######## block 1 ########
### src/rtl/seg_pkg.sv
// Shared types and constants for the 7-segment scan controller.
package seg_pkg;

  typedef enum logic [1:0] {
    IDLE  = 2'd0,
    BLANK = 2'd1,
    SHOW  = 2'd2
  } state_t;

  typedef logic [3:0] nibble_t;

  // Nibble presented to the decoder whenever no digit is lit.
  localparam nibble_t SEG_BLANK = 4'h0;

endpackage

### src/rtl/seg_lz_mask.sv
// Leading-zero suppression mask: digit i is dark when it and every more
// significant digit are zero. Digit 0 always stays lit.
module seg_lz_mask
  import seg_pkg::*;
#(
  parameter int unsigned NUM_DIGITS = 4
) (
  input  logic [4*NUM_DIGITS-1:0] committed,
  input  logic                    lz_en,
  output logic [NUM_DIGITS-1:0]   suppress
);

  logic all_zero;

  // Walk from the most significant digit down, tracking "all zero so far".
  always_comb begin
    suppress = '0;
    all_zero = 1'b1;
    for (int i = NUM_DIGITS - 1; i >= 1; i--) begin
      all_zero    = all_zero && (committed[4*i +: 4] == nibble_t'(0));
      suppress[i] = lz_en && all_zero;
    end
  end

endmodule

### src/rtl/seg_scan_ctrl.sv
// Time-multiplexed scan controller: rotates committed hex digits onto a shared
// decoder with dead-time between digits and frame-aligned value commits.
module seg_scan_ctrl
  import seg_pkg::*;
#(
  parameter int unsigned NUM_DIGITS   = 4,
  parameter int unsigned PRESCALE     = 1000,
  parameter int unsigned BLANK_CYCLES = 4
) (
  input  logic                    clk,
  input  logic                    rst_n,
  input  logic                    en,
  input  logic                    load,
  input  logic [4*NUM_DIGITS-1:0] value,
  input  logic                    lz_en,
  output logic [3:0]              hex_out,
  output logic                    seg_en,
  output logic [NUM_DIGITS-1:0]   dig_sel,
  output logic                    frame_done
);

  localparam int unsigned VW      = 4 * NUM_DIGITS;
  localparam int unsigned CNT_MAX = (PRESCALE > BLANK_CYCLES) ? PRESCALE : BLANK_CYCLES;
  localparam int unsigned CW      = $clog2(CNT_MAX + 1);
  localparam int unsigned IW      = (NUM_DIGITS > 1) ? $clog2(NUM_DIGITS) : 1;

  localparam logic [CW-1:0] BLANK_LAST = CW'(BLANK_CYCLES - 1);
  localparam logic [CW-1:0] SHOW_LAST  = CW'(PRESCALE - 1);
  localparam logic [IW-1:0] IDX_LAST   = IW'(NUM_DIGITS - 1);

  state_t                state, state_n;
  logic [IW-1:0]         idx, idx_n;
  logic [CW-1:0]         cnt, cnt_n;
  logic                  wrap;

  logic [VW-1:0]         pending, committed;
  logic                  pend_valid;
  logic                  commit;
  logic [NUM_DIGITS-1:0] suppress;

  nibble_t               hex_n;
  logic                  seg_en_n;
  logic [NUM_DIGITS-1:0] dig_sel_n;

  seg_lz_mask #(
    .NUM_DIGITS (NUM_DIGITS)
  ) u_lz_mask (
    .committed (committed),
    .lz_en     (lz_en),
    .suppress  (suppress)
  );

  // State register
  always_ff @(posedge clk or negedge rst_n) begin
    if (!rst_n) begin
      state <= IDLE;
      idx   <= '0;
      cnt   <= '0;
    end else begin
      state <= state_n;
      idx   <= idx_n;
      cnt   <= cnt_n;
    end
  end

  // Next-state logic; wrap marks the last SHOW cycle of the final digit.
  always_comb begin
    state_n = state;
    idx_n   = idx;
    cnt_n   = cnt;
    wrap    = 1'b0;
    if (!en) begin
      state_n = IDLE;
      idx_n   = '0;
      cnt_n   = '0;
    end else begin
      case (state)
        IDLE: begin
          state_n = BLANK;
          idx_n   = '0;
          cnt_n   = '0;
        end
        BLANK: begin
          if (cnt == BLANK_LAST) begin
            state_n = SHOW;
            cnt_n   = '0;
          end else begin
            cnt_n = cnt + CW'(1);
          end
        end
        SHOW: begin
          if (cnt == SHOW_LAST) begin
            state_n = BLANK;
            cnt_n   = '0;
            if (idx == IDX_LAST) begin
              idx_n = '0;
              wrap  = 1'b1;
            end else begin
              idx_n = idx + IW'(1);
            end
          end else begin
            cnt_n = cnt + CW'(1);
          end
        end
        default: begin
          state_n = IDLE;
          idx_n   = '0;
          cnt_n   = '0;
        end
      endcase
    end
  end

  // Output decode from the upcoming state so the registered outputs line up with it.
  always_comb begin
    hex_n     = SEG_BLANK;
    seg_en_n  = 1'b0;
    dig_sel_n = '0;
    if (state_n == SHOW) begin
      hex_n     = committed[4*idx_n +: 4];
      seg_en_n  = !suppress[idx_n];
      dig_sel_n = NUM_DIGITS'(1) << idx_n;
    end
  end

  always_ff @(posedge clk or negedge rst_n) begin
    if (!rst_n) begin
      hex_out    <= SEG_BLANK;
      seg_en     <= 1'b0;
      dig_sel    <= '0;
      frame_done <= 1'b0;
    end else begin
      hex_out    <= hex_n;
      seg_en     <= seg_en_n;
      dig_sel    <= dig_sel_n;
      frame_done <= wrap;
    end
  end

  // Double-buffered value: commits only at frame wrap or while disabled.
  assign commit = wrap || !en;

  always_ff @(posedge clk or negedge rst_n) begin
    if (!rst_n) begin
      pending    <= '0;
      committed  <= '0;
      pend_valid <= 1'b0;
    end else begin
      if (load) begin
        pending <= value;
      end
      if (commit) begin
        pend_valid <= 1'b0;
        if (load) begin
          committed <= value;
        end else if (pend_valid) begin
          committed <= pending;
        end
      end else if (load) begin
        pend_valid <= 1'b1;
      end
    end
  end

endmodule

### config.mk
export PLATFORM = sky130hd
export DESIGN_NAME = seg_scan_ctrl
export DESIGN_NICKNAME = d
export VERILOG_FILES = /design/src/rtl/seg_pkg.sv /design/src/rtl/seg_lz_mask.sv /design/src/rtl/seg_scan_ctrl.sv
export SDC_FILE = /design/constraint.sdc
export NUM_CORES = 1
export LEC_CHECK = 0
export CAP_MARGIN = 20
export CORE_MARGIN = 3
export CORE_UTILIZATION = 54
export CTS_BUF_LIST = sky130_fd_sc_hd__clkbuf_4 sky130_fd_sc_hd__clkbuf_8
export DETAILED_ROUTE_END_ITERATION = 10
export HOLD_SLACK_MARGIN = 0.06
export PLACE_DENSITY = 0.77
export SLEW_MARGIN = 15
export SYNTH_ARGS = -nofsm -noshare
export SYNTH_HDL_FRONTEND = slang
export SYNTH_SLANG_ARGS = --single-unit
### constraint.sdc
create_clock -name clk -period 4.1 [get_ports clk]
set_clock_uncertainty 0.1 [all_clocks]
set_input_delay 0.615 -clock clk [delete_from_list [all_inputs] [get_ports clk]]
set_output_delay 0.615 -clock clk [all_outputs]
set_load 0.05 [all_outputs]
Block 1, floorplan with the power grid:
Bar = 20 microns. Pins as bars on the die edge.
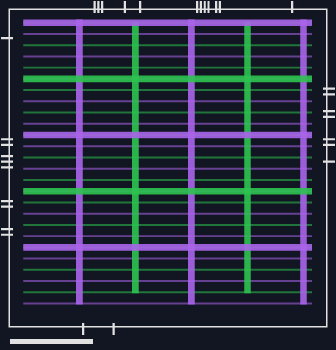
| color | net |
|---|---|
| purple | VSS |
| green | VDD |
met1 rails: 26
signal pins: 31
Std-Cell Core Area: 4750 sq um
x dimension of the die: 76.5 microns

Block 1, placement by cell class:
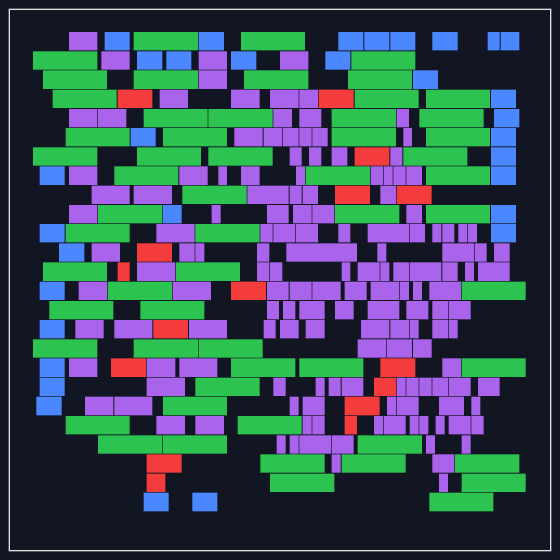
| color | class | cells | share of their area |
|---|---|---|---|
| red | clock drivers and dummy loads | 16 | 6.1% |
| blue | remaining buffers and delay cells | 32 | 9.9% |
| purple | combinational and other logic | 151 | 38% |
| green | sequential cells | 57 | 46% |
fraction of the core area covered by cells at the end of the flow: 0.676
total non-filler cell area in the finished layout: 3220 sq um
num rows: 25
sequential fraction of total cell area: 0.444

==> results.txt <==
Notes on the physical design

Per the post-CTS timing run, clock transition at the registers of the reported paths is 0.07 ns. Summed over all layers, the routed wires come to 4990 microns. For met3 alone, demand over resource in global routing was 0.0414. Hold-check failures listed in the final report amount to 0. The total CTS buffers is 9. The switching share of power is 0.241.

The number of gates resized after CTS was 0. The CTS tree is yes. The root buffer cell chosen for the clock tree is clkbuf_8.

The kind of cell with the highest combined delay on the critical path is simple AND/OR/NAND/NOR gates. The transition time recorded at the tightest slew-check pin is 0.689 ns. The upper clock frequency limit is 377 MHz. The total count of max-transition violations in the final report is 0. The final power report lists total power as 1260 uW.

According to the dpl log, the detail-placed design has an HPWL of 3510 microns. The most critical min-delay path falls under in2async. The count of antenna diodes in the layout is 0.

The sequential share of power is 0.509. The post-route non-filler standard cell count is 323. The number of buffers inserted to repair setup after CTS is 0.

The cell-mix breakdown from Yosys lists the compound-gate area share as 0.100. The detailed-routed wire length on met2 is 2300 microns. The proportion of power drawn by combinational gates is 0.106. Post-synth the commonest register cell is dfrtp_1.

The initial utilization of the core area, before any placement, comes to 0.565. In the detailed route, the total length drawn on met3 is 166 microns. In the final report, the number of endpoints failing setup comes to 0. The number of enable flip-flop cells is 0. The largest share of the power goes to sequential cells. The worst setup path is launched from a flip-flop. Dividing total power by cell area gives a power density of 393 nW/um^2. The initial antenna violation count is 0. The gate count after technology mapping is 214. Counting buffers and inverters, the worst setup path is 7 cells deep. The standard cell with the maximum stage delay on the critical path is a2111oi_4.

The worst setup path is captured at a flip-flop. The startpoint identified for the worst register-to-register timing path is state[0]. Per STA, the worst path is made up of inv_1 -> ha_1 -> or3b_1 -> a2111oi_4 -> o21ai_2 -> nor4b_1 -> nor3_1.

The synthesized netlist occupies a cell area of 2690 sq um. The clock passes through at most 2 buffers. The chip area is 5850 sq um. Sorting the synthesized cells by area gives the leading types as dfrtp_1 (53%), mux2_2 (9.2%), mux2_4 (5.6%), ha_1 (2.8%), nand3_1 (2.4%).

The layout overhead on the synthesized area is 19.8%. The setup slack after placement is 1.49 ns. Per the gpl log, the routability congestion estimate is 0.761. The biggest cell delay along the critical path is 0.47 ns. The run finished with clean final reports.

The worst register-to-register path depth is 7.
Block 1, routed clock nets over the placement:
Bar = 20 microns.
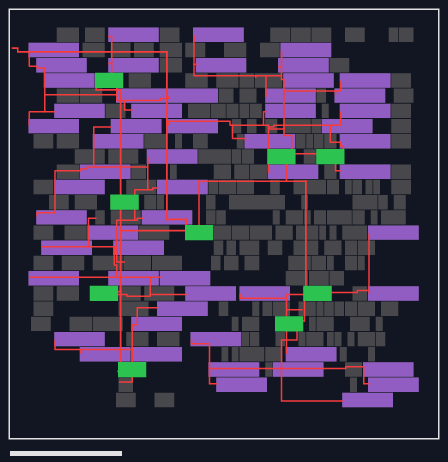
[green] clock drivers | count: 9
[purple] flip-flops | count: 57
[red] clock wires | length: 696 microns
routed clock nets: 10
source-to-sink clock delay at the later pin of the worst-skew pair: 0.33 ns
reported clock group power: 487 uW

layout make-up:
type / count / share of cell area
Sequential cell: 57 / 0.444
Multi-Input combinational cell: 144 / 0.366
Timing Repair Buffer: 32 / 0.0965
Clock buffer: 12 / 0.0514
Tap cell: 67 / 0.0261
Clock inverter: 4 / 0.00817
Inverter: 7 / 0.00817
sequential cells by signal, indices dropped and copies added (netlist names):
name,count
frame_done,1
pending,16
seg_en,1
pend_valid,1
hex_out,4
cnt,10
committed,16
idx,2
dig_sel,4
state,2
cells in the final DEF, fill, tap and decap left out, types with 2 or more instances in the layout:
cell type	instances
and2_1	2
dfrtp_1	57
o31ai_1	2
clkdlybuf4s50_1	29
a21oi_1	2
a211o_1	4
o21ai_4	2
nor3_1	5
buf_4	2
mux2_4	10
inv_1	7
a31oi_1	5
xor2_1	4
or4_1	2
xnor2_1	4
or3b_1	2
ha_1	6
nand3b_1	4
nand3_1	13
nand2_1	10
nor4_1	4
o21ai_0	4
nor2_1	16
clkbuf_8	12
mux2_2	22
nand3_2	2
clkinv_2	2
cells by family after synthesis:
family,Yosys count
AOI/OAI and AO/OA,31
DFF,57
and+or+nand+nor,67
adders and majority gates,6
buffers and inverters,13
xor gates and xnor gates,8
muxes,32

######## block 2 ########
Block 2, floorplan with the power grid:
Bar = 10 microns. Pins as bars on the die edge.
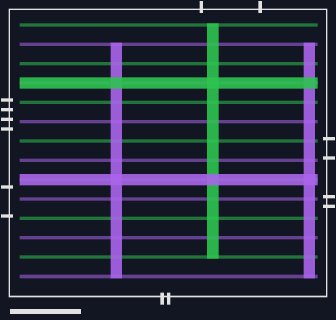
Block 2, placement by cell class:
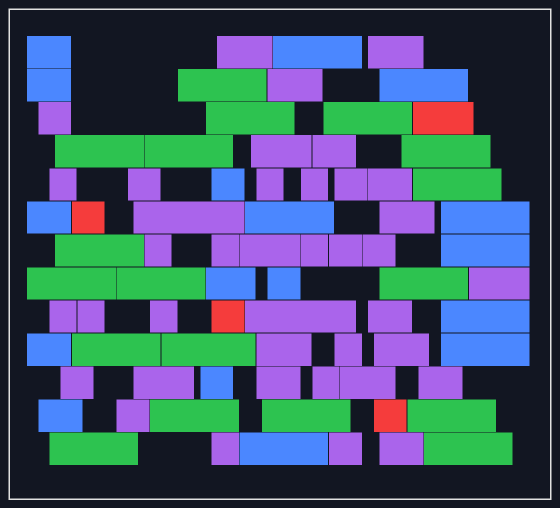
### src/rtl/task3_shift.sv
// -----------------------------------------------------------------------------
// task3_shift
//   Board-level LED shift register driven by two active-low push-buttons.
//   key1 press shifts right (sw1 enters at MSB); key2 press shifts left
//   (sw0 enters at LSB). Exactly one shift per press, however long it is held.
//
//   Optional build macro: TASK3_SHIFT_DEBOUNCE_EN
//     When defined, each synchronized key passes through a counter-based
//     debouncer before edge detection, adding DEBOUNCE_CYCLES of latency.
//
//   Reset (key0_rst) is synchronous and active-high.
// -----------------------------------------------------------------------------
module task3_shift #(
    parameter int WIDTH           = 8,
    parameter int SYNC_STAGES     = 2,
    parameter int DEBOUNCE_CYCLES = 4
) (
    input  logic             clk,
    input  logic             key0_rst,
    input  logic             key1_rshift,
    input  logic             key2_lshift,
    input  logic             sw1_rshift,
    input  logic             sw0_lshift,
    output logic [WIDTH-1:0] ledr
);

    // Index of each key inside the packed per-key vectors below.
    localparam int KEY_R    = 0;
    localparam int KEY_L    = 1;
    localparam int NUM_KEYS = 2;

    typedef enum logic [1:0] {
        SHIFT_NONE  = 2'd0,
        SHIFT_RIGHT = 2'd1,
        SHIFT_LEFT  = 2'd2
    } shift_cmd_e;

    // A single flop is not a synchronizer; refuse to elaborate below two.
    generate
        if (SYNC_STAGES < 2) begin : g_bad_sync_stages
            $error("task3_shift: SYNC_STAGES must be at least 2");
        end
    endgenerate

    logic [NUM_KEYS-1:0]                  key_raw;
    logic [NUM_KEYS-1:0][SYNC_STAGES-1:0] key_sync_q;
    logic [SYNC_STAGES-1:0]               sw1_sync_q;
    logic [SYNC_STAGES-1:0]               sw0_sync_q;
    logic [NUM_KEYS-1:0]                  key_sync;
    logic [NUM_KEYS-1:0]                  key_level;
    logic [NUM_KEYS-1:0]                  key_prev_q;
    logic [NUM_KEYS-1:0]                  press;
    logic                                 sw1_sync;
    logic                                 sw0_sync;
    shift_cmd_e                           shift_cmd;
    logic [WIDTH-1:0]                     ledr_next;

    assign key_raw = {key2_lshift, key1_rshift};

    // Key synchronizers; reset to the released level so nothing looks pressed.
    always_ff @(posedge clk) begin
        // NOTE: sequential state uses non-blocking assignments so every flop
        // samples the pre-edge value of its neighbour, which is what makes the
        // chain a chain rather than a single flop.
        if (key0_rst) begin
            key_sync_q <= '1;
        end else begin
            for (int k = 0; k < NUM_KEYS; k++) begin
                key_sync_q[k] <= {key_sync_q[k][SYNC_STAGES-2:0], key_raw[k]};
            end
        end
    end

    // Switch synchronizers, same depth as the keys so each switch is sampled
    // in step with the key that consumes it.
    always_ff @(posedge clk) begin
        if (key0_rst) begin
            sw1_sync_q <= '0;
            sw0_sync_q <= '0;
        end else begin
            sw1_sync_q <= {sw1_sync_q[SYNC_STAGES-2:0], sw1_rshift};
            sw0_sync_q <= {sw0_sync_q[SYNC_STAGES-2:0], sw0_lshift};
        end
    end

    assign key_sync = {key_sync_q[KEY_L][SYNC_STAGES-1],
                       key_sync_q[KEY_R][SYNC_STAGES-1]};
    assign sw1_sync = sw1_sync_q[SYNC_STAGES-1];
    assign sw0_sync = sw0_sync_q[SYNC_STAGES-1];

`ifdef TASK3_SHIFT_DEBOUNCE_EN
    // Counter just wide enough to hold DEBOUNCE_CYCLES.
    localparam int                CNT_W    = $clog2(DEBOUNCE_CYCLES + 1);
    localparam logic [CNT_W-1:0] CNT_LAST = CNT_W'(DEBOUNCE_CYCLES - 1);
    localparam logic [CNT_W-1:0] CNT_ONE  = CNT_W'(1);

    logic [NUM_KEYS-1:0][CNT_W-1:0] db_cnt_q;
    logic [NUM_KEYS-1:0]            db_level_q;

    // Debouncer: the level follows the key only after DEBOUNCE_CYCLES
    // consecutive disagreeing samples; any agreeing sample restarts the count.
    always_ff @(posedge clk) begin
        if (key0_rst) begin
            db_level_q <= '1;
            db_cnt_q   <= '0;
        end else begin
            for (int k = 0; k < NUM_KEYS; k++) begin
                if (key_sync[k] == db_level_q[k]) begin
                    db_cnt_q[k] <= '0;
                end else if (db_cnt_q[k] == CNT_LAST) begin
                    db_level_q[k] <= key_sync[k];
                    db_cnt_q[k]   <= '0;
                end else begin
                    db_cnt_q[k] <= db_cnt_q[k] + CNT_ONE;
                end
            end
        end
    end

    assign key_level = db_level_q;
`else
    assign key_level = key_sync;
`endif

    // Previous key level for falling-edge detection; released after reset.
    always_ff @(posedge clk) begin
        if (key0_rst) begin
            key_prev_q <= '1;
        end else begin
            key_prev_q <= key_level;
        end
    end

    // A press is a released-to-pressed transition: one pulse per press.
    assign press = key_prev_q & ~key_level;

    // Decode pulses into a shift command and compute the next register value.
    always_comb begin
        // NOTE: defaults first so every path assigns every output; a missed
        // branch would otherwise infer a latch.
        shift_cmd = SHIFT_NONE;
        ledr_next = ledr;

        // Both pulses together cancel: the register holds.
        unique case (press)
            2'b01:   shift_cmd = SHIFT_RIGHT;
            2'b10:   shift_cmd = SHIFT_LEFT;
            default: shift_cmd = SHIFT_NONE;
        endcase

        case (shift_cmd)
            SHIFT_RIGHT: ledr_next = {sw1_sync, ledr[WIDTH-1:1]};
            SHIFT_LEFT:  ledr_next = {ledr[WIDTH-2:0], sw0_sync};
            default:     ledr_next = ledr;
        endcase
    end

    // LED register; reset wins over a shift in the same cycle.
    always_ff @(posedge clk) begin
        if (key0_rst) begin
            ledr <= '0;
        end else begin
            ledr <= ledr_next;
        end
    end

endmodule

### config.mk
export PLATFORM = sky130hd
export DESIGN_NAME = task3_shift
export DESIGN_NICKNAME = d
export VERILOG_FILES = /design/src/rtl/task3_shift.sv
export SDC_FILE = /design/constraint.sdc
export NUM_CORES = 1
export LEC_CHECK = 0
export CAP_MARGIN = 20
export CORE_ASPECT_RATIO = 0.9
export CORE_UTILIZATION = 43
export CTS_CLUSTER_DIAMETER = 80
export DETAILED_ROUTE_END_ITERATION = 10
export PLACE_DENSITY = 0.77
export RECOVER_POWER = 50
export REMOVE_ABC_BUFFERS = 1
export SYNTH_ARGS = -nofsm -noshare
export SYNTH_HDL_FRONTEND = slang
export SYNTH_SLANG_ARGS = --single-unit
### constraint.sdc
create_clock -name clk -period 1.2 [get_ports clk]
set_input_delay 0.12 -clock clk [delete_from_list [all_inputs] [get_ports clk]]
set_output_delay 0.12 -clock clk [all_outputs]
set_load 0.05 [all_outputs]
==> results.txt <==
Notes on the physical design

The wire length on met3 is 50 microns. The post-route met1 wirelength is 543 microns. Looking at the clock tree report, the root buffer type is clkbuf_4.

CTS built an H-tree with a depth of 1. The chip occupies 1790 sq um. The violation count after the first detailed-routing iteration is 5. The initial antenna violation count came to 0. Fill cells in the final layout number 106. Data arrives at the worst endpoint at 1.40 ns.

The switching share of power is 0.275. The share of cell area taken by multi-input logic gates is 0.361. Power attributed to combinational cells is 333 uW.

The area of all placed cells without fillers is 1060 sq um. After the flow finishes, the layout carries non-filler instances totaling 100. The total count of max-transition violations in the final report is 0. Yosys mapped a number of flops with a built-in enable equal to 0. The warning tally printed by Yosys for this design is 0. Per STA, the worst path accumulates the most delay in the family flip-flops. Per the detail_route log, met2 wirelength is 622 microns. The sequential share of power is 0.493. Setup repair after global routing could not meet its margin everywhere. The initial core utilization is 0.471.

According to the I/O placement log, the pin count is 14. At the worst endpoint, the required time is 1.42 ns. The flow ran to the end, and the final reports show no timing, DRC or antenna violations. The highest-utilization routing layer at the global route stage is met2. The count of hold buffers inserted by post-cts repair is 0. The DRC violation total left in the routed layout is recorded as 0. The count of maximum capacitance violations is 0. The number of non-clock inverters is 1.
Notes on 'floorplan with the power grid' of block 2 above:
| color | net |
|---|---|
| green | VDD |
| purple | VSS |
met4 straps: 3
rows: 13
met1 rails: 14
worst-case vdd ir drop: 895 uV
vertical die dimension: 40.2 microns

Notes on 'placement by cell class' of block 2 above:
| color | class | cells | share of their area |
|---|---|---|---|
| blue | remaining buffers and delay cells | 17 | 24% |
| red | clock drivers and dummy loads | 4 | 3.5% |
| purple | combinational and other logic | 39 | 38% |
| green | sequential cells | 18 | 35% |
Std-Cell Core Area: 1480 sq um
num rows: 13
sequential fraction of total cell area: 0.342

placed cells by master (no fill, tap or decap), drive strengths merged:
| cell | instances |
|---|---|
| buf | 12 |
| nor2b | 6 |
| inv | 1 |
| clkdlybuf4s50 | 4 |
| a211oi | 8 |
| dfxtp | 18 |
| clkbuf | 4 |
| nand2b | 1 |
| ha | 2 |
| dlygate4sd3 | 1 |
| mux2i | 8 |
| or2 | 6 |
| and2b | 7 |
state kept, by name, summed over array words and instances (netlist names):
register,flops
key_prev_q,2
key_sync_q,2
key_level,2
sw0_sync_q,2
sw1_sync_q,2
ledr,8
worst paths after layout:
check | slack, ns | cells after the start | endpoint
worst max-delay path | 0.02 | 4 | ledr[1]
worst min-delay path | 0.39 | 2 | key_sync_q[2]
worst max register to register | 0.02 | 4 | ledr[1]
worst min register to register | 0.42 | 1 | key_level[1]
cells by family (layout without fill, tap and decap cells):
logic type,count (synthesis),after routing,synth area share
and+or+nand+nor,20,20,0.192
DFF,18,18,0.517
AOI/OAI and AO/OA,8,8,0.108
muxes,8,8,0.115
buffers and inverters,3,22,0.0323
adders and majority gates,2,2,0.0359

######## block 3 ########
Block 3, floorplan with the power grid:
Bar = 50 microns. Pins as bars on the die edge.
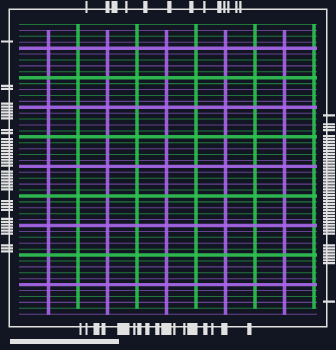
Block 3, placement by cell class:
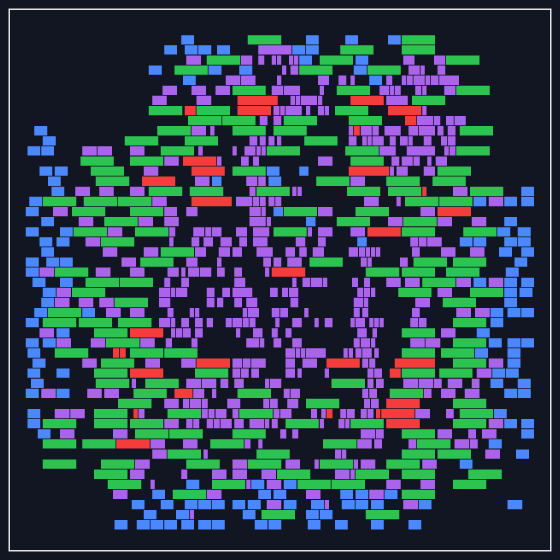
Block 3, routed clock nets over the placement:
Bar = 50 microns.
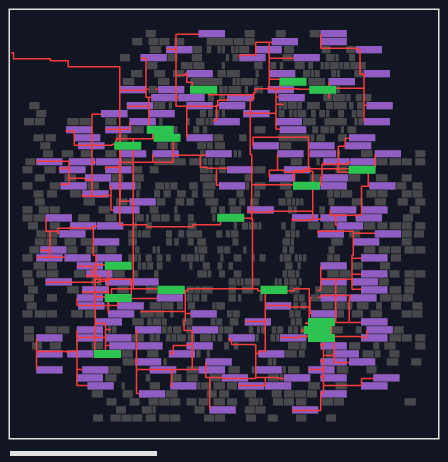
### config.mk
export PLATFORM = sky130hd
export DESIGN_NAME = lcd_glyph_streamer
export DESIGN_NICKNAME = d
export VERILOG_FILES = /design/src/rtl/lcd_glyph_streamer_pkg.sv /design/src/rtl/lcd_glyph_streamer_tick.sv /design/src/rtl/lcd_glyph_streamer.sv
export SDC_FILE = /design/constraint.sdc
export NUM_CORES = 1
export LEC_CHECK = 0
export CAP_MARGIN = 20
export CELL_PAD_IN_SITES_DETAIL_PLACEMENT = 0
export CELL_PAD_IN_SITES_GLOBAL_PLACEMENT = 1
export CORE_MARGIN = 4
export CORE_UTILIZATION = 40
export DETAILED_ROUTE_END_ITERATION = 7
export PLACE_DENSITY_LB_ADDON = 0.25
export SYNTH_ARGS = -nofsm -noshare
export SYNTH_HDL_FRONTEND = slang
export SYNTH_HIERARCHICAL = 1
export SYNTH_SLANG_ARGS = --single-unit
### constraint.sdc
create_clock -name clk -period 6.9 [get_ports clk]
set_clock_uncertainty 0.15 [all_clocks]
set_input_delay 1.38 -clock clk [delete_from_list [all_inputs] [get_ports clk]]
set_output_delay 1.38 -clock clk [all_outputs]
set_load 0.03 [all_outputs]
### src/rtl/lcd_glyph_streamer_pkg.sv
// Shared constants and FSM encoding for the LCD glyph streamer.
package lcd_glyph_streamer_pkg;

  localparam int unsigned LCD_NUM_GLYPHS = 16;
  localparam int unsigned LCD_GLYPH_W    = 8;
  localparam int unsigned LCD_SKIP_CNT_W = 3;

  // Blank-cell code of the character writer's font table.
  localparam logic [7:0] FONT_NONE = 8'h20;

  typedef enum logic [1:0] {
    LCD_STAT_IDLE = 2'd0,
    LCD_STAT_LOAD = 2'd1,
    LCD_STAT_SEND = 2'd2,
    LCD_STAT_DONE = 2'd3
  } lcd_state_e;

endpackage

### src/rtl/lcd_glyph_streamer_tick.sv
// Free-running refresh divider: tick is high for one cycle every REFRESH_DIV
// cycles, first in the REFRESH_DIV-th cycle after reset release.
module refresh_tick_gen #(
  parameter int unsigned REFRESH_DIV = 1000
) (
  input  logic clk,
  input  logic rst_n,
  output logic tick
);

  localparam logic [15:0] LAST_CNT = 16'(REFRESH_DIV - 1);

  logic [15:0] cnt_q;
  logic [15:0] cnt_d;

  always_comb begin
    tick  = (cnt_q == LAST_CNT);
    cnt_d = tick ? '0 : cnt_q + 16'd1;
  end

  always_ff @(posedge clk or negedge rst_n) begin
    if (!rst_n) begin
      cnt_q <= '0;
    end else begin
      cnt_q <= cnt_d;
    end
  end

endmodule

### src/rtl/lcd_glyph_streamer.sv
// Snapshots the glyph vector on each refresh tick and streams it slot by slot
// over a valid/ready handshake. Optional LCD_GLYPH_SKIP_UNCHANGED_EN skips unchanged frames.
module lcd_glyph_streamer
  import lcd_glyph_streamer_pkg::*;
#(
  parameter int unsigned NUM_GLYPHS  = LCD_NUM_GLYPHS,
  parameter int unsigned GLYPH_W     = LCD_GLYPH_W,
  parameter int unsigned REFRESH_DIV = 1000
) (
  input  logic                          clk,
  input  logic                          rst_n,
  input  logic [NUM_GLYPHS*GLYPH_W-1:0] data_in,
  input  logic                          glyph_ready,
  output logic                          glyph_valid,
  output logic [GLYPH_W-1:0]            glyph_code,
  output logic [$clog2(NUM_GLYPHS)-1:0] glyph_idx,
  output logic                          frame_start,
  output logic                          frame_done,
  output logic                          busy
);

  localparam int unsigned IDX_W = $clog2(NUM_GLYPHS);
  localparam int unsigned VEC_W = NUM_GLYPHS * GLYPH_W;
  localparam logic [IDX_W-1:0] LAST_IDX = IDX_W'(NUM_GLYPHS - 1);

  logic tick;

  lcd_state_e       state_q, state_d;
  logic             pending_q, pending_d;
  logic [VEC_W-1:0] snapshot_q, snapshot_d;
  logic [IDX_W-1:0] idx_q, idx_d;
  logic             glyph_valid_q, glyph_valid_d;
  logic             frame_start_q, frame_start_d;
  logic             frame_done_q, frame_done_d;
  logic             busy_q, busy_d;
`ifdef LCD_GLYPH_SKIP_UNCHANGED_EN
  logic [VEC_W-1:0]          last_sent_q, last_sent_d;
  logic [LCD_SKIP_CNT_W-1:0] skip_cnt_q, skip_cnt_d;
  logic                      force_q, force_d;
  logic                      skip_q, skip_d;
`endif

  refresh_tick_gen #(
    .REFRESH_DIV(REFRESH_DIV)
  ) u_tick (
    .clk  (clk),
    .rst_n(rst_n),
    .tick (tick)
  );

  always_comb begin
    glyph_code = '0;
    for (int unsigned i = 0; i < NUM_GLYPHS; i++) begin
      if (idx_q == IDX_W'(i)) begin
        glyph_code = snapshot_q[(NUM_GLYPHS-1-i)*GLYPH_W +: GLYPH_W];
      end
    end
  end

  always_comb begin
    state_d       = state_q;
    pending_d     = pending_q;
    snapshot_d    = snapshot_q;
    idx_d         = idx_q;
    glyph_valid_d = glyph_valid_q;
    frame_start_d = 1'b0;
    frame_done_d  = 1'b0;
    busy_d        = busy_q;
`ifdef LCD_GLYPH_SKIP_UNCHANGED_EN
    last_sent_d   = last_sent_q;
    skip_cnt_d    = skip_cnt_q;
    force_d       = force_q;
    skip_d        = skip_q;
`endif

    if (tick && (state_q != LCD_STAT_IDLE)) begin
      pending_d = 1'b1;
    end

    case (state_q)
      LCD_STAT_IDLE: begin
        if (tick || pending_q) begin
          state_d       = LCD_STAT_LOAD;
          pending_d     = 1'b0;
          busy_d        = 1'b1;
          frame_start_d = 1'b1;
`ifdef LCD_GLYPH_SKIP_UNCHANGED_EN
          // Skip is decided on entry so frame_start can stay a registered output.
          skip_d        = (data_in == last_sent_q) && !force_q;
          frame_start_d = !skip_d;
`endif
        end
      end
      LCD_STAT_LOAD: begin
`ifdef LCD_GLYPH_SKIP_UNCHANGED_EN
        if (skip_q) begin
          state_d    = LCD_STAT_IDLE;
          busy_d     = 1'b0;
          skip_d     = 1'b0;
          skip_cnt_d = skip_cnt_q + 1'b1;
          if (skip_cnt_q == '1) begin
            force_d = 1'b1;
          end
        end else begin
          skip_cnt_d    = '0;
          force_d       = 1'b0;
          snapshot_d    = data_in;
          idx_d         = '0;
          glyph_valid_d = 1'b1;
          state_d       = LCD_STAT_SEND;
        end
`else
        snapshot_d    = data_in;
        idx_d         = '0;
        glyph_valid_d = 1'b1;
        state_d       = LCD_STAT_SEND;
`endif
      end
      LCD_STAT_SEND: begin
        if (glyph_valid_q && glyph_ready) begin
          if (idx_q == LAST_IDX) begin
            glyph_valid_d = 1'b0;
            frame_done_d  = 1'b1;
            state_d       = LCD_STAT_DONE;
          end else begin
            idx_d = idx_q + IDX_W'(1);
          end
        end
      end
      LCD_STAT_DONE: begin
        state_d = LCD_STAT_IDLE;
        busy_d  = 1'b0;
`ifdef LCD_GLYPH_SKIP_UNCHANGED_EN
        last_sent_d = snapshot_q;
`endif
      end
      default: begin
        state_d = LCD_STAT_IDLE;
      end
    endcase
  end

  always_ff @(posedge clk or negedge rst_n) begin
    if (!rst_n) begin
      state_q       <= LCD_STAT_IDLE;
      pending_q     <= 1'b0;
      snapshot_q    <= '0;
      idx_q         <= '0;
      glyph_valid_q <= 1'b0;
      frame_start_q <= 1'b0;
      frame_done_q  <= 1'b0;
      busy_q        <= 1'b0;
`ifdef LCD_GLYPH_SKIP_UNCHANGED_EN
      last_sent_q   <= '0;
      skip_cnt_q    <= '0;
      force_q       <= 1'b0;
      skip_q        <= 1'b0;
`endif
    end else begin
      state_q       <= state_d;
      pending_q     <= pending_d;
      snapshot_q    <= snapshot_d;
      idx_q         <= idx_d;
      glyph_valid_q <= glyph_valid_d;
      frame_start_q <= frame_start_d;
      frame_done_q  <= frame_done_d;
      busy_q        <= busy_d;
`ifdef LCD_GLYPH_SKIP_UNCHANGED_EN
      last_sent_q   <= last_sent_d;
      skip_cnt_q    <= skip_cnt_d;
      force_q       <= force_d;
      skip_q        <= skip_d;
`endif
    end
  end

  assign glyph_valid = glyph_valid_q;
  assign glyph_idx   = idx_q;
  assign frame_start = frame_start_q;
  assign frame_done  = frame_done_q;
  assign busy        = busy_q;

endmodule

==> results.txt <==
Notes on the physical design

The biggest cell delay along the critical path is 0.81 ns. Fill cells in the final layout number 1576. Multi-input logic gates represent a cell area share of 0.344. The cell area power density is 459 nW/um^2. The final timing report lists a max-slew violation count of 0. The count of unique library cells instantiated by Yosys is 59. Summed over all routing layers, the global router reports a total usage of 0.200. The routing usage on met1 is 0.301. The critical path goes through inv_1 -> ha_1 -> nand2b_1 -> o221ai_1 -> a31oi_1 -> o21ai_0 -> o211ai_1 -> clkdlybuf4s50_1.

The flow ran to the end, and the final reports show no timing, DRC or antenna violations. The final number of setup-violating endpoints is 0. The sequential share of power is 0.369.

The initial core utilization is 0.413. The sequential power reported by the tool is 1640 uW. The analysis attributes to cell leakage a power of 0.00392 uW. STA shows the worst reg2reg path with a cell count of 4. The worst setup path is captured at an output port. The top cell types in the final layout, fill and taps aside, are dfrtp_1 (155), clkdlybuf4s50_1 (145), mux2_2 (121), nand2_1 (52), o21ai_0 (32).

Across all checked pins, the minimum headroom to the slew limit is 0.275.
Notes on 'floorplan with the power grid' of block 3 above:
| color | net |
|---|---|
| green | VDD |
| purple | VSS |
met1 rails: 50
met4 straps: 10
met5 straps: 9
x dimension of the die: 145 microns
worst-case vdd ir drop: 226 uV
Std-Cell Core Area: 18300 sq um

Notes on 'placement by cell class' of block 3 above:
| color | class | cells | share of their area |
|---|---|---|---|
| green | sequential cells | 155 | 41% |
| purple | combinational and other logic | 449 | 36% |
| red | clock drivers and dummy loads | 32 | 6.6% |
| blue | remaining buffers and delay cells | 151 | 16% |
total non-filler cell area in the finished layout: 9670 sq um
fraction of the core area covered by cells at the end of the flow: 0.529
sequential fraction of total cell area: 0.401
num rows: 49

Notes on 'routed clock nets over the placement' of block 3 above:
[green] clock drivers | count: 17
[red] clock wires | length: 1960 microns
[purple] flip-flops | count: 155
flops lie: widely spread
routed clock nets: 18
source-to-sink clock delay at the later pin of the worst-skew pair: 0.42 ns
clock power share: 0.221

logic make-up (layout without fill, tap and decap cells):
logic type,count (synthesis),after routing,synth area share
adders and majority gates,9,9,0.0149
muxes,121,121,0.180
DFF,155,155,0.514
xor gates and xnor gates,12,12,0.0139
and+or+nand+nor,139,139,0.0964
AOI/OAI and AO/OA,151,151,0.133
buffers and inverters,59,200,0.0479
stage by stage:
step	util	hold slack [ns]	power, uW	area, sq um	cells
final	0.529	0.316	4440	9670	1016
after floorplan	-	0.292	2840	7550	646
after global routing	0.529	0.330	4680	9670	1016
after detailed placement	0.495	0.310	3450	9050	984
after CTS	0.529	0.323	4450	9670	1016
after global placement	0.495	0.309	3410	9050	984
critical path, delay by kind of cell, from the launching register on:
| family | cells | cell delay (ns) |
|---|---|---|
| adders and majority gates | 1 | 0.81 |
| AOI/OAI and AO/OA | 4 | 0.81 |
| buffers and inverters | 2 | 0.87 |
| and+or+nand+nor | 1 | 0.57 |
| DFF | 1 | 0.44 |
flip-flops by register name, indices dropped and copies added (netlist names):
signal	count
busy	1
frame_done	1
frame_start	1
glyph_idx	4
glyph_valid	1
pending_q	1
snapshot_q	128
state_q	2
u_tick/cnt_q	16

######## block 4 ########
===== config.mk =====
export PLATFORM = sky130hd
export DESIGN_NAME = multi_operand_adder_pipe
export DESIGN_NICKNAME = d
export VERILOG_FILES = /design/src/rtl/adder_pkg.sv /design/src/rtl/adder_tree_level.sv /design/src/rtl/multi_operand_adder_pipe.sv
export SDC_FILE = /design/constraint.sdc
export NUM_CORES = 1
export LEC_CHECK = 0
export CORE_UTILIZATION = 30
export CTS_BUF_LIST = sky130_fd_sc_hd__clkbuf_16
export CTS_CLUSTER_SIZE = 16
export DETAILED_ROUTE_END_ITERATION = 16
export SLEW_MARGIN = 20
export SYNTH_ARGS = -nofsm -noshare
export SYNTH_HDL_FRONTEND = slang
export SYNTH_HIERARCHICAL = 1
export SYNTH_SLANG_ARGS = --single-unit

===== constraint.sdc =====
create_clock -name clk -period 3.1 [get_ports clk]
set_clock_uncertainty 0.15 [all_clocks]
set_input_delay 0.465 -clock clk [delete_from_list [all_inputs] [get_ports clk]]
set_output_delay 0.465 -clock clk [all_outputs]
set_load 0.01 [all_outputs]

===== src/rtl/adder_pkg.sv =====
// Shared sizing helpers for the multi-operand reduction-tree adder.
// Tree shape (levels, per-level operand counts and widths) is derived from WIDTH/NUM_OPS.
package adder_pkg;

  localparam int unsigned WIDTH_DEF   = 7;
  localparam int unsigned NUM_OPS_DEF = 8;
  localparam int unsigned SUM_W       = WIDTH_DEF + $clog2(NUM_OPS_DEF);

  // Number of pairwise reduction levels needed to reach a single sum.
  function automatic int unsigned level_count(input int unsigned num_ops);
    return $clog2(num_ops);
  endfunction

  // Width of the exact total: operand width plus one bit per level.
  function automatic int unsigned sum_width(input int unsigned width, input int unsigned num_ops);
    return width + $clog2(num_ops);
  endfunction

  // Partial-sum width after `level` levels, capped at the full sum width.
  function automatic int unsigned level_width(input int unsigned width, input int unsigned num_ops,
                                              input int unsigned level);
    int unsigned w;
    w = width + level;
    if (w > sum_width(width, num_ops)) w = sum_width(width, num_ops);
    return w;
  endfunction

  // Count of partial sums present after `level` levels (odd leftovers pass through).
  function automatic int unsigned level_ops(input int unsigned num_ops, input int unsigned level);
    int unsigned cnt;
    cnt = num_ops;
    for (int unsigned i = 0; i < level; i++) cnt = (cnt + 1) / 2;
    return cnt;
  endfunction

endpackage


===== src/rtl/adder_tree_level.sv =====
// One registered reduction level: adds operand pairs (0,1), (2,3), ... and
// zero-extends an odd leftover. The optional carry-in joins pair 0.
module adder_tree_level #(
  parameter int unsigned IN_CNT  = 8,
  parameter int unsigned IN_W    = 7,
  parameter int unsigned OUT_W   = 8,
  parameter bit          HAS_CI  = 1'b0,
  localparam int unsigned OUT_CNT = (IN_CNT + 1) / 2
) (
  input  logic                     clk,
  input  logic                     rst,
  input  logic                     flush,
  input  logic                     en,
  input  logic                     in_valid,
  input  logic [IN_CNT*IN_W-1:0]   in_data,
  input  logic                     ci,
  output logic                     out_valid,
  output logic [OUT_CNT*OUT_W-1:0] out_data
);

  logic [OUT_CNT*OUT_W-1:0] sum_c;

  for (genvar j = 0; j < OUT_CNT; j++) begin : g_pair
    logic [OUT_W-1:0] cin_c;
    assign cin_c = (HAS_CI && (j == 0)) ? OUT_W'(ci) : '0;
    if (2 * j + 1 < IN_CNT) begin : g_add
      assign sum_c[j*OUT_W +: OUT_W] = OUT_W'(in_data[2*j*IN_W +: IN_W])
                                     + OUT_W'(in_data[(2*j+1)*IN_W +: IN_W])
                                     + cin_c;
    end else begin : g_pass
      assign sum_c[j*OUT_W +: OUT_W] = OUT_W'(in_data[2*j*IN_W +: IN_W]) + cin_c;
    end
  end

  // Flush wins over the enable for the valid bit; data simply follows the enable.
  always_ff @(posedge clk or posedge rst) begin
    if (rst) begin
      out_valid <= 1'b0;
      out_data  <= '0;
    end else begin
      if (flush)   out_valid <= 1'b0;
      else if (en) out_valid <= in_valid;
      if (en)      out_data  <= sum_c;
    end
  end

endmodule


===== src/rtl/multi_operand_adder_pipe.sv =====
// Pipelined NUM_OPS-operand unsigned adder with carry-in, built as a registered
// binary reduction tree with valid/ready handshakes; the whole pipe advances together.
module multi_operand_adder_pipe
  import adder_pkg::level_count, adder_pkg::sum_width, adder_pkg::level_width, adder_pkg::level_ops;
#(
  parameter int unsigned  WIDTH   = 7,
  parameter int unsigned  NUM_OPS = 8,
  localparam int unsigned LEVELS  = level_count(NUM_OPS),
  localparam int unsigned SUM_W   = sum_width(WIDTH, NUM_OPS)
) (
  input  logic                     clk,
  input  logic                     rst,
  input  logic                     flush,
  input  logic                     in_valid,
  output logic                     in_ready,
  input  logic [NUM_OPS*WIDTH-1:0] ops,
  input  logic                     ci,
  output logic                     out_valid,
  input  logic                     out_ready,
  output logic [SUM_W-1:0]         sum_full,
  output logic [WIDTH-1:0]         s,
  output logic                     ovf
);

  logic adv;

  // Stages hold as a block whenever a finished result is waiting downstream.
  assign adv      = !out_valid || out_ready;
  assign in_ready = adv;

  for (genvar l = 0; l < LEVELS; l++) begin : g_lvl
    localparam int unsigned IN_CNT  = level_ops(NUM_OPS, l);
    localparam int unsigned OUT_CNT = level_ops(NUM_OPS, l + 1);
    localparam int unsigned IN_W    = level_width(WIDTH, NUM_OPS, l);
    localparam int unsigned OUT_W   = level_width(WIDTH, NUM_OPS, l + 1);

    logic [IN_CNT*IN_W-1:0]   d_in;
    logic                     v_in;
    logic [OUT_CNT*OUT_W-1:0] d_out;
    logic                     v_out;

    if (l == 0) begin : g_src
      assign d_in = ops;
      assign v_in = in_valid;
    end else begin : g_src
      assign d_in = g_lvl[l-1].d_out;
      assign v_in = g_lvl[l-1].v_out;
    end

    adder_tree_level #(
      .IN_CNT (IN_CNT),
      .IN_W   (IN_W),
      .OUT_W  (OUT_W),
      .HAS_CI (l == 0)
    ) u_level (
      .clk       (clk),
      .rst       (rst),
      .flush     (flush),
      .en        (adv),
      .in_valid  (v_in),
      .in_data   (d_in),
      .ci        (ci),
      .out_valid (v_out),
      .out_data  (d_out)
    );
  end

  // The last level's registers are the output registers.
  assign sum_full  = g_lvl[LEVELS-1].d_out;
  assign out_valid = g_lvl[LEVELS-1].v_out;
  assign s         = sum_full[WIDTH-1:0];
  assign ovf       = |sum_full[SUM_W-1:WIDTH];

endmodule

Block 4, floorplan with the power grid:
Bar = 50 microns. Pins as bars on the die edge.
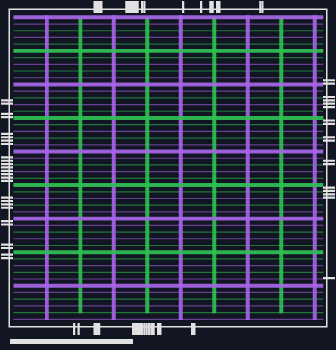
| color | net |
|---|---|
| purple | VSS |
| green | VDD |
met5 straps: 9
met1 rails: 46
rows: 45
signal pins: 82
worst-case vdd ir drop: 322 uV
x dimension of the die: 128 microns

Block 4, placement by cell class:
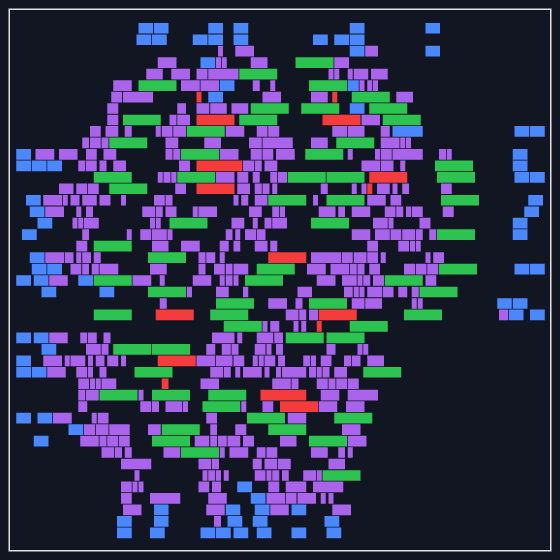
| color | class | cells | share of their area |
|---|---|---|---|
| red | clock drivers and dummy loads | 16 | 5.3% |
| blue | remaining buffers and delay cells | 83 | 14% |
| green | sequential cells | 63 | 27% |
| purple | combinational and other logic | 406 | 53% |
sequential fraction of total cell area: 0.260
total non-filler cell area in the finished layout: 6060 sq um
num rows: 45
fraction of the core area covered by cells at the end of the flow: 0.394

==> results.txt <==
Notes on the physical design

Setup repair after global routing left no endpoint under its margin. The half-perimeter wire length of the detailed placement result is 7890 microns. The standard cell with the maximum stage delay on the critical path is clkdlybuf4s50_1. The startpoint of the worst setup timing path is out_ready. The flow ran to the end, and the final reports show no timing, DRC or antenna violations. Per the post-synthesis report, the nets total 613. Each instance of the synthesized netlist takes up on average 9.71 sq um. The post-synthesis instance area is 4770 sq um. The global route total overflow is 0. The simple-gate area share of the yosys netlist is 0.132.

The count of hold buffers inserted by post-cts repair is 0. The gate count after technology mapping is 491. The number of buffers and inverters on the critical path is 2. In the final report, the number of endpoints failing setup comes to 0. The count of H-tree levels built during CTS is 3. The minimum clock period is 2.38 ns. By area the synthesized netlist is led by dfrtp_1 (33%), ha_1 (14%), o21ai_0 (3.5%), fa_1 (3.4%), mux2_2 (3.3%). Pins over their slew limit in the final report were tallied at 0. The last weighted congestion value of the routability-driven placer is 0.814. The cell area power density is 750 nW/um^2. The final worst hold slack is 0.329 ns. In the Yosys report the total cell count is 491.

The standby leakage power is 0.00266 uW. The biggest cell delay along the critical path is 0.59 ns. The CTS clock-pin slew for the worst setup and hold paths is 0.05 ns. The library cell appearing most often on the critical path is clkdlybuf4s50_1. The setup slack after placement is 0.391 ns.
## layer usage
metal  global-route usage  up-vias  share of wire
li1                     -     1963              -
met1                0.180     1835           0.49
met2                0.212       75           0.45
met3               0.0292       15          0.041
met4               0.0519        0          0.019
met5                    0        -              0
## final cells by class
type	count	area, sq um	area share
Clock buffer	9	225	0.0372
Clock inverter	7	80.1	0.0132
Inverter	26	97.6	0.0161
Multi-Input combinational cell	380	2980	0.491
Sequential cell	63	1580	0.260
Tap cell	211	264	0.0436
Timing Repair Buffer	83	838	0.138
## worst register-to-register path: cells and delay by family, from the launching register on
family	cells	cell delay, ns
fa+ha+maj	2	0.70
compound gates	2	0.49
flops	1	0.41
simple gates	2	0.40
## flip-flops by register name, summed over array words and instances (netlist names)
signal and flops:
g_lvl.u_level/out_data 60, g_lvl.u_level/out_valid 3
## power groups by stage
stage / sequential (uW) / clock, uW / combinational [uW]
finish: 1270 / 1030 / 2240
global route: 1310 / 1100 / 2510
CTS: 1280 / 1060 / 2250
detailed placement: 1290 / 0 / 2230
global placement: 1290 / 0 / 2190
floorplan: 1250 / 0 / 1660

######## block 5 ########
Block 5, floorplan with the power grid:
Bar = 50 microns. Pins as bars on the die edge.
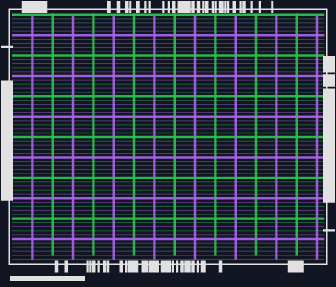
Block 5, placement by cell class:
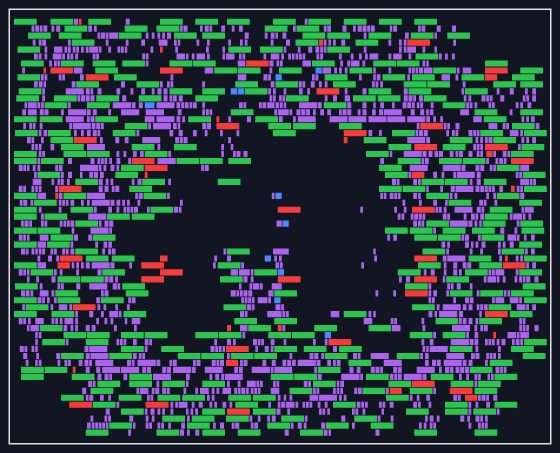
$ cat config.mk
export PLATFORM = sky130hd
export DESIGN_NAME = udiv_64_seq
export DESIGN_NICKNAME = d
export VERILOG_FILES = /design/src/rtl/div_pkg.sv /design/src/rtl/fullAdder.sv /design/src/rtl/subtractor_64.sv /design/src/rtl/udiv_64_seq.sv
export SDC_FILE = /design/constraint.sdc
export NUM_CORES = 1
export LEC_CHECK = 0
export ABC_AREA = 1
export ABC_CLOCK_PERIOD_IN_PS = 41500
export CORE_ASPECT_RATIO = 0.8
export CORE_UTILIZATION = 45
export DETAILED_ROUTE_END_ITERATION = 7
export DONT_BUFFER_PORTS = 1
export GPL_ROUTABILITY_DRIVEN = 1
export PLACE_DENSITY = 0.68
export SLEW_MARGIN = 20
export SYNTH_ARGS = -nofsm -noshare
export SYNTH_HDL_FRONTEND = slang
export SYNTH_SLANG_ARGS = --single-unit
$ cat constraint.sdc
create_clock -name clk -period 41.5 [get_ports clk]
set_input_delay 4.15 -clock clk [delete_from_list [all_inputs] [get_ports clk]]
set_output_delay 4.15 -clock clk [all_outputs]
set_load 0.005 [all_outputs]
$ cat src/rtl/div_pkg.sv
// Shared types and constants for the sequential unsigned divider.
// Provides the FSM state encoding and the default operand width.
package div_pkg;

    typedef enum logic [1:0] {
        IDLE,
        CALC,
        DONE
    } div_state_t;

    localparam int DIV_WIDTH = 64;
    localparam int CNT_W     = $clog2(DIV_WIDTH);

endpackage

$ cat src/rtl/fullAdder.sv
// One-bit full adder cell used to build ripple arithmetic chains.
// Ports: a, b, cin in; sum, cout out.
module fullAdder (
    input  logic a,
    input  logic b,
    input  logic cin,
    output logic sum,
    output logic cout
);

    assign sum  = a ^ b ^ cin;
    assign cout = (a & b) | (a & cin) | (b & cin);

endmodule

$ cat src/rtl/subtractor_64.sv
// Ripple subtractor a - b made of fullAdder cells (a + ~b + 1).
// Ports: a_i, b_i operands; diff_o difference; borrow_o set when a < b.
module subtractor_64 #(
    parameter int W = 65
) (
    input  logic [W-1:0] a_i,
    input  logic [W-1:0] b_i,
    output logic [W-1:0] diff_o,
    output logic         borrow_o
);

    logic [W:0] c;

    assign c[0] = 1'b1;

    for (genvar i = 0; i < W; i++) begin : g_fa
        fullAdder u_fa (
            .a    (a_i[i]),
            .b    (~b_i[i]),
            .cin  (c[i]),
            .sum  (diff_o[i]),
            .cout (c[i+1])
        );
    end

    // No carry out of the chain means the subtraction wrapped.
    assign borrow_o = ~c[W];

endmodule

$ cat src/rtl/udiv_64_seq.sv
// Restoring shift-subtract unsigned divider, one quotient bit per cycle.
// Ports: clk, reset_n; start/dividend/divisor in; busy/done, quotient/remainder/div_by_zero out.
module udiv_64_seq
    import div_pkg::*;
#(
    parameter int WIDTH = DIV_WIDTH
) (
    input  logic             clk,
    input  logic             reset_n,
    input  logic             start,
    input  logic [WIDTH-1:0] dividend,
    input  logic [WIDTH-1:0] divisor,
    output logic             busy,
    output logic             done,
    output logic [WIDTH-1:0] quotient,
    output logic [WIDTH-1:0] remainder,
    output logic             div_by_zero
);

    localparam int            CW   = $clog2(WIDTH);
    localparam logic [CW-1:0] LAST = CW'(WIDTH - 1);

    div_state_t       state_q, state_d;
    logic [WIDTH-1:0] dvsr_q, dvsr_d;
    logic [WIDTH-1:0] q_q, q_d;
    logic [WIDTH-1:0] rem_q, rem_d;
    logic [CW-1:0]    cnt_q, cnt_d;
    logic [WIDTH-1:0] quo_q, quo_d;
    logic [WIDTH-1:0] rmd_q, rmd_d;
    logic             dbz_q, dbz_d;

    logic [WIDTH:0]   shifted;
    logic [WIDTH:0]   diff;
    logic             borrow;
    logic             diff_msb_unused;
    logic [WIDTH-1:0] q_nx;
    logic [WIDTH-1:0] rem_nx;

    // Full rem register plus the incoming dividend bit; one extra bit
    // keeps shifted from overflowing when the divisor is above 2^(W-1).
    assign shifted = {rem_q, q_q[WIDTH-1]};

    subtractor_64 #(
        .W (WIDTH + 1)
    ) u_sub (
        .a_i      (shifted),
        .b_i      ({1'b0, dvsr_q}),
        .diff_o   (diff),
        .borrow_o (borrow)
    );

    // The remainder always fits in WIDTH bits after restore/subtract.
    assign diff_msb_unused = diff[WIDTH];
    assign q_nx   = {q_q[WIDTH-2:0], ~borrow};
    assign rem_nx = borrow ? shifted[WIDTH-1:0] : diff[WIDTH-1:0];

    always_comb begin
        state_d = state_q;
        dvsr_d  = dvsr_q;
        q_d     = q_q;
        rem_d   = rem_q;
        cnt_d   = cnt_q;
        quo_d   = quo_q;
        rmd_d   = rmd_q;
        dbz_d   = dbz_q;
        unique case (state_q)
            IDLE, DONE: begin
                state_d = IDLE;
                if (start) begin
                    dvsr_d = divisor;
                    q_d    = dividend;
                    rem_d  = '0;
                    cnt_d  = '0;
                    if (divisor == '0) begin
                        state_d = DONE;
                        quo_d   = '0;
                        rmd_d   = dividend;
                        dbz_d   = 1'b1;
                    end else begin
                        state_d = CALC;
                    end
                end
            end
            CALC: begin
                q_d   = q_nx;
                rem_d = rem_nx;
                cnt_d = cnt_q + CW'(1);
                if (cnt_q == LAST) begin
                    state_d = DONE;
                    quo_d   = q_nx;
                    rmd_d   = rem_nx;
                    dbz_d   = 1'b0;
                end
            end
            default: state_d = IDLE;
        endcase
    end

    always_ff @(posedge clk or negedge reset_n) begin
        if (!reset_n) begin
            state_q <= IDLE;
            dvsr_q  <= '0;
            q_q     <= '0;
            rem_q   <= '0;
            cnt_q   <= '0;
            quo_q   <= '0;
            rmd_q   <= '0;
            dbz_q   <= 1'b0;
        end else begin
            state_q <= state_d;
            dvsr_q  <= dvsr_d;
            q_q     <= q_d;
            rem_q   <= rem_d;
            cnt_q   <= cnt_d;
            quo_q   <= quo_d;
            rmd_q   <= rmd_d;
            dbz_q   <= dbz_d;
        end
    end

    assign busy        = (state_q == CALC);
    assign done        = (state_q == DONE);
    assign quotient    = quo_q;
    assign remainder   = rmd_q;
    assign div_by_zero = dbz_q;

endmodule
==> results.txt <==
Notes on the physical design

The last weighted congestion value of the routability-driven placer is 0.856. On met3, the global router reports a usage of 0.0701. The layout overhead on the synthesized area is 8.01%. The maximum buffer depth of the clock tree is 3. In this run, the synthesized area fraction spent on and/or/nand/nor cells is recorded as 0.187. The run finished with clean final reports. For reference, the clock transition at the flip-flops on the worst setup and hold paths is 0.06 ns. The critical path required time is 41.89 ns. Per STA, the highest per-stage delay on the worst path measures 0.53 ns. Counting stages on the worst path, the most repeated cell is fa_1.

Setup violations remaining at the end of the flow were counted as 0. The final layout contains routed wiring with a total length of 40000 microns. 0 antenna diodes ended up in the layout. In this design, the largest share of critical-path delay is due to adder cells. The sort of element at the end of the critical path is a flip-flop. The detailed-routed wire length on met2 is 18500 microns. After detailed placement, the design holds a cell count of 2132.

For reference, the top cells by count after synthesis are nand2_1 (484), dfrtp_1 (329), inv_1 (194). Once synthesis finished, the tally of register bits stood at 329. The highest-utilization routing layer at the global route stage is met2.

Summing every instance area after synthesis gives 15700 sq um. The largest non-sequential cell family by area is simple AND/OR/NAND/NOR gates. The min-delay analysis places its worst path in the category reg2reg.
Notes on 'floorplan with the power grid' of block 5 above:
| color | net |
|---|---|
| green | VDD |
| purple | VSS |
met4 straps: 15
met1 rails: 61
met5 straps: 12
Std-Cell Core Area: 34000 sq um
worst-case vdd ir drop: 37.1 uV
x dimension of the die: 211 microns
vertical die dimension: 169 microns

Notes on 'placement by cell class' of block 5 above:
| color | class | cells | share of their area |
|---|---|---|---|
| blue | remaining buffers and delay cells | 11 | 0.53% |
| green | sequential cells | 329 | 50% |
| red | clock drivers and dummy loads | 59 | 6.6% |
| purple | combinational and other logic | 1327 | 43% |
total non-filler cell area in the finished layout: 17000 sq um
fraction of the core area covered by cells at the end of the flow: 0.499

==> worst max-delay path by stage <==
| stage | from | endpoint | slack (ns) |
|---|---|---|---|
| 2_1_floorplan | q_q[63] | remainder[36] | 13.49 |
| 3_3_place_gp | q_q[63] | remainder[63] | 11.98 |
| 3_5_place_dp | q_q[63] | remainder[63] | 11.78 |
| 4_1_cts | q_q[63] | remainder[63] | 11.68 |
| 5_1_grt | q_q[63] | remainder[63] | 10.87 |
| 6_report | q_q[63] | remainder[23] | 12.16 |
==> cells in the final DEF, fill, tap and decap left out, drive strengths merged <==
cell / instances
a221o: 62
dfrtp: 329
ha: 2
nand2: 486
clkbuf: 52
a21oi: 67
o221ai: 1
o21ai: 194
fa: 63
buf: 11
o22ai: 1
inv: 200
nand3: 133
clkinv: 6
clkinvlp: 1
a22o: 1
or2: 1
nor2: 114
xor2: 1
o31ai: 1
==> report_power, final <==
group	internal, uW	total (uW)	switching, uW
sequential	478	576	98.7
combinational	250	657	407
clock	173	300	127
==> final cells by class <==
type	instances	area, sq um
clock inverter	7	41.3
multi-input combinational	1127	6230
sequential	329	8230
inverter	200	756
fill	3213	17000
tap	465	582
timing repair buffer	11	86.3
clock buffer	52	1040

######## block 6 ########
[src/rtl/definitions_main.sv]
// Shared types and widths for the packet length meter.
package definitions_main;
    localparam int SIZE_W = 16;
    localparam int ACC_W  = 17;

    typedef enum logic {IDLE_METER, IN_PKT} states_meter;

    // Drop causes, kept for debug visibility in waveforms.
    typedef enum logic [1:0] {ERR_ORPHAN, ERR_ABORT, ERR_OVERSIZE} meter_err_t;
endpackage

[src/rtl/sat_counter.sv]
// Saturating up-counter; clr together with inc loads STEP (start of a new sum).
module sat_counter #(
    parameter int W    = 16,
    parameter int STEP = 1
) (
    input  logic         clk,
    input  logic         rst,
    input  logic         clr,
    input  logic         inc,
    output logic [W-1:0] count
);
    localparam logic [W:0] STEP_X = (W+1)'(STEP);

    logic [W:0] sum;

    assign sum = {1'b0, (clr ? {W{1'b0}} : count)} + STEP_X;

    always_ff @(posedge clk or posedge rst) begin
        if (rst)
            count <= '0;
        else if (inc)
            count <= sum[W] ? {W{1'b1}} : sum[W-1:0];
        else if (clr)
            count <= '0;
    end
endmodule

[src/rtl/pkt_len_meter.sv]
// Measures packet byte length on a word stream and emits one registered report per
// legal packet; orphan, aborted and oversize packets are dropped and counted.
module pkt_len_meter
    import definitions_main::*;
#(
    parameter int A_WIDTH        = 10,
    parameter int BYTES_PER_WORD = 8,
    parameter int MAX_SIZE       = 9600,
    localparam int EMPTY_W       = $clog2(BYTES_PER_WORD)
) (
    input  logic               clk_i,
    input  logic               rst_i,
    input  logic               pkt_val_i,
    input  logic               pkt_sop_i,
    input  logic               pkt_eop_i,
    input  logic [EMPTY_W-1:0] pkt_empty_i,
    input  logic [A_WIDTH-1:0] pkt_flow_num_i,
    output logic [A_WIDTH-1:0] rx_flow_num_o,
    output logic [SIZE_W-1:0]  pkt_size_o,
    output logic               pkt_size_en_o,
    output logic               err_o,
    output logic [SIZE_W-1:0]  err_cnt_o
);
    typedef struct packed {
        logic [A_WIDTH-1:0] flow;
        logic [SIZE_W-1:0]  size;
    } MeterReport;

    localparam logic [ACC_W:0] MAX_X = (ACC_W+1)'(MAX_SIZE);
    localparam logic [ACC_W:0] BPW_X = (ACC_W+1)'(BYTES_PER_WORD);

    states_meter        state, state_nxt;
    logic [ACC_W-1:0]   acc;
    logic [A_WIDTH-1:0] flow_q;
    logic               acc_clr, acc_inc, flow_ld;
    logic               rep_nxt, err_nxt;
    MeterReport         rep_d, rep_q;
    logic [ACC_W:0]     base, fin;

    // A sop beat always starts a fresh sum, even when it aborts a packet.
    assign base = (state == IN_PKT && !pkt_sop_i) ? {1'b0, acc} : '0;
    assign fin  = base + BPW_X - {{(ACC_W+1-EMPTY_W){1'b0}}, pkt_empty_i};

    always_comb begin
        state_nxt = state;
        if (pkt_val_i) begin
            if (pkt_sop_i)
                state_nxt = pkt_eop_i ? IDLE_METER : IN_PKT;
            else if (state == IN_PKT && pkt_eop_i)
                state_nxt = IDLE_METER;
        end
    end

    always_comb begin
        acc_clr = 1'b0;
        acc_inc = 1'b0;
        flow_ld = 1'b0;
        rep_nxt = 1'b0;
        err_nxt = 1'b0;
        rep_d   = '{flow: pkt_flow_num_i, size: fin[SIZE_W-1:0]};
        if (pkt_val_i) begin
            if (pkt_sop_i) begin
                err_nxt = (state == IN_PKT);
                if (pkt_eop_i) begin
                    rep_nxt = 1'b1;
                end else begin
                    acc_clr = 1'b1;
                    acc_inc = 1'b1;
                    flow_ld = 1'b1;
                end
            end else if (state == IDLE_METER) begin
                err_nxt = 1'b1;
            end else if (!pkt_eop_i) begin
                // Freeze once oversize; the eop check still sees a value > MAX_SIZE.
                acc_inc = ({1'b0, acc} <= MAX_X);
            end else begin
                rep_d.flow = flow_q;
                if (fin > MAX_X)
                    err_nxt = 1'b1;
                else
                    rep_nxt = 1'b1;
            end
        end
    end

    always_ff @(posedge clk_i or posedge rst_i) begin
        if (rst_i) begin
            state         <= IDLE_METER;
            flow_q        <= '0;
            rep_q         <= '0;
            pkt_size_en_o <= 1'b0;
            err_o         <= 1'b0;
        end else begin
            state         <= state_nxt;
            pkt_size_en_o <= rep_nxt;
            err_o         <= err_nxt;
            if (flow_ld)
                flow_q <= pkt_flow_num_i;
            if (rep_nxt)
                rep_q <= rep_d;
        end
    end

    assign rx_flow_num_o = rep_q.flow;
    assign pkt_size_o    = rep_q.size;

    sat_counter #(.W(ACC_W), .STEP(BYTES_PER_WORD)) u_acc (
        .clk   (clk_i),
        .rst   (rst_i),
        .clr   (acc_clr),
        .inc   (acc_inc),
        .count (acc)
    );

    sat_counter #(.W(SIZE_W), .STEP(1)) u_err_cnt (
        .clk   (clk_i),
        .rst   (rst_i),
        .clr   (1'b0),
        .inc   (err_nxt),
        .count (err_cnt_o)
    );
endmodule
[config.mk]
export PLATFORM = sky130hd
export DESIGN_NAME = pkt_len_meter
export DESIGN_NICKNAME = d
export VERILOG_FILES = /design/src/rtl/definitions_main.sv /design/src/rtl/sat_counter.sv /design/src/rtl/pkt_len_meter.sv
export SDC_FILE = /design/constraint.sdc
export NUM_CORES = 1
export LEC_CHECK = 0
export ABC_AREA = 1
export CAP_MARGIN = 20
export CORE_UTILIZATION = 30
export DETAILED_ROUTE_END_ITERATION = 8
export PLACE_DENSITY_LB_ADDON = 0.2
export RECOVER_POWER = 25
export SLEW_MARGIN = 25
export SYNTH_ARGS = -nofsm -noshare
export SYNTH_HDL_FRONTEND = slang
export SYNTH_SLANG_ARGS = --single-unit
[constraint.sdc]
create_clock -name clk_i -period 4.7 [get_ports clk_i]
set_input_delay 0.94 -clock clk_i [delete_from_list [all_inputs] [get_ports clk_i]]
set_output_delay 0.94 -clock clk_i [all_outputs]
set_load 0.02 [all_outputs]
==> results.txt <==
Notes on the physical design

The net count after synthesis is 792. The final design was reported to hold multi-input combinational gates totalling 553. The finished layout holds 1040 standard cells, fillers aside. The critical path is of the in2reg type. The number of gates given a new drive strength after cts is 0. In this run the worst setup path terminates at pkt_size_o[10]. The count of H-tree levels built during CTS is 3.

Between the synthesized netlist and the finished layout, the area growth was recorded as 22.1%. The slowest stage of the critical path is the clkdlybuf4s50_1 cell. The final reports fail on max-capacitance violations, max-slew violations. The post-route antenna net violation count is 0. The count of hold buffers inserted by post-cts repair is 0. In this run the cell area of the synthesized design comes to 5060 sq um. The number of hold-slack violations in the final timing report is 0. The DRC violations left is 0. The startpoint of the worst setup timing path is pkt_sop_i. Clock buffers in the final layout number 11.

For the final database, setup skew stands at 0.00574 ns. By count the netlist is led by nand2_1 (237), inv_1 (107), nand3_1 (86). In this run the maximum-capacitance check reported violations numbering 1. The flow inserted 220 tap cells. The initial antenna violation count is 0. The synthesized flop and latch total is 72.

Post-route period utilization is reported as 0.902. The number of top-level design ports is 62. For the worst setup path, the data required time is 4.93 ns. In this run, the number of DRC markers left after iteration 0 of detailed routing was 293. The timing report shows the most common cell along the critical path to be nand2_1.

The CTS tree is yes. The worst slew slack as a fraction of its limit is -0.409. The synthesis log from Yosys contains 0 warnings.

The number of global-route vias before repair is 4324. The maximum buffer depth of the clock tree is 2. The share of cell area taken by multi-input logic gates is 0.445. After technology mapping, the gate count stands at 752. Counting tap cells, the placed design contains a total of 1024 instances. The total cell area at the placement stage is 5910 sq um. According to the CTS report, the clock sink count is 72.

In this run, CTS created clock tree buffers numbering 9. The routed design shows a via density per instance of 4.50. Summed over all layers, the routed wires come to 13000 microns. Of all the cell area in the finished design, non-clock buffers hold 0.109. Counting cells, the worst reg-to-reg path comes to 22. The count of unique library cells instantiated by Yosys is 33.

The total global routing track utilization is 0.157. The cell-internal power is 1440 uW. The standby leakage power is 0.00317 uW. The storage element area is 1800 sq um.

The CTS clock-pin slew for the worst setup and hold paths is 0.06 ns. The worst flop-to-flop path endpoint is pkt_size_o[10]. The routing usage on met1 is 0.227. The reg-to-reg startpoint is state.

The share of total power dissipated in combinational logic is 0.351. Setup repair after global routing left no endpoint under its margin. The first global-routing pass estimated 21900 microns of wire. The run finished, with violations left. The total iterations of the first detailed-routing run is 4. Routing resource usage on met2 recorded by global route was 0.236.

The post-synthesis xor/xnor area fraction is 0.0173. The average wire per cell in the routed design is 12.5 microns. The number of enable flip-flop cells is 0. The most numerous cell in the Yosys netlist is nand2_1. Setup slack closes at 0.462 ns. In the final layout, the share of cells above drive strength 1 is 0.0756. The filler cells instantiated in the layout total 1782. The total count of max-transition violations in the final report is 40. In this design, the largest share of critical-path delay is due to simple AND/OR/NAND/NOR gates.

The tree is rooted in a clkbuf_16. The synthesis report names the predominant flop master as dfrtp_1.
==> placed cells by master, fill, tap and decap left out, types with 8 or more instances in the layout <==
cell type          n
dfrtp_1           72
nor3_1            10
nand3_1           86
clkdlybuf4s50_1   60
or2_2              8
nor2_1            77
nand4_1           12
clkbuf_16          9
nand2_1          237
xor2_1             8
nand2_2           12
a21oi_1           20
o21ai_0           28
inv_1            107
ha_1              21
==> worst min path at each step <==
stage                     start  slack [ns]  depth (start not counted)               end
2_1_floorplan         flow_q[0]        0.45                          2         flow_q[0]
3_3_place_gp   rx_flow_num_o[7]        0.46                          2  rx_flow_num_o[7]
3_5_place_dp   rx_flow_num_o[6]        0.46                          2  rx_flow_num_o[6]
4_1_cts        rx_flow_num_o[6]        0.47                          2  rx_flow_num_o[6]
5_1_grt        rx_flow_num_o[6]        0.49                          2  rx_flow_num_o[6]
6_report       rx_flow_num_o[6]        0.47                          2  rx_flow_num_o[6]
==> routing by layer <==
layer	vias up	part of all wire
li1	2493	-
met1	2105	0.52
met2	67	0.44
met3	13	0.033
met4	0	0.013
met5	-	0
Block 6, floorplan with the power grid:
Bar = 50 microns. Pins as bars on the die edge.
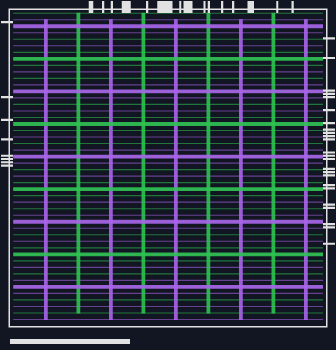
| color | net |
|---|---|
| purple | VSS |
| green | VDD |
signal pins: 62
met4 straps: 9
Std-Cell Core Area: 16500 sq um
vertical die dimension: 132 microns
x dimension of the die: 132 microns
worst-case vdd ir drop: 174 uV

Block 6, placement by cell class:
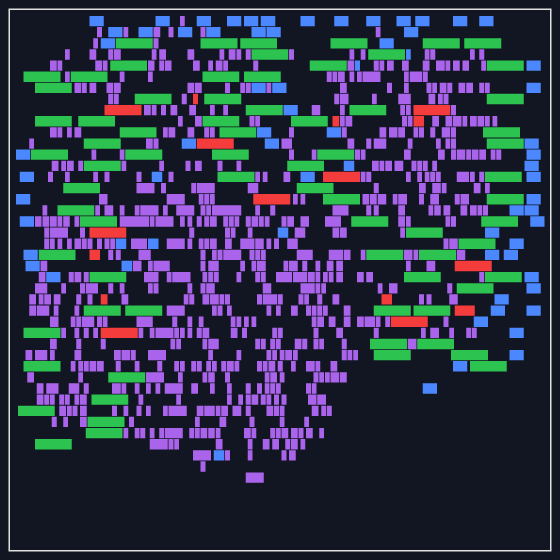
| color | class | cells | share of their area |
|---|---|---|---|
| purple | combinational and other logic | 662 | 53% |
| green | sequential cells | 72 | 31% |
| red | clock drivers and dummy loads | 16 | 4.7% |
| blue | remaining buffers and delay cells | 70 | 11% |
num rows: 47
total non-filler cell area in the finished layout: 6180 sq um
sequential fraction of total cell area: 0.291
fraction of the core area covered by cells at the end of the flow: 0.374


######## block 7 ########
**src/rtl/stream_mux.sv**
```systemverilog
// stream_mux: N-channel valid/ready stream multiplexer with one registered
// output stage. The grant comes either from an explicit select or from a
// round-robin search that starts at a rotating pointer.
//   clk, rst_n        clock, asynchronous active-low reset
//   in_data/in_valid  per-channel words and valids; in_ready is the accept strobe
//   sel               explicit channel select (RR_MODE=0 only)
//   out_data/out_chan registered word and the id of the channel that supplied it
//   out_valid         output register holds a word; out_ready drains it
module stream_mux #(
  parameter int WIDTH    = 32,
  parameter int CHANNELS = 4,
  parameter int RR_MODE  = 0,
  localparam int SW      = (CHANNELS > 1) ? $clog2(CHANNELS) : 1
) (
  input  logic                      clk,
  input  logic                      rst_n,
  input  logic [CHANNELS*WIDTH-1:0] in_data,
  input  logic [CHANNELS-1:0]       in_valid,
  output logic [CHANNELS-1:0]       in_ready,
  input  logic [SW-1:0]             sel,
  output logic [WIDTH-1:0]          out_data,
  output logic [SW-1:0]             out_chan,
  output logic                      out_valid,
  input  logic                      out_ready
);

  logic [SW-1:0]      ptr;
  logic [SW-1:0]      grant;
  logic               grant_valid;
  logic               can_accept;
  logic               transfer;
  logic [2**SW-1:0]   valid_pad;

  assign can_accept = !out_valid || out_ready;
  assign transfer   = grant_valid && can_accept;

  always_comb begin : arb
    int unsigned idx;
    idx         = 0;
    grant       = '0;
    grant_valid = 1'b0;
    // Zero padding makes an out-of-range select look like an idle channel.
    valid_pad                 = '0;
    valid_pad[CHANNELS-1:0]   = in_valid;
    if (RR_MODE == 0) begin
      if (valid_pad[sel]) begin
        grant       = sel;
        grant_valid = 1'b1;
      end
    end else begin
      for (int unsigned k = 0; k < CHANNELS; k++) begin
        idx = int'(ptr) + k;
        if (idx >= CHANNELS) idx = idx - CHANNELS;
        if (!grant_valid && in_valid[idx]) begin
          grant       = SW'(idx);
          grant_valid = 1'b1;
        end
      end
    end
  end

  always_comb begin
    in_ready = '0;
    if (rst_n && transfer) in_ready[grant] = 1'b1;
  end

  always_ff @(posedge clk or negedge rst_n) begin
    if (!rst_n) begin
      out_data  <= '0;
      out_chan  <= '0;
      out_valid <= 1'b0;
      ptr       <= '0;
    end else if (transfer) begin
      out_data  <= in_data[int'(grant)*WIDTH +: WIDTH];
      out_chan  <= grant;
      out_valid <= 1'b1;
      if (RR_MODE != 0)
        ptr <= (int'(grant) == CHANNELS - 1) ? '0 : grant + 1'b1;
    end else if (out_ready) begin
      out_valid <= 1'b0;
    end
  end

endmodule

```
**config.mk**
```make
export PLATFORM = sky130hd
export DESIGN_NAME = stream_mux
export DESIGN_NICKNAME = d
export VERILOG_FILES = /design/src/rtl/stream_mux.sv
export SDC_FILE = /design/constraint.sdc
export NUM_CORES = 1
export LEC_CHECK = 0
export CAP_MARGIN = 30
export CORE_ASPECT_RATIO = 1.4
export CORE_MARGIN = 5
export CORE_UTILIZATION = 33
export DETAILED_ROUTE_END_ITERATION = 12
export PLACE_DENSITY = 0.81
export SETUP_SLACK_MARGIN = 0.05
export SYNTH_ARGS = -nofsm -noshare
export SYNTH_HDL_FRONTEND = slang
export SYNTH_SLANG_ARGS = --single-unit
```
**constraint.sdc**
```tcl
create_clock -name clk -period 1.55 [get_ports clk]
set_input_delay 0.31 -clock clk [delete_from_list [all_inputs] [get_ports clk]]
set_output_delay 0.31 -clock clk [all_outputs]
set_load 0.03 [all_outputs]
```
Block 7, floorplan with the power grid:
Bar = 20 microns. Pins as bars on the die edge.
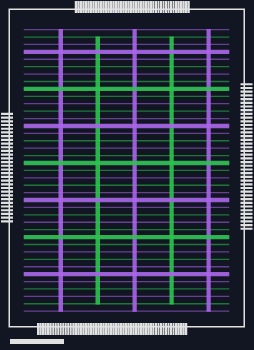
| color | net |
|---|---|
| purple | VSS |
| green | VDD |
rows: 38
met5 straps: 7
x dimension of the die: 85.7 microns
worst-case vdd ir drop: 477 uV
vertical die dimension: 116 microns

==> results.txt <==
Notes on the physical design

The flow ran to the end, but the final reports show violations. The checks that failed: negative setup slack. Per the detail_route log, met2 wirelength is 6120 microns. CTS placed an instance of clkbuf_8 at the clock tree root.

The most critical hold endpoint after final layout shows a slack of 0.113 ns. Per the summary, power density relative to cell area is 781 nW/um^2. Signal routing reaches up to met4. The final number of setup-violating endpoints is 33. The detailed router reports a met3 wire length of 746 microns.

The power drawn by the sequential cells is 1270 uW. The routed via count divided by cell count is 5.32. The registers reported with the highest flop counts are out_data x32, out_chan x2, out_valid x1. Post-CTS repair changed the size of 85 cells.

The global route total overflow is 0. For this run, asynchronously set or reset flops after synthesis account for 1.00. The mean post-synth cell area is 9.33 sq um. After technology mapping, the gate count stands at 284.

In this run the layout overhead on the synthesized area is reported as 92.6%. The net count of the finished layout is 609. The maximum buffer depth of the clock tree is 2. The placeable core area is 7800 sq um. The switching share of power is 0.367. The half-perimeter wire length of the detailed placement result is 8050 microns. As reported, the later end of the worst-skew pair has a clock insertion delay of 0.28 ns. The combinational cell power is 2110 uW.

The critical-path maximum fanout is 8. The DRC violation total left in the routed layout is recorded as 0. The placement report lists the number of port buffers as 175.

The synthesized flop and latch total is 35. The clock power share is 0.153. The chip area is 9940 sq um. The group that draws the most power in this run is combinational cells.

The net count after synthesis is 421. Yosys mapped the design onto 26 distinct sky130hd cell types. Of the total power, registers draw 0.318. Data on the critical path is required at its endpoint by 1.71 ns. The chip area estimate from yosys synthesis is 2650 sq um. Looking at the max-slew report, the worst-margin pin has a slew of 0.361 ns.

By count the netlist is led by nand2_1 (38), dfrtp_1 (35), inv_1 (33). The Yosys step of the flow raised 0 warnings. The last weighted congestion value of the routability-driven placer is 0.918. In the post-synthesis netlist, the biggest area contributors are dfrtp_1 (33%), a311o_1 (12%), o32ai_1 (11%), nor3b_1 (9.1%), mux2_1 (8.5%). In the post-route analysis, the smallest setup slack over all paths is -0.0589 ns. Data arrives at the worst endpoint at 1.76 ns. The maximum number of pins on one net before global-route repair is 26.

The class of the most critical hold timing path is in2async. The count of hold buffers inserted by post-cts repair is 0. Post-synth the commonest register cell is dfrtp_1. The average wire per cell in the routed design is 19.7 microns. The number of global-route vias before repair is 3282. The post-route met1 wirelength is 3910 microns. The largest register by flop count is out_data.
logic make-up (layout without fill, tap and decap cells):
family	after synthesis	in the layout	share of synthesized area
simple gates	82	82	0.169
flops	35	35	0.331
buf+inv	66	254	0.116
compound gates	68	68	0.244
mux	33	33	0.140
metrics by stage:
step                 util  area, sq um
detailed placement  0.601         4690
CTS                 0.648         5050
finish              0.654         5100
global placement    0.601         4690
global route        0.654         5100
floorplan               -         2720
worst paths after layout:
path / from / to / slack (ns) / depth (start not counted)
setup / recovery: out_valid / out_data[3] / -0.06 / 5
hold reg to reg: out_data[23] / out_data[23] / 0.50 / 1
setup reg to reg: out_valid / out_data[3] / -0.06 / 5
max in group asynchronous: rst_n / out_valid / 1.20 / 2
min in group clk: out_data[23] / out_data[23] / 0.50 / 1
hold / removal: rst_n / out_chan[0] / 0.11 / 2
final cells by class:
class	count	area [sq um]
clock buffers	7	76.3
fillers	615	2700
repair buffers	213	2250
inverters	34	128
multi-input cells	183	1650
well taps	100	125
flip-flops and latches	35	877
critical path: stages (launching register included):
cell	delay, ns
dfrtp_2	0.45
a221oi_4	0.35
a31oi_4	0.09
buf_12	0.16
buf_12	0.14
mux2_4	0.30

######## block 8 ########
Block 8, floorplan with the power grid:
Bar = 20 microns. Pins as bars on the die edge.
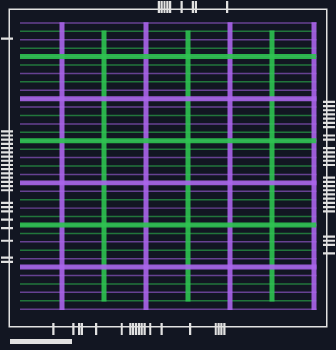
Block 8, placement by cell class:
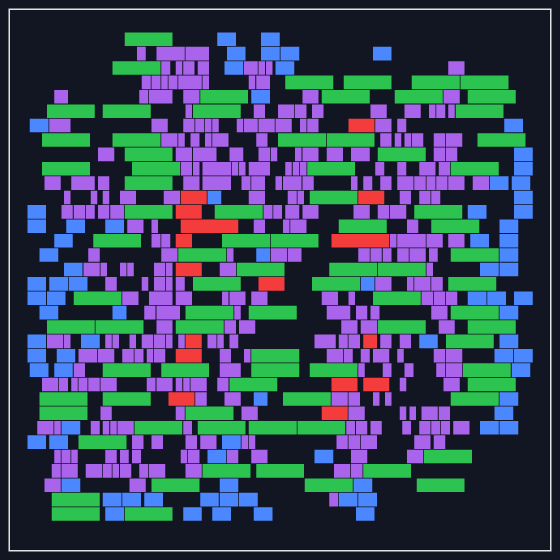
--- src/rtl/pipe_pkg.sv ---
// Shared types and constants for the FD/EX pipeline sequencing controller.
package pipe_pkg;

   localparam int CNT_W_DEF = 32;

   typedef enum logic [1:0] {
      BOOT     = 2'd0,
      RUN      = 2'd1,
      MEM_WAIT = 2'd2,
      FLUSH    = 2'd3
   } pipe_state_t;

   typedef struct packed {
      logic pc_en;
      logic pc_redirect;
      logic fd_en;
      logic fd_flush;
      logic ex_en;
      logic ex_bubble;
   } pipe_ctl_t;

   // Canonical control bundles, one per pipeline action.
   localparam pipe_ctl_t CTL_FREEZE  = '{pc_en:1'b0, pc_redirect:1'b0, fd_en:1'b0,
                                         fd_flush:1'b0, ex_en:1'b0, ex_bubble:1'b0};
   localparam pipe_ctl_t CTL_BOOT    = '{pc_en:1'b0, pc_redirect:1'b0, fd_en:1'b1,
                                         fd_flush:1'b1, ex_en:1'b1, ex_bubble:1'b1};
   localparam pipe_ctl_t CTL_RUN     = '{pc_en:1'b1, pc_redirect:1'b0, fd_en:1'b1,
                                         fd_flush:1'b0, ex_en:1'b1, ex_bubble:1'b0};
   localparam pipe_ctl_t CTL_LOADUSE = '{pc_en:1'b0, pc_redirect:1'b0, fd_en:1'b0,
                                         fd_flush:1'b0, ex_en:1'b1, ex_bubble:1'b1};
   localparam pipe_ctl_t CTL_REDIR   = '{pc_en:1'b1, pc_redirect:1'b1, fd_en:1'b1,
                                         fd_flush:1'b1, ex_en:1'b1, ex_bubble:1'b1};
   localparam pipe_ctl_t CTL_FLUSH   = '{pc_en:1'b1, pc_redirect:1'b0, fd_en:1'b1,
                                         fd_flush:1'b1, ex_en:1'b1, ex_bubble:1'b1};

endpackage

--- src/rtl/pipe_ctrl_sat_counter.sv ---
// Saturating up-counter: holds at all ones instead of wrapping.
module sat_counter #(
   parameter int W = 8
) (
   input  logic         clk,
   input  logic         rst,
   input  logic         inc,
   input  logic         clear,
   output logic [W-1:0] count
);

   logic [W-1:0] r_count;

   always_ff @(posedge clk or posedge rst) begin
      if (rst)
         r_count <= '0;
      else if (clear)
         r_count <= '0;
      else if (inc && (r_count != {W{1'b1}}))
         r_count <= r_count + W'(1);
   end

   assign count = r_count;

endmodule

--- src/rtl/pipe_ctrl.sv ---
// FD/EX pipeline sequencing controller: boot warmup, memory freeze, branch
// flush and load-use stall arbitration, plus saturating stall/flush counters.
module pipe_ctrl
   import pipe_pkg::*;
#(
   parameter int BOOT_CYCLES = 1,
   parameter int BR_PENALTY  = 1,
   parameter int CNT_W       = CNT_W_DEF
) (
   input  logic             clk,
   input  logic             rst,
   input  logic             should_stall,
   input  logic             br_taken,
   input  logic             dmem_req,
   input  logic             dmem_ready,
   output logic             pc_en,
   output logic             pc_redirect,
   output logic             fd_en,
   output logic             fd_flush,
   output logic             ex_en,
   output logic             ex_bubble,
   output logic [CNT_W-1:0] stall_cnt,
   output logic [CNT_W-1:0] flush_cnt,
   output logic             proto_err,
   output logic [1:0]       dbg_state
);

   localparam int PH_W = 16;
   localparam logic [PH_W-1:0] BOOT_LOAD = PH_W'(BOOT_CYCLES - 1);
   localparam logic [PH_W-1:0] BR_LOAD   = PH_W'((BR_PENALTY > 1) ? (BR_PENALTY - 2) : 0);

   pipe_state_t     r_state, w_next_state;
   logic [PH_W-1:0] r_phase, w_next_phase;
   logic            r_proto_err;
   logic            w_proto_set;
   logic            w_run_rules;
   logic            w_stall_inc;
   pipe_ctl_t       w_ctl;

   always_ff @(posedge clk or posedge rst) begin
      if (rst) begin
         r_state     <= BOOT;
         r_phase     <= BOOT_LOAD;
         r_proto_err <= 1'b0;
      end else begin
         r_state     <= w_next_state;
         r_phase     <= w_next_phase;
         r_proto_err <= r_proto_err | w_proto_set;
      end
   end

   // Memory handshake: dmem_req rises with the access and must stay high until
   // the cycle dmem_ready is seen; that ready cycle completes the access.
   always_comb begin
      w_ctl        = CTL_FREEZE;
      w_next_state = r_state;
      w_next_phase = r_phase;
      w_proto_set  = 1'b0;
      w_run_rules  = 1'b0;
      case (r_state)
         BOOT: begin
            w_ctl = CTL_BOOT;
            if (r_phase == '0) w_next_state = RUN;
            else               w_next_phase = r_phase - PH_W'(1);
         end
         RUN: begin
            if (dmem_req && !dmem_ready) w_next_state = MEM_WAIT;
            else                         w_run_rules  = 1'b1;
         end
         MEM_WAIT: begin
            if (!dmem_req) begin
               w_proto_set = 1'b1;
               w_run_rules = 1'b1;
            end else if (dmem_ready) begin
               w_run_rules = 1'b1;
            end
         end
         FLUSH: begin
            w_ctl = CTL_FLUSH;
            if (r_phase == '0) w_next_state = RUN;
            else               w_next_phase = r_phase - PH_W'(1);
         end
      endcase

      // Branch beats load-use; the memory term has already been resolved above.
      if (w_run_rules) begin
         if (br_taken) begin
            w_ctl = CTL_REDIR;
            if (BR_PENALTY > 1) begin
               w_next_state = FLUSH;
               w_next_phase = BR_LOAD;
            end else begin
               w_next_state = RUN;
            end
         end else if (should_stall) begin
            w_ctl        = CTL_LOADUSE;
            w_next_state = RUN;
         end else begin
            w_ctl        = CTL_RUN;
            w_next_state = RUN;
         end
      end
   end

   assign w_stall_inc = ((r_state == RUN) || (r_state == MEM_WAIT)) && !w_ctl.pc_en;

   sat_counter #(.W(CNT_W)) u_stall_cnt (
      .clk   (clk),
      .rst   (rst),
      .inc   (w_stall_inc),
      .clear (1'b0),
      .count (stall_cnt)
   );

   sat_counter #(.W(CNT_W)) u_flush_cnt (
      .clk   (clk),
      .rst   (rst),
      .inc   (w_ctl.pc_redirect),
      .clear (1'b0),
      .count (flush_cnt)
   );

   assign pc_en       = w_ctl.pc_en;
   assign pc_redirect = w_ctl.pc_redirect;
   assign fd_en       = w_ctl.fd_en;
   assign fd_flush    = w_ctl.fd_flush;
   assign ex_en       = w_ctl.ex_en;
   assign ex_bubble   = w_ctl.ex_bubble;
   assign proto_err   = r_proto_err;
   assign dbg_state   = r_state;

endmodule
--- config.mk ---
export PLATFORM = sky130hd
export DESIGN_NAME = pipe_ctrl
export DESIGN_NICKNAME = d
export VERILOG_FILES = /design/src/rtl/pipe_pkg.sv /design/src/rtl/pipe_ctrl_sat_counter.sv /design/src/rtl/pipe_ctrl.sv
export SDC_FILE = /design/constraint.sdc
export NUM_CORES = 1
export LEC_CHECK = 0
export CAP_MARGIN = 5
export CORE_MARGIN = 3
export CORE_UTILIZATION = 45
export DETAILED_ROUTE_END_ITERATION = 7
export PLACE_DENSITY = 0.7
export SLEW_MARGIN = 20
export SYNTH_ARGS = -nofsm -noshare
export SYNTH_HDL_FRONTEND = slang
export SYNTH_SLANG_ARGS = --single-unit
--- constraint.sdc ---
create_clock -name clk -period 3.9 [get_ports clk]
set_clock_uncertainty 0.2 [all_clocks]
set_input_delay 0.39 -clock clk [delete_from_list [all_inputs] [get_ports clk]]
set_output_delay 0.39 -clock clk [all_outputs]
set_load 0.02 [all_outputs]
==> results.txt <==
Notes on the physical design

The flow ran to the end, and the final reports show no timing, DRC or antenna violations. For reference, the mux area share after synthesis is 0.00813. The number of nets in the synthesized netlist is 416. The count of H-tree levels built during CTS is 3. Summed over all routing layers, the global router reports a total usage of 0.188. The sort of element at the end of the critical path is an output port. Counting every instance in the synthesized netlist gives 404.

The data arrival time of the critical path is 2.79 ns. The top cell type by total area after synthesis is dfrtp_1. In this run, synthesis produced a sequential element count of 83.

Post-route period utilization is reported as 0.867. The final number of setup-violating endpoints is 0. The first global-routing pass estimated 15600 microns of wire. The most numerous cell in the Yosys netlist is dfrtp_1. The OpenROAD report gives the critical path a required time of 3.31 ns. The last weighted congestion value of the routability-driven placer is 0.834. The number of hold-slack violations in the final timing report is 0. In this run the worst hold path is classified as reg2reg.

The largest non-sequential cell family by area is simple AND/OR/NAND/NOR gates. The CTS clock-pin slew for the worst setup and hold paths is 0.08 ns. After synthesis, the cell types taking the most area are dfrtp_1 (50%), xnor2_1 (8.6%), xor2_1 (7.4%), nand4_1 (4.7%), nand3_1 (3.4%). The quantity of I/O buffers inserted on ports is 78. The ratio of cells with drive above 1 in the final layout is 0.0751. The met3 capacity usage during global routing is 0.0375. The element type at the critical path start is a flip-flop. The highest-utilization routing layer at the global route stage is met2.
Notes on 'floorplan with the power grid' of block 8 above:
| color | net |
|---|---|
| purple | VSS |
| green | VDD |
rows: 34
signal pins: 79
met4 straps: 7
met1 rails: 35
vertical die dimension: 102 microns
Std-Cell Core Area: 8850 sq um
x dimension of the die: 102 microns

Notes on 'placement by cell class' of block 8 above:
| color | class | cells | share of their area |
|---|---|---|---|
| blue | remaining buffers and delay cells | 83 | 16% |
| red | clock drivers and dummy loads | 16 | 4.6% |
| purple | combinational and other logic | 311 | 39% |
| green | sequential cells | 83 | 40% |
sequential fraction of total cell area: 0.392
fraction of the core area covered by cells at the end of the flow: 0.599

final cells by class:
cell class                      instances  area [sq um]
Tap cell                              108           135
Multi-Input combinational cell        302          2000
Clock buffer                           11           151
Timing Repair Buffer                   83           818
Fill cell                             761          3550
Inverter                                9          35.0
Clock inverter                          5          85.1
Sequential cell                        83          2080
power by group:
group	internal (uW)	switching [uW]	total, uW
Sequential	937	105	1040
Combinational	444	566	1010
Clock	398	317	715
logic make-up after synthesis:
kind of cell | count (synthesis)
AND/OR/NAND/NOR | 196
flip-flops | 83
XOR/XNOR | 76
AND-OR/OR-AND | 21
buffers and inverters | 19
adder cells (fa/ha/maj) | 6
multiplexers | 3
worst max-delay path: cells and delay by family, from the launching register on:
family,cells,cell delay [ns]
AND/OR/NAND/NOR,1,0.70
buffers and inverters,2,0.62
adder cells (fa/ha/maj),1,0.53
flip-flops,1,0.44
AND-OR/OR-AND,1,0.15
how the worst min path moves through the flow:
stage,startpoint,end,slack (ns),cells past startpoint
floorplan,r_phase[9],r_phase[9],0.25,1
global placement,proto_err,proto_err,0.25,1
detailed placement,proto_err,proto_err,0.25,1
CTS,proto_err,proto_err,0.28,1
global route,r_phase[5],r_phase[5],0.29,1
finish,proto_err,proto_err,0.27,1

######## block 9 ########
Block 9, floorplan with the power grid:
Bar = 20 microns. Pins as bars on the die edge.
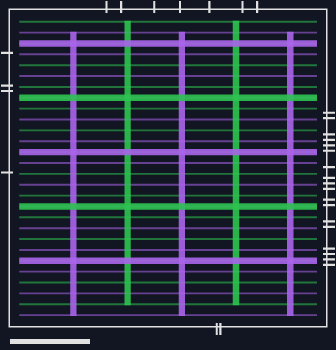
Block 9, placement by cell class:
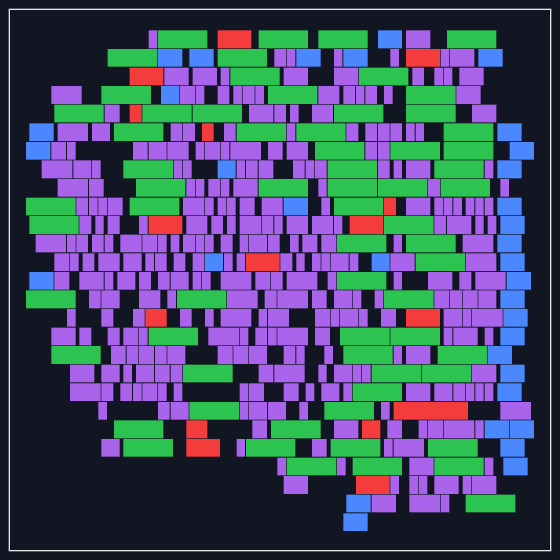
Block 9, routed clock nets over the placement:
Bar = 20 microns.
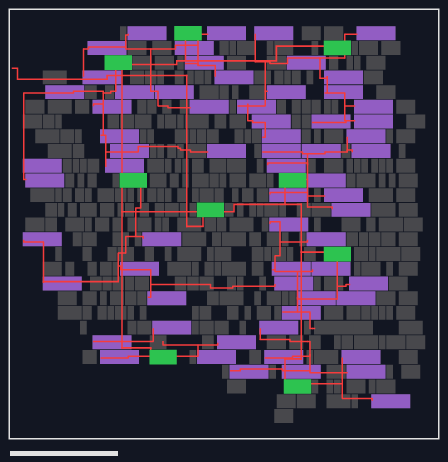
$ cat config.mk
export PLATFORM = sky130hd
export DESIGN_NAME = pwm_duty_meter
export DESIGN_NICKNAME = d
export VERILOG_FILES = /design/src/rtl/pwm_duty_meter_pkg.sv /design/src/rtl/sync_edge.sv /design/src/rtl/pwm_duty_meter.sv
export SDC_FILE = /design/constraint.sdc
export NUM_CORES = 1
export LEC_CHECK = 0
export CAP_MARGIN = 0
export CORE_MARGIN = 2
export CORE_UTILIZATION = 57
export DETAILED_ROUTE_END_ITERATION = 8
export PLACE_DENSITY = 0.92
export SLEW_MARGIN = 20
export SYNTH_ARGS = -nofsm -noshare
export SYNTH_HDL_FRONTEND = slang
export SYNTH_HIERARCHICAL = 1
export SYNTH_SLANG_ARGS = --single-unit
$ cat constraint.sdc
create_clock -name i_sysclk -period 2.83 [get_ports i_sysclk]
set_clock_uncertainty 0.2 [all_clocks]
set_input_delay 0.4245 -clock i_sysclk [delete_from_list [all_inputs] [get_ports i_sysclk]]
set_output_delay 0.4245 -clock i_sysclk [all_outputs]
set_load 0.03 [all_outputs]
$ cat src/rtl/pwm_duty_meter_pkg.sv
// Shared types and defaults for the PWM duty meter.
// Holds the FSM state enum, the counter width and a saturating increment.
package pwm_duty_meter_pkg;

  localparam int CNT_W       = 8;
  localparam int FRAME_DEF   = 64;
  localparam int TIMEOUT_DEF = 2 * FRAME_DEF;

  typedef logic [CNT_W-1:0] cnt_t;

  typedef enum logic [1:0] {
    IDLE,
    ARMED,
    MEASURE
  } state_e;

  // Adds en to v, sticking at all-ones instead of wrapping.
  function automatic cnt_t sat_inc(cnt_t v, logic en);
    if (en && (v != '1)) return v + cnt_t'(1);
    return v;
  endfunction

endpackage

$ cat src/rtl/sync_edge.sv
// Two-flop synchronizer plus rising-edge detector for an async input.
// Ports: i_clk, i_reset (sync, high), i_async in; o_level (s2), o_rise out.
module sync_edge
  import pwm_duty_meter_pkg::*;
(
  input  logic i_clk,
  input  logic i_reset,
  input  logic i_async,
  output logic o_level,
  output logic o_rise
);

  logic r_s1;
  logic r_s2;
  logic r_s3;

  always_ff @(posedge i_clk) begin
    if (i_reset) begin
      r_s1 <= 1'b0;
      r_s2 <= 1'b0;
      r_s3 <= 1'b0;
    end else begin
      r_s1 <= i_async;
      r_s2 <= r_s1;
      r_s3 <= r_s2;
    end
  end

  assign o_level = r_s2;
  assign o_rise  = r_s2 & ~r_s3;

endmodule

$ cat src/rtl/pwm_duty_meter.sv
// Measures high time and period of a PWM input, flags a stuck input.
// Ports: i_sysclk, i_reset, i_enable, i_pulse_in, i_peak_clr in;
//        o_duty, o_period, o_duty_valid, o_stuck, o_peak out.
module pwm_duty_meter
  import pwm_duty_meter_pkg::*;
#(
  parameter int FRAME   = FRAME_DEF,
  parameter int TIMEOUT = 2 * FRAME
) (
  input  logic             i_sysclk,
  input  logic             i_reset,
  input  logic             i_enable,
  input  logic             i_pulse_in,
  input  logic             i_peak_clr,
  output logic [CNT_W-1:0] o_duty,
  output logic [CNT_W-1:0] o_period,
  output logic             o_duty_valid,
  output logic             o_stuck,
  output logic [CNT_W-1:0] o_peak
);

  localparam cnt_t TMO_LAST = cnt_t'(TIMEOUT - 1);
  localparam cnt_t FRAME_C  = cnt_t'(FRAME);

  logic   w_s2;
  logic   w_rise;

  state_e r_state;
  state_e w_state_nx;
  cnt_t   r_per;
  cnt_t   w_per_nx;
  cnt_t   r_hi;
  cnt_t   w_hi_nx;

  // Report staged one cycle ahead of the output registers.
  logic   r_pend;
  logic   w_pend_nx;
  cnt_t   r_pduty;
  cnt_t   w_pduty_nx;
  cnt_t   r_pper;
  cnt_t   w_pper_nx;
  logic   r_pstuck;
  logic   w_pstuck_nx;

  cnt_t   r_duty;
  cnt_t   r_period;
  logic   r_dv;
  logic   r_stuck;
  cnt_t   r_peak;

  logic   w_tmo;
  cnt_t   w_stuck_duty;
  cnt_t   w_clip;

  sync_edge u_sync (
    .i_clk   (i_sysclk),
    .i_reset (i_reset),
    .i_async (i_pulse_in),
    .o_level (w_s2),
    .o_rise  (w_rise)
  );

  assign w_tmo        = (r_per >= TMO_LAST);
  assign w_stuck_duty = w_s2 ? FRAME_C : '0;
  assign w_clip       = (r_hi > r_per) ? r_per : r_hi;

  always_comb begin
    w_state_nx  = r_state;
    w_per_nx    = r_per;
    w_hi_nx     = r_hi;
    w_pend_nx   = 1'b0;
    w_pduty_nx  = r_pduty;
    w_pper_nx   = r_pper;
    w_pstuck_nx = r_pstuck;

    unique case (r_state)
      IDLE: begin
        w_per_nx   = '0;
        w_hi_nx    = '0;
        w_state_nx = ARMED;
      end
      ARMED: begin
        if (w_rise) begin
          w_per_nx   = cnt_t'(1);
          w_hi_nx    = cnt_t'(1);
          w_state_nx = MEASURE;
        end else if (w_tmo) begin
          w_pend_nx   = 1'b1;
          w_pduty_nx  = w_stuck_duty;
          w_pper_nx   = '0;
          w_pstuck_nx = 1'b1;
          w_per_nx    = '0;
          w_hi_nx     = '0;
        end else begin
          w_per_nx = sat_inc(r_per, 1'b1);
        end
      end
      MEASURE: begin
        if (w_rise) begin
          w_pend_nx   = 1'b1;
          w_pduty_nx  = w_clip;
          w_pper_nx   = r_per;
          w_pstuck_nx = 1'b0;
          w_per_nx    = cnt_t'(1);
          w_hi_nx     = cnt_t'(1);
        end else if (w_tmo) begin
          w_pend_nx   = 1'b1;
          w_pduty_nx  = w_stuck_duty;
          w_pper_nx   = '0;
          w_pstuck_nx = 1'b1;
          w_per_nx    = '0;
          w_hi_nx     = '0;
          w_state_nx  = ARMED;
        end else begin
          w_per_nx = sat_inc(r_per, 1'b1);
          w_hi_nx  = sat_inc(r_hi, w_s2);
        end
      end
      default: w_state_nx = IDLE;
    endcase

    // Disable wins over everything and drops the partial period.
    if (!i_enable) begin
      w_state_nx = IDLE;
      w_per_nx   = '0;
      w_hi_nx    = '0;
      w_pend_nx  = 1'b0;
    end
  end

  always_ff @(posedge i_sysclk) begin
    if (i_reset) begin
      r_state  <= IDLE;
      r_per    <= '0;
      r_hi     <= '0;
      r_pend   <= 1'b0;
      r_pduty  <= '0;
      r_pper   <= '0;
      r_pstuck <= 1'b0;
    end else begin
      r_state  <= w_state_nx;
      r_per    <= w_per_nx;
      r_hi     <= w_hi_nx;
      r_pend   <= w_pend_nx;
      r_pduty  <= w_pduty_nx;
      r_pper   <= w_pper_nx;
      r_pstuck <= w_pstuck_nx;
    end
  end

  always_ff @(posedge i_sysclk) begin
    if (i_reset) begin
      r_duty   <= '0;
      r_period <= '0;
      r_dv     <= 1'b0;
      r_stuck  <= 1'b0;
    end else begin
      r_dv <= r_pend;
      if (r_pend) begin
        r_duty   <= r_pduty;
        r_period <= r_pper;
        r_stuck  <= r_pstuck;
      end
    end
  end

  // A clear coinciding with a report restarts the peak from that report.
  always_ff @(posedge i_sysclk) begin
    if (i_reset) begin
      r_peak <= '0;
    end else if (i_peak_clr) begin
      r_peak <= r_dv ? r_duty : '0;
    end else if (r_dv && (r_duty > r_peak)) begin
      r_peak <= r_duty;
    end
  end

  assign o_duty       = r_duty;
  assign o_period     = r_period;
  assign o_duty_valid = r_dv;
  assign o_stuck      = r_stuck;
  assign o_peak       = r_peak;

endmodule

==> results.txt <==
Notes on the physical design

The run finished with clean final reports. The gate count after technology mapping is 384. In the final layout, the share of cells above drive strength 1 is 0.0549.

The total negative slack for setup checks is 0 ns. The final clock period utilization by the worst path is 0.839. The adder-cell share of the synthesized area is 0.0895. The violation tally recorded at the end of detailed-routing iteration 0 is 162.

STA classifies the critical path startpoint as a flip-flop. After synthesis, the most frequently instantiated cells are dfxtp_1 (65), nor2_1 (51), nand2_1 (43). The post-route non-filler standard cell count is 491.

Synthesis inferred 65 register bits. Across all hold checks on the routed design, the worst slack comes to 0.249 ns. The number of top-level design ports is 31.

Of all nets on the critical path, the largest fanout is 6. The CTS tree is yes. The total global routing track utilization is 0.245. Per the slew report, the remaining headroom to the max-slew limit stands at 0.595. After synthesis, the design contains 384 cells according to Yosys.

The worst path meets setup with 0.455 ns of slack. The timing report gives the clock slew at the launch and capture registers of the worst setup and hold paths as 0.08 ns. The dominant synthesized flop cell is dfxtp_1. The minimum clock period is 2.37 ns. The count of H-tree levels built during CTS is 3. The post-route antenna net violation count is 0. The library cell used most frequently in the layout, excluding fill and tap cells, is dfxtp_1. The simple-gate area share of the yosys netlist is 0.223.

The worst hold path terminates at u_sync/o_level. In this run, the synthesized area fraction spent on xor and xnor cells is recorded as 0.0109. The floorplan step records an initial core utilization of 0.587.

The clock root buffer is clkbuf_8. In the synthesized netlist, the dominant kind of combinational cell is simple AND/OR/NAND/NOR gates. The synthesized netlist contains 42 unique library cells. The clock tree has to reach 65 sinks. The startpoint of the worst setup timing path is r_hi[1]. For this run, the detailed router's first-pass iteration total came to 5. Per Yosys stat, the portion of area used by sequential elements is 0.405. Counting instances, the worst hold path has a depth of 1.
## Picture notes: 'floorplan with the power grid' of block 9
| color | net |
|---|---|
| green | VDD |
| purple | VSS |
met5 straps: 5
met4 straps: 5
rows: 27
worst-case vdd ir drop: 349 uV
x dimension of the die: 79.1 microns
Std-Cell Core Area: 5470 sq um
vertical die dimension: 79.1 microns

## Picture notes: 'placement by cell class' of block 9
| color | class | cells | share of their area |
|---|---|---|---|
| red | clock drivers and dummy loads | 16 | 5.3% |
| green | sequential cells | 65 | 35% |
| blue | remaining buffers and delay cells | 34 | 9.0% |
| purple | combinational and other logic | 304 | 50% |
fraction of the core area covered by cells at the end of the flow: 0.688
total non-filler cell area in the finished layout: 3760 sq um
num rows: 27

## Picture notes: 'routed clock nets over the placement' of block 9
[red] clock wires | length: 802 microns
[green] clock drivers | count: 9
[purple] flip-flops | count: 65
routed clock nets: 10
reported clock group power: 778 uW
clock power share: 0.440

==> final cells by class <==
| type | count | area [sq um] |
|---|---|---|
| fill | 422 | 1710 |
| inverter | 25 | 93.8 |
| sequential | 65 | 1300 |
| multi-input combinational | 279 | 1750 |
| tap | 72 | 90.1 |
| timing repair buffer | 34 | 330 |
| clock inverter | 7 | 70.1 |
| clock buffer | 9 | 124 |
==> layer usage <==
metal	GRT usage	vias up	wire length, microns
li1	-	1421	-
met3	0.0636	17	487
met5	0	-	0
met4	0.117	0	167
met1	0.302	1353	3160
met2	0.400	125	3480
==> where the power goes <==
group,leakage [uW],internal [uW],switching (uW)
Combinational,0.000750,25.5,44.3
Sequential,0.000524,918,3.34
Clock,0.0000994,406,372
Total,0.00137,1350,420
==> sequential cells by signal, indices dropped and copies added (netlist names), 2 cells and up <==
| signal | flops |
|---|---|
| r_per | 8 |
| o_period | 8 |
| o_peak | 8 |
| r_pduty | 8 |
| r_state | 2 |
| r_pper | 8 |
| o_duty | 8 |
| r_hi | 8 |
==> critical path, cell delays in order (launching register included) <==
cell	delay, ns
dfxtp_1	0.46
ha_1	0.27
nand3_1	0.13
o31a_1	0.36
a211oi_1	0.53
o21ai_0	0.23
o31ai_1	0.10

######## block 10 ########
Block 10, floorplan with the power grid:
Bar = 50 microns. Pins as bars on the die edge.
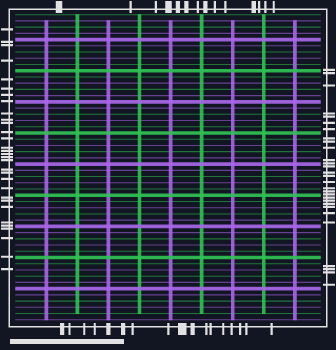
## src/rtl/pc_pkg.sv

```systemverilog
// Shared definitions for the PC redirect path: FSM encoding, PC defaults,
// and the brOp codes that decode and this unit must agree on.
package pc_pkg;

  typedef enum logic [1:0] {
    ST_RUN     = 2'b00,
    ST_RESOLVE = 2'b01,
    ST_HALT    = 2'b10
  } pc_state_e;

  localparam logic [31:0] PC_RESET_DEFAULT = 32'h0000_0000;
  localparam int unsigned PC_INC_DEFAULT   = 4;
  localparam int unsigned CNT_W_DEFAULT    = 16;

  // brOp encodings issued by decode; 3'b000 means "not a branch"
  localparam logic [2:0] BROP_NONE   = 3'b000;
  localparam logic [2:0] BROP_ALWAYS = 3'b001;
  localparam logic [2:0] BROP_SIGN_A = 3'b010;
  localparam logic [2:0] BROP_SIGN_B = 3'b011;
  localparam logic [2:0] BROP_ZERO   = 3'b100;

  // A redirect target is only usable when it is word aligned
  function automatic logic is_word_aligned(input logic [31:0] addr);
    return (addr[1:0] == 2'b00);
  endfunction

endpackage

```

## src/rtl/sat_counter.sv

```systemverilog
// Saturating up-counter: holds at all-ones instead of wrapping.
module sat_counter #(
  parameter int unsigned W = 16
) (
  input  logic         clk,
  input  logic         rst,
  input  logic         inc,
  output logic [W-1:0] count
);

  logic [W-1:0] count_q;

  // Count up on inc, stop at the maximum value; synchronous active-low clear
  always_ff @(posedge clk) begin
    if (!rst) begin
      count_q <= '0;
    end else if (inc && (count_q != {W{1'b1}})) begin
      count_q <= count_q + W'(1);
    end
  end

  assign count = count_q;

endmodule

```

## src/rtl/pc_redirect_unit.sv

```systemverilog
// Fetch PC sequencer: steps sequentially, or redirects to a branch target
// once the comparator's registered verdict arrives one cycle after issue.
//
// state   | meaning
// RUN     | normal fetch; sequential step, stall hold, or accept a branch
// RESOLVE | one-cycle wait for isBranch, then redirect / continue / fault
// HALT    | fetch stopped until reset
module pc_redirect_unit
  import pc_pkg::*;
#(
  parameter logic [31:0] RESET_PC = PC_RESET_DEFAULT,
  parameter int unsigned PC_INC   = PC_INC_DEFAULT,
  parameter int unsigned CNT_W    = CNT_W_DEFAULT
) (
  input  logic             clk,
  input  logic             rst,
  input  logic             stall,
  input  logic             halt,
  input  logic             br_issue,
  input  logic [31:0]      br_target,
  input  logic             isBranch,
  output logic [31:0]      pc,
  output logic             fetch_valid,
  output logic             flush,
  output logic             halted,
  output logic             misalign_err,
  output logic [CNT_W-1:0] br_count,
  output logic [CNT_W-1:0] taken_count
);

  localparam logic [31:0] PcStep = 32'(PC_INC);

  pc_state_e   state_q;
  logic [31:0] pc_q;
  logic [31:0] target_q;
  logic        fetch_valid_q;
  logic        flush_q;
  logic        halted_q;
  logic        misalign_q;
  logic [31:0] pc_seq_d;
  logic        br_inc_d;
  logic        taken_inc_d;

  // Sequential successor of the current PC; wraps modulo 2^32
  always_comb begin
    pc_seq_d = pc_q + PcStep;
  end

  // Counter strobes: every RESOLVE resolves one branch, isBranch marks it taken
  always_comb begin
    br_inc_d    = (state_q == ST_RESOLVE);
    taken_inc_d = (state_q == ST_RESOLVE) && isBranch;
  end

  // Control FSM with all outputs registered alongside the state
  always_ff @(posedge clk) begin
    if (!rst) begin
      state_q       <= ST_RUN;
      pc_q          <= RESET_PC;
      target_q      <= '0;
      fetch_valid_q <= 1'b0;
      flush_q       <= 1'b0;
      halted_q      <= 1'b0;
      misalign_q    <= 1'b0;
    end else begin
      flush_q <= 1'b0;
      case (state_q)
        ST_RUN: begin
          if (halt) begin
            state_q       <= ST_HALT;
            fetch_valid_q <= 1'b0;
            halted_q      <= 1'b1;
          end else if (stall) begin
            fetch_valid_q <= 1'b1;
          end else if (br_issue) begin
            target_q      <= br_target;
            fetch_valid_q <= 1'b0;
            state_q       <= ST_RESOLVE;
          end else begin
            // Coming out of reset the PC has not been fetched yet, so the
            // first RUN cycle presents it instead of stepping past it.
            if (fetch_valid_q) begin
              pc_q <= pc_seq_d;
            end
            fetch_valid_q <= 1'b1;
          end
        end
        ST_RESOLVE: begin
          if (isBranch) begin
            flush_q <= 1'b1;
            if (is_word_aligned(target_q)) begin
              pc_q          <= target_q;
              fetch_valid_q <= 1'b1;
              state_q       <= ST_RUN;
            end else begin
              misalign_q    <= 1'b1;
              fetch_valid_q <= 1'b0;
              halted_q      <= 1'b1;
              state_q       <= ST_HALT;
            end
          end else begin
            pc_q          <= pc_seq_d;
            fetch_valid_q <= 1'b1;
            state_q       <= ST_RUN;
          end
        end
        ST_HALT: begin
          fetch_valid_q <= 1'b0;
          halted_q      <= 1'b1;
        end
        default: begin
          state_q       <= ST_HALT;
          fetch_valid_q <= 1'b0;
          halted_q      <= 1'b1;
        end
      endcase
    end
  end

  sat_counter #(.W(CNT_W)) u_br_cnt (
    .clk   (clk),
    .rst   (rst),
    .inc   (br_inc_d),
    .count (br_count)
  );

  sat_counter #(.W(CNT_W)) u_taken_cnt (
    .clk   (clk),
    .rst   (rst),
    .inc   (taken_inc_d),
    .count (taken_count)
  );

  assign pc           = pc_q;
  assign fetch_valid  = fetch_valid_q;
  assign flush        = flush_q;
  assign halted       = halted_q;
  assign misalign_err = misalign_q;

endmodule

```

## config.mk

```make
export PLATFORM = sky130hd
export DESIGN_NAME = pc_redirect_unit
export DESIGN_NICKNAME = d
export VERILOG_FILES = /design/src/rtl/pc_pkg.sv /design/src/rtl/sat_counter.sv /design/src/rtl/pc_redirect_unit.sv
export SDC_FILE = /design/constraint.sdc
export NUM_CORES = 1
export LEC_CHECK = 0
export ABC_AREA = 1
export CAP_MARGIN = 15
export CORE_MARGIN = 2
export CORE_UTILIZATION = 31
export CTS_CLUSTER_DIAMETER = 60
export DETAILED_ROUTE_END_ITERATION = 6
export PLACE_DENSITY_LB_ADDON = 0.05
export SLEW_MARGIN = 5
export SYNTH_ARGS = -nofsm -noshare
export SYNTH_HDL_FRONTEND = slang
export SYNTH_SLANG_ARGS = --single-unit
```

## constraint.sdc

```tcl
create_clock -name clk -period 1.9 [get_ports clk]
set_clock_uncertainty 0.2 [all_clocks]
set_input_delay 0.475 -clock clk [delete_from_list [all_inputs] [get_ports clk]]
set_output_delay 0.475 -clock clk [all_outputs]
set_load 0.02 [all_outputs]
```

==> results.txt <==
Notes on the physical design

The run finished with clean final reports. The net count after synthesis is 884. The fraction of the yosys area taken by sequential cells is 0.367. The global-route wire length before repair is 27800 microns. The initial antenna violation count is 0. The final clock period utilization by the worst path is 0.982. In this run, the number of DRC markers left after iteration 0 of detailed routing was 271. The average wire per cell in the routed design is 13.6 microns.

The setup slack after placement is -0.244 ns. The switching share of power is 0.241. The combined area of the multi-input logic cells is 3150 sq um. The max-slew check reports its worst relative slack as 0.730. The count of unique library cells instantiated by Yosys is 32. Counting cells, the worst reg-to-reg path comes to 10. For reference, the most critical setup path is categorized as reg2out. Setup violations remaining at the end of the flow were counted as 0. The number of cells on the worst hold path is 2. The class of the most critical hold timing path is reg2reg. In the synthesized netlist, the dominant kind of combinational cell is simple AND/OR/NAND/NOR gates. The power drawn by the sequential cells is 2190 uW.

The multiplexer share of the synthesized area is 0. The timing endpoint of the critical path is pc[9]. The total CTS buffers is 9.

The start point of the worst min-delay path is pc[0]. Per the placement log, port buffering inserted 105 buffers. The combinational cell power is 370 uW.

The total iterations of the first detailed-routing run is 4. Per the synth stats, the proportion of register bits with asynchronous set or reset is 0. The total negative slack for setup checks is 0 ns. The adder-cell share of the synthesized area is 0.00674.

The tally of yosys warning messages is 0. The share of cell area taken by multi-input logic gates is 0.399. The capture point of the worst register-to-register path is recorded as u_br_cnt.count[11].

The upper clock frequency limit is 536 MHz. Clock buffers in the final layout number 9. The switching power of the nets is 1120 uW. Cell internal power was estimated by the tool at 3530 uW. The total cell area at the placement stage is 7500 sq um. The number of sinks handled by clock tree synthesis is 102.

Per the post-run analysis, buffers plus inverters along the critical path come to 1. The most common logic cells in the final layout are nand2_1 (235), nor2_1 (102), dfxtp_1 (88), a21oi_1 (76), buf_4 (75). The number of tap cells inserted is 229. The final timing report derives a shortest allowable period of 1.87 ns.

The register-to-register setup slack is 0.10 ns. The final worst hold slack is 0.235 ns. The most used logic cell in the final layout is nand2_1. Dividing total power by cell area gives a power density of 588 nW/um^2. The clock latency at the later pin of the worst-skew pair is 0.35 ns. The signal on the critical path passes through clkdlybuf4s15_1.
Notes on 'floorplan with the power grid' of block 10 above:
| color | net |
|---|---|
| green | VDD |
| purple | VSS |
met4 straps: 9
met5 straps: 9
met1 rails: 50
worst-case vdd ir drop: 564 uV
Std-Cell Core Area: 17800 sq um
vertical die dimension: 138 microns

tightest hold or removal path, cell delays in order, from the launching register on:
cell and delay [ns]:
dfxtp_1 0.31, nand2_1 0.06, nor2_1 0.03
sequential cells by signal, summed over array words and instances (netlist names):
signal,count
u_br_cnt.count,16
halted,1
target_q,32
misalign_err,1
state_q,2
flush,1
fetch_valid,1
u_taken_cnt.count,16
pc,32
per-layer routing:
| layer | global-route usage | up-vias | wire length, microns |
|---|---|---|---|
| met4 | 0.0328 | 0 | 144 |
| met1 | 0.264 | 2508 | 9000 |
| met3 | 0.0388 | 8 | 661 |
| met5 | 0 | - | 0 |
| li1 | - | 3083 | - |
| met2 | 0.267 | 97 | 7140 |
Yosys cell counts, drive strengths merged (6+ instances only):
cell    number  area [sq um]
nand2      242           931
nor2       110           449
a21oi      102           593
dfxtp      102          2040
inv         81           304
nand3       58           290
o21ai       45           225
xor2        21           184
nor3        16          90.1
buf         15           111
clkbuf      15          56.3
nand4       12          90.1
nand3b       7          52.6
xnor2        6          52.6
timing repair:
action | CTS | global route
hold buffers | 0 | 0
setup buffers | 0 | 3
pin swaps | 0 | 7
endpoints found under the setup margin | 70 | 42
resized | 71 | 43

######## block 11 ########
[config.mk]
export PLATFORM = sky130hd
export DESIGN_NAME = tick_divider_ctrl
export DESIGN_NICKNAME = d
export VERILOG_FILES = /design/src/rtl/tick_div_pkg.sv /design/src/rtl/div_phase_counter.sv /design/src/rtl/tick_divider_ctrl.sv
export SDC_FILE = /design/constraint.sdc
export NUM_CORES = 1
export LEC_CHECK = 0
export CAP_MARGIN = 0
export CORE_MARGIN = 2
export CORE_UTILIZATION = 45
export DETAILED_ROUTE_END_ITERATION = 16
export GPL_ROUTABILITY_DRIVEN = 0
export PLACE_DENSITY = 0.8
export REMOVE_ABC_BUFFERS = 1
export SETUP_SLACK_MARGIN = 0.15
export SLEW_MARGIN = 20
export SYNTH_ARGS = -nofsm -noshare
export SYNTH_HDL_FRONTEND = slang
export SYNTH_HIERARCHICAL = 1
export SYNTH_SLANG_ARGS = --single-unit
[constraint.sdc]
create_clock -name clk -period 2.9 [get_ports clk]
set_clock_uncertainty 0.15 [all_clocks]
set_input_delay 0.725 -clock clk [delete_from_list [all_inputs] [get_ports clk]]
set_output_delay 0.725 -clock clk [all_outputs]
set_load 0.02 [all_outputs]
[src/rtl/tick_div_pkg.sv]
// Shared constants for the tick divider controller.
// FSM state encodings and state width.
package tick_div_pkg;

  localparam int STATE_W = 2;

  localparam logic [STATE_W-1:0] ST_IDLE = 2'b00;
  localparam logic [STATE_W-1:0] ST_RUN  = 2'b01;
  localparam logic [STATE_W-1:0] ST_DONE = 2'b10;

endpackage

[src/rtl/div_phase_counter.sv]
// Reusable modulo-div phase counter.
// Ports: clk, reset, clr, en, div -> phase, wrap.
module div_phase_counter #(
  parameter int WIDTH = 8
) (
  input  logic             clk,
  input  logic             reset,
  input  logic             clr,
  input  logic             en,
  input  logic [WIDTH-1:0] div,
  output logic [WIDTH-1:0] phase,
  output logic             wrap
);

  // div of 0 or 1 wraps every cycle; >= guards a
  // phase left beyond a newly shortened divisor.
  assign wrap = en
    & ((div <= WIDTH'(1))
    | (phase >= div - WIDTH'(1)));

  always_ff @(posedge clk) begin
    if (reset || clr) begin
      phase <= '0;
    end else if (en) begin
      phase <= wrap ? '0 : phase + WIDTH'(1);
    end
  end

endmodule

[src/rtl/tick_divider_ctrl.sv]
// Divide-by-N tick controller with burst length.
// Ports: cfg_valid/ready/div/count, stop -> tick,
// busy, done, state, phase.
module tick_divider_ctrl
  import tick_div_pkg::*;
#(
  parameter int WIDTH = 8,
  parameter int CNT_W = 8
) (
  input  logic               clk,
  input  logic               reset,
  input  logic               cfg_valid,
  output logic               cfg_ready,
  input  logic [WIDTH-1:0]   cfg_div,
  input  logic [CNT_W-1:0]   cfg_count,
  input  logic               stop,
  output logic               tick,
  output logic               busy,
  output logic               done,
  output logic [STATE_W-1:0] state,
  output logic [WIDTH-1:0]   phase
);

  logic [STATE_W-1:0] state_q;
  logic [STATE_W-1:0] state_d;
  logic [WIDTH-1:0]   div_r;
  logic [CNT_W-1:0]   left_r;
  logic               hs;
  logic               in_run;
  logic               tick_i;
  logic               last;
  logic               wrap_unused;

  assign in_run = (state_q == ST_RUN);
  assign hs     = cfg_valid
                & (state_q == ST_IDLE);
  assign tick_i = in_run
                & (phase == '0);
  // left_r == 0 means free-run: never last.
  assign last   = tick_i
                & (left_r == CNT_W'(1));

  // Held clear outside RUN so each burst
  // starts its first period at phase 0.
  div_phase_counter #(
    .WIDTH (WIDTH)
  ) u_phase (
    .clk   (clk),
    .reset (reset),
    .clr   (!in_run),
    .en    (in_run),
    .div   (div_r),
    .phase (phase),
    .wrap  (wrap_unused)
  );

  always_ff @(posedge clk) begin
    if (reset) begin
      state_q <= ST_IDLE;
    end else begin
      state_q <= state_d;
    end
  end

  always_ff @(posedge clk) begin
    if (reset) begin
      div_r  <= WIDTH'(1);
      left_r <= '0;
    end else if (hs) begin
      div_r  <= (cfg_div == '0)
              ? WIDTH'(1) : cfg_div;
      left_r <= cfg_count;
    end else if (tick_i
             && left_r != '0) begin
      left_r <= left_r - CNT_W'(1);
    end
  end

  always_comb begin
    state_d = ST_IDLE;
    unique case (1'b1)
      (state_q == ST_IDLE):
        state_d = hs ? ST_RUN : ST_IDLE;
      (state_q == ST_RUN):
        state_d = (last || stop)
                ? ST_DONE : ST_RUN;
      default:
        state_d = ST_IDLE;
    endcase
  end

  always_comb begin
    cfg_ready = (state_q == ST_IDLE);
    busy      = (state_q != ST_IDLE);
    done      = (state_q == ST_DONE);
    tick      = tick_i;
    state     = state_q;
  end

endmodule

==> results.txt <==
Notes on the physical design

The run finished with clean final reports. The DRC violations left is 0. The logic depth of the worst path, buffers included is 8. The biggest cell delay along the critical path is 0.54 ns. The script reports the combined buffer and inverter count of the critical path as 0. The worst slew slack as a fraction of its limit is 0.570. The cell area power density is 454 nW/um^2. The register-to-register setup slack is 0.30 ns. Of the cells placed in the final design, the portion with a size suffix greater than 1 is 0.111.

The routing usage on met1 is 0.235. The synthesized netlist occupies a cell area of 1760 sq um. In this run the most critical hold path is launched from div_r[5]. The total count of max-transition violations in the final report is 0.

The layout overhead on the synthesized area is 26.6%. The post-detailed-routing wire length is 3820 microns. The critical path goes through or4_4 -> nor4_1 -> xnor2_1 -> ha_1 -> a21oi_1 -> o21a_2 -> o211ai_4 -> a211oi_1. The met3 capacity usage during global routing is 0.0253. The worst flop-to-flop path endpoint is u_phase/phase[7]. The average wire per cell in the routed design is 13.1 microns. The floorplan step records an initial core utilization of 0.473. After clock tree synthesis, the clock-pin slew on the worst setup and hold paths is 0.09 ns.

For this run the detailed placement stage logged an HPWL of 2960 microns. The minimum clock period is 2.60 ns. Setup repair after global routing left no endpoint under its margin. The path type of the worst setup path is reg2reg. The number of sinks handled by clock tree synthesis is 26. Hold repair after CTS inserted 0 buffers.

The gate count after technology mapping is 209. Per the cell usage report, the commonest logic cell in the layout is clkdlybuf4s50_1. The Yosys step of the flow raised 6 warnings. The sort of element at the end of the critical path is a flip-flop. The clock root buffer is clkbuf_8. The routed via count divided by cell count is 5.72. The count of maximum capacitance violations is 0. In the global route stage, overall resource usage came out at 0.178. The warning total across the stage logs is 28. The global-route wire length before repair is 6330 microns. The worst setup path is launched from a flip-flop. Entering global routing, the biggest net connects 20 pins. The post-route antenna net violation count is 0.
## cell type report
class                      instances  area [sq um]
sequential                        26           520
tap                               48          60.1
clock buffer                       3          41.3
clock inverter                     1          30.0
timing repair buffer              41           389
inverter                          12          45.0
multi-input combinational        161          1140
fill                             328          1490
## flip-flops by register name (all words and copies together) (netlist names)
| signal | cells |
|---|---|
| state | 2 |
| u_phase/phase | 8 |
| div_r | 8 |
| left_r | 8 |
## report_power, final
| group | internal (uW) | switching, uW |
|---|---|---|
| Sequential | 381 | 27.1 |
| Clock | 184 | 111 |
| Combinational | 143 | 163 |
## per-stage QoR
stage                      util  cells  hold slack, ns  setup WS, ns  power (uW)
after floorplan               -    199           0.306         0.496         619
after global placement    0.580    288           0.326         0.346         716
after detailed placement  0.580    288           0.333         0.294         722
after CTS                 0.599    292           0.345         0.275        1020
after global routing      0.599    292           0.375         0.167        1070
final                     0.599    292           0.341         0.295        1010
## routing by layer
metal  up-vias  wire, microns
met2        44           1880
met5         -              0
met3         2            183
met1       780           1740
li1        844              -
met4         0             15
## what timing repair did
action	4_1_cts	5_1_grt
endpoints found under the setup margin	1	5
cloned	0	0
hold endpoints to repair	0	0
gates resized	1	1
Block 11, floorplan with the power grid:
Bar = 20 microns. Pins as bars on the die edge.
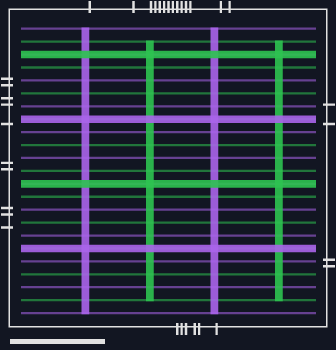
| color | net |
|---|---|
| purple | VSS |
| green | VDD |
rows: 22
met4 straps: 4
met5 straps: 4
met1 rails: 23
signal pins: 34
Std-Cell Core Area: 3720 sq um
vertical die dimension: 66.5 microns
x dimension of the die: 66.5 microns
worst-case vdd ir drop: 239 uV

Block 11, placement by cell class:
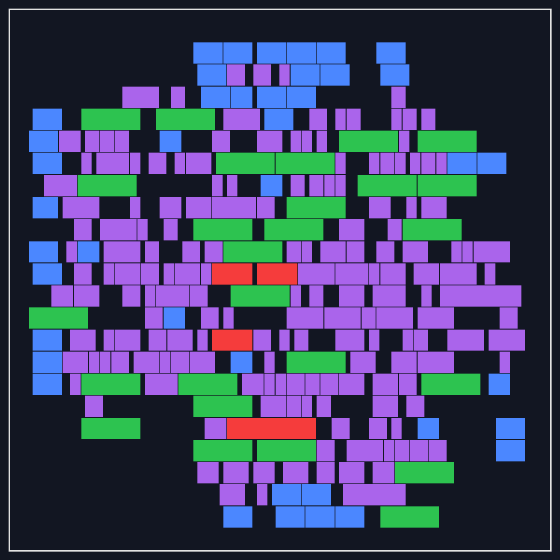
| color | class | cells | share of their area |
|---|---|---|---|
| purple | combinational and other logic | 173 | 55% |
| green | sequential cells | 26 | 24% |
| red | clock drivers and dummy loads | 4 | 3.3% |
| blue | remaining buffers and delay cells | 41 | 18% |
fraction of the core area covered by cells at the end of the flow: 0.599
num rows: 22
total non-filler cell area in the finished layout: 2230 sq um



==> layout pictures side by side <==
The clock network.
(a)
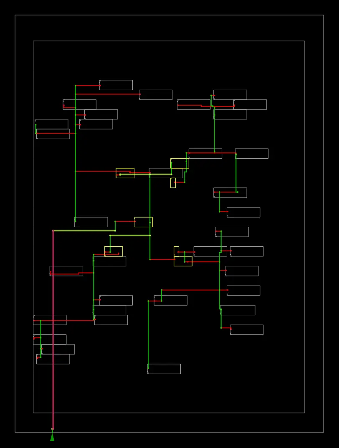
(b)
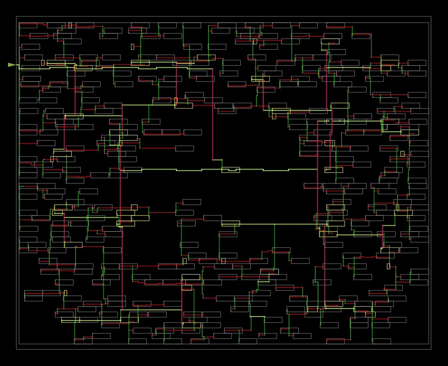
(c)
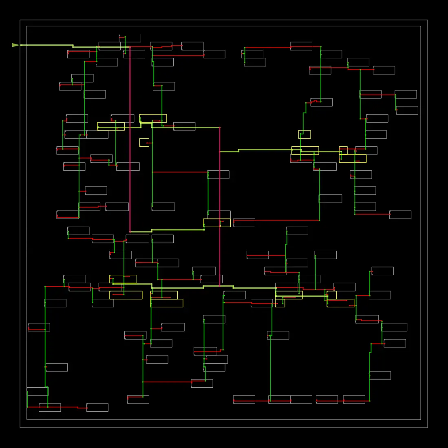
(d)
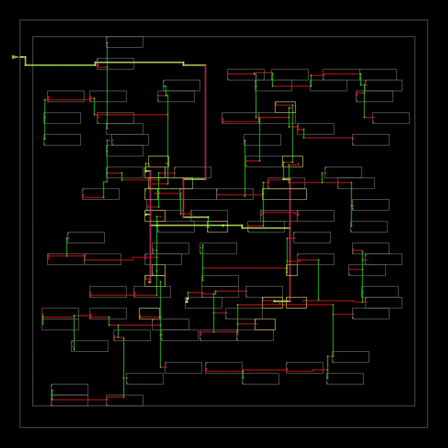
(e)
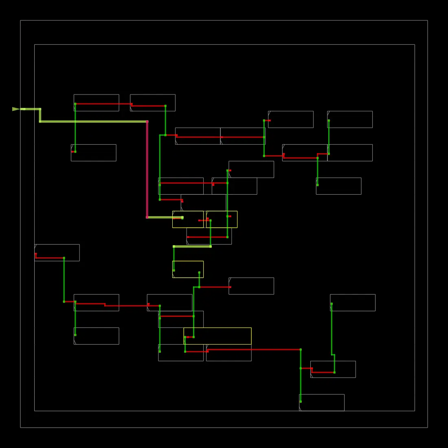
(f)
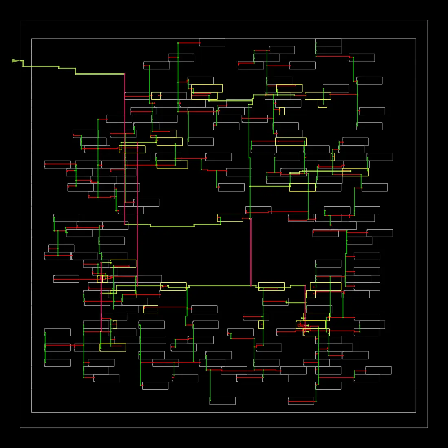
- (a) = block 7
- (f) = block 3
- (b) = block 5
- (c) = block 10
- (d) = block 8
- (e) = block 11


==> screenshots <==
Routed clock nets over the placement.
panel A
Bar = 50 microns.
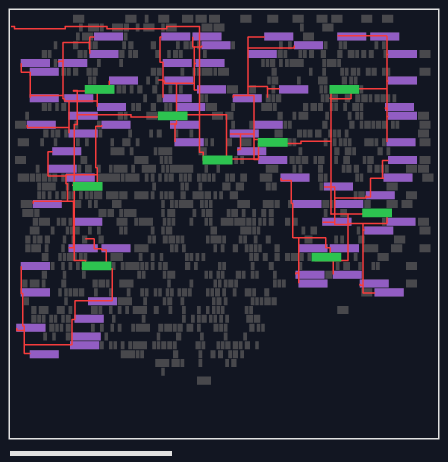
panel B
Bar = 50 microns.
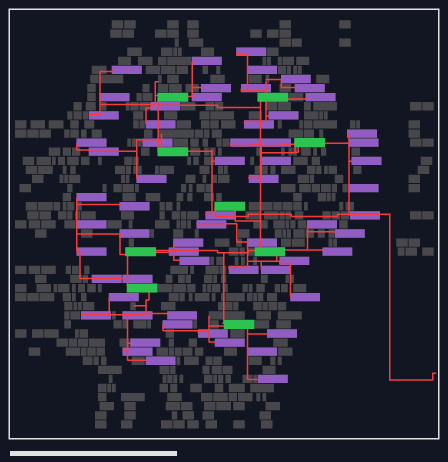
panel C
Bar = 50 microns.
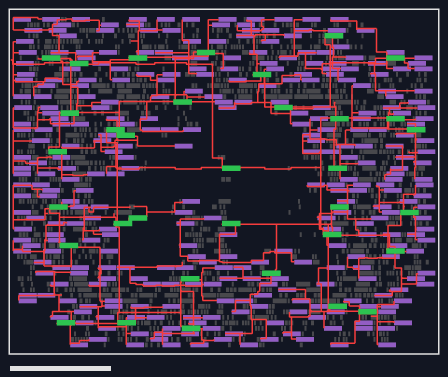
panel D
Bar = 20 microns.
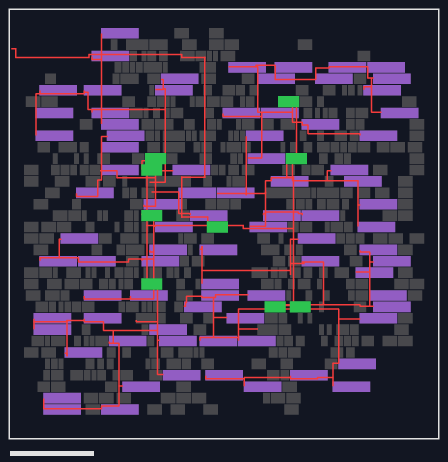
panel E
Bar = 20 microns.
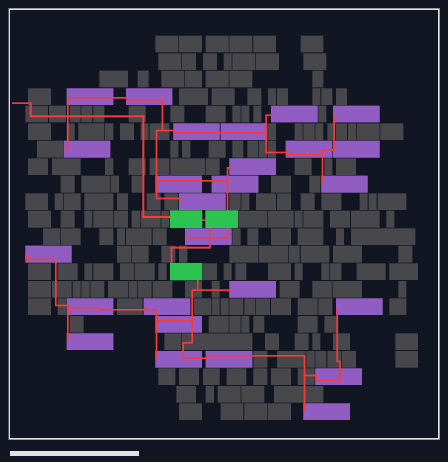
panel F
Bar = 10 microns.
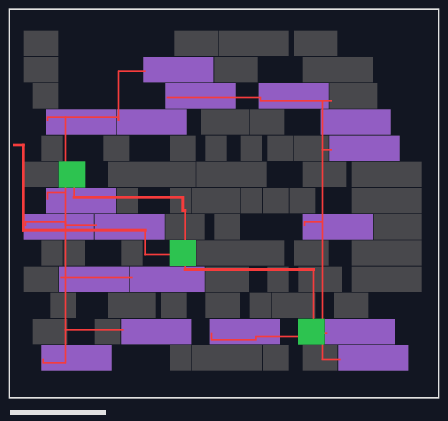
Of these, largest die: panel C
Of these, fewest sequential cells: panel F
Block 5 is panel C.
Block 2 is panel F.
Block 11 is panel E.
Block 6 is panel A.
Block 8 is panel D.
Block 4 is panel B.

Power is estimated from default activity; no workload was simulated.
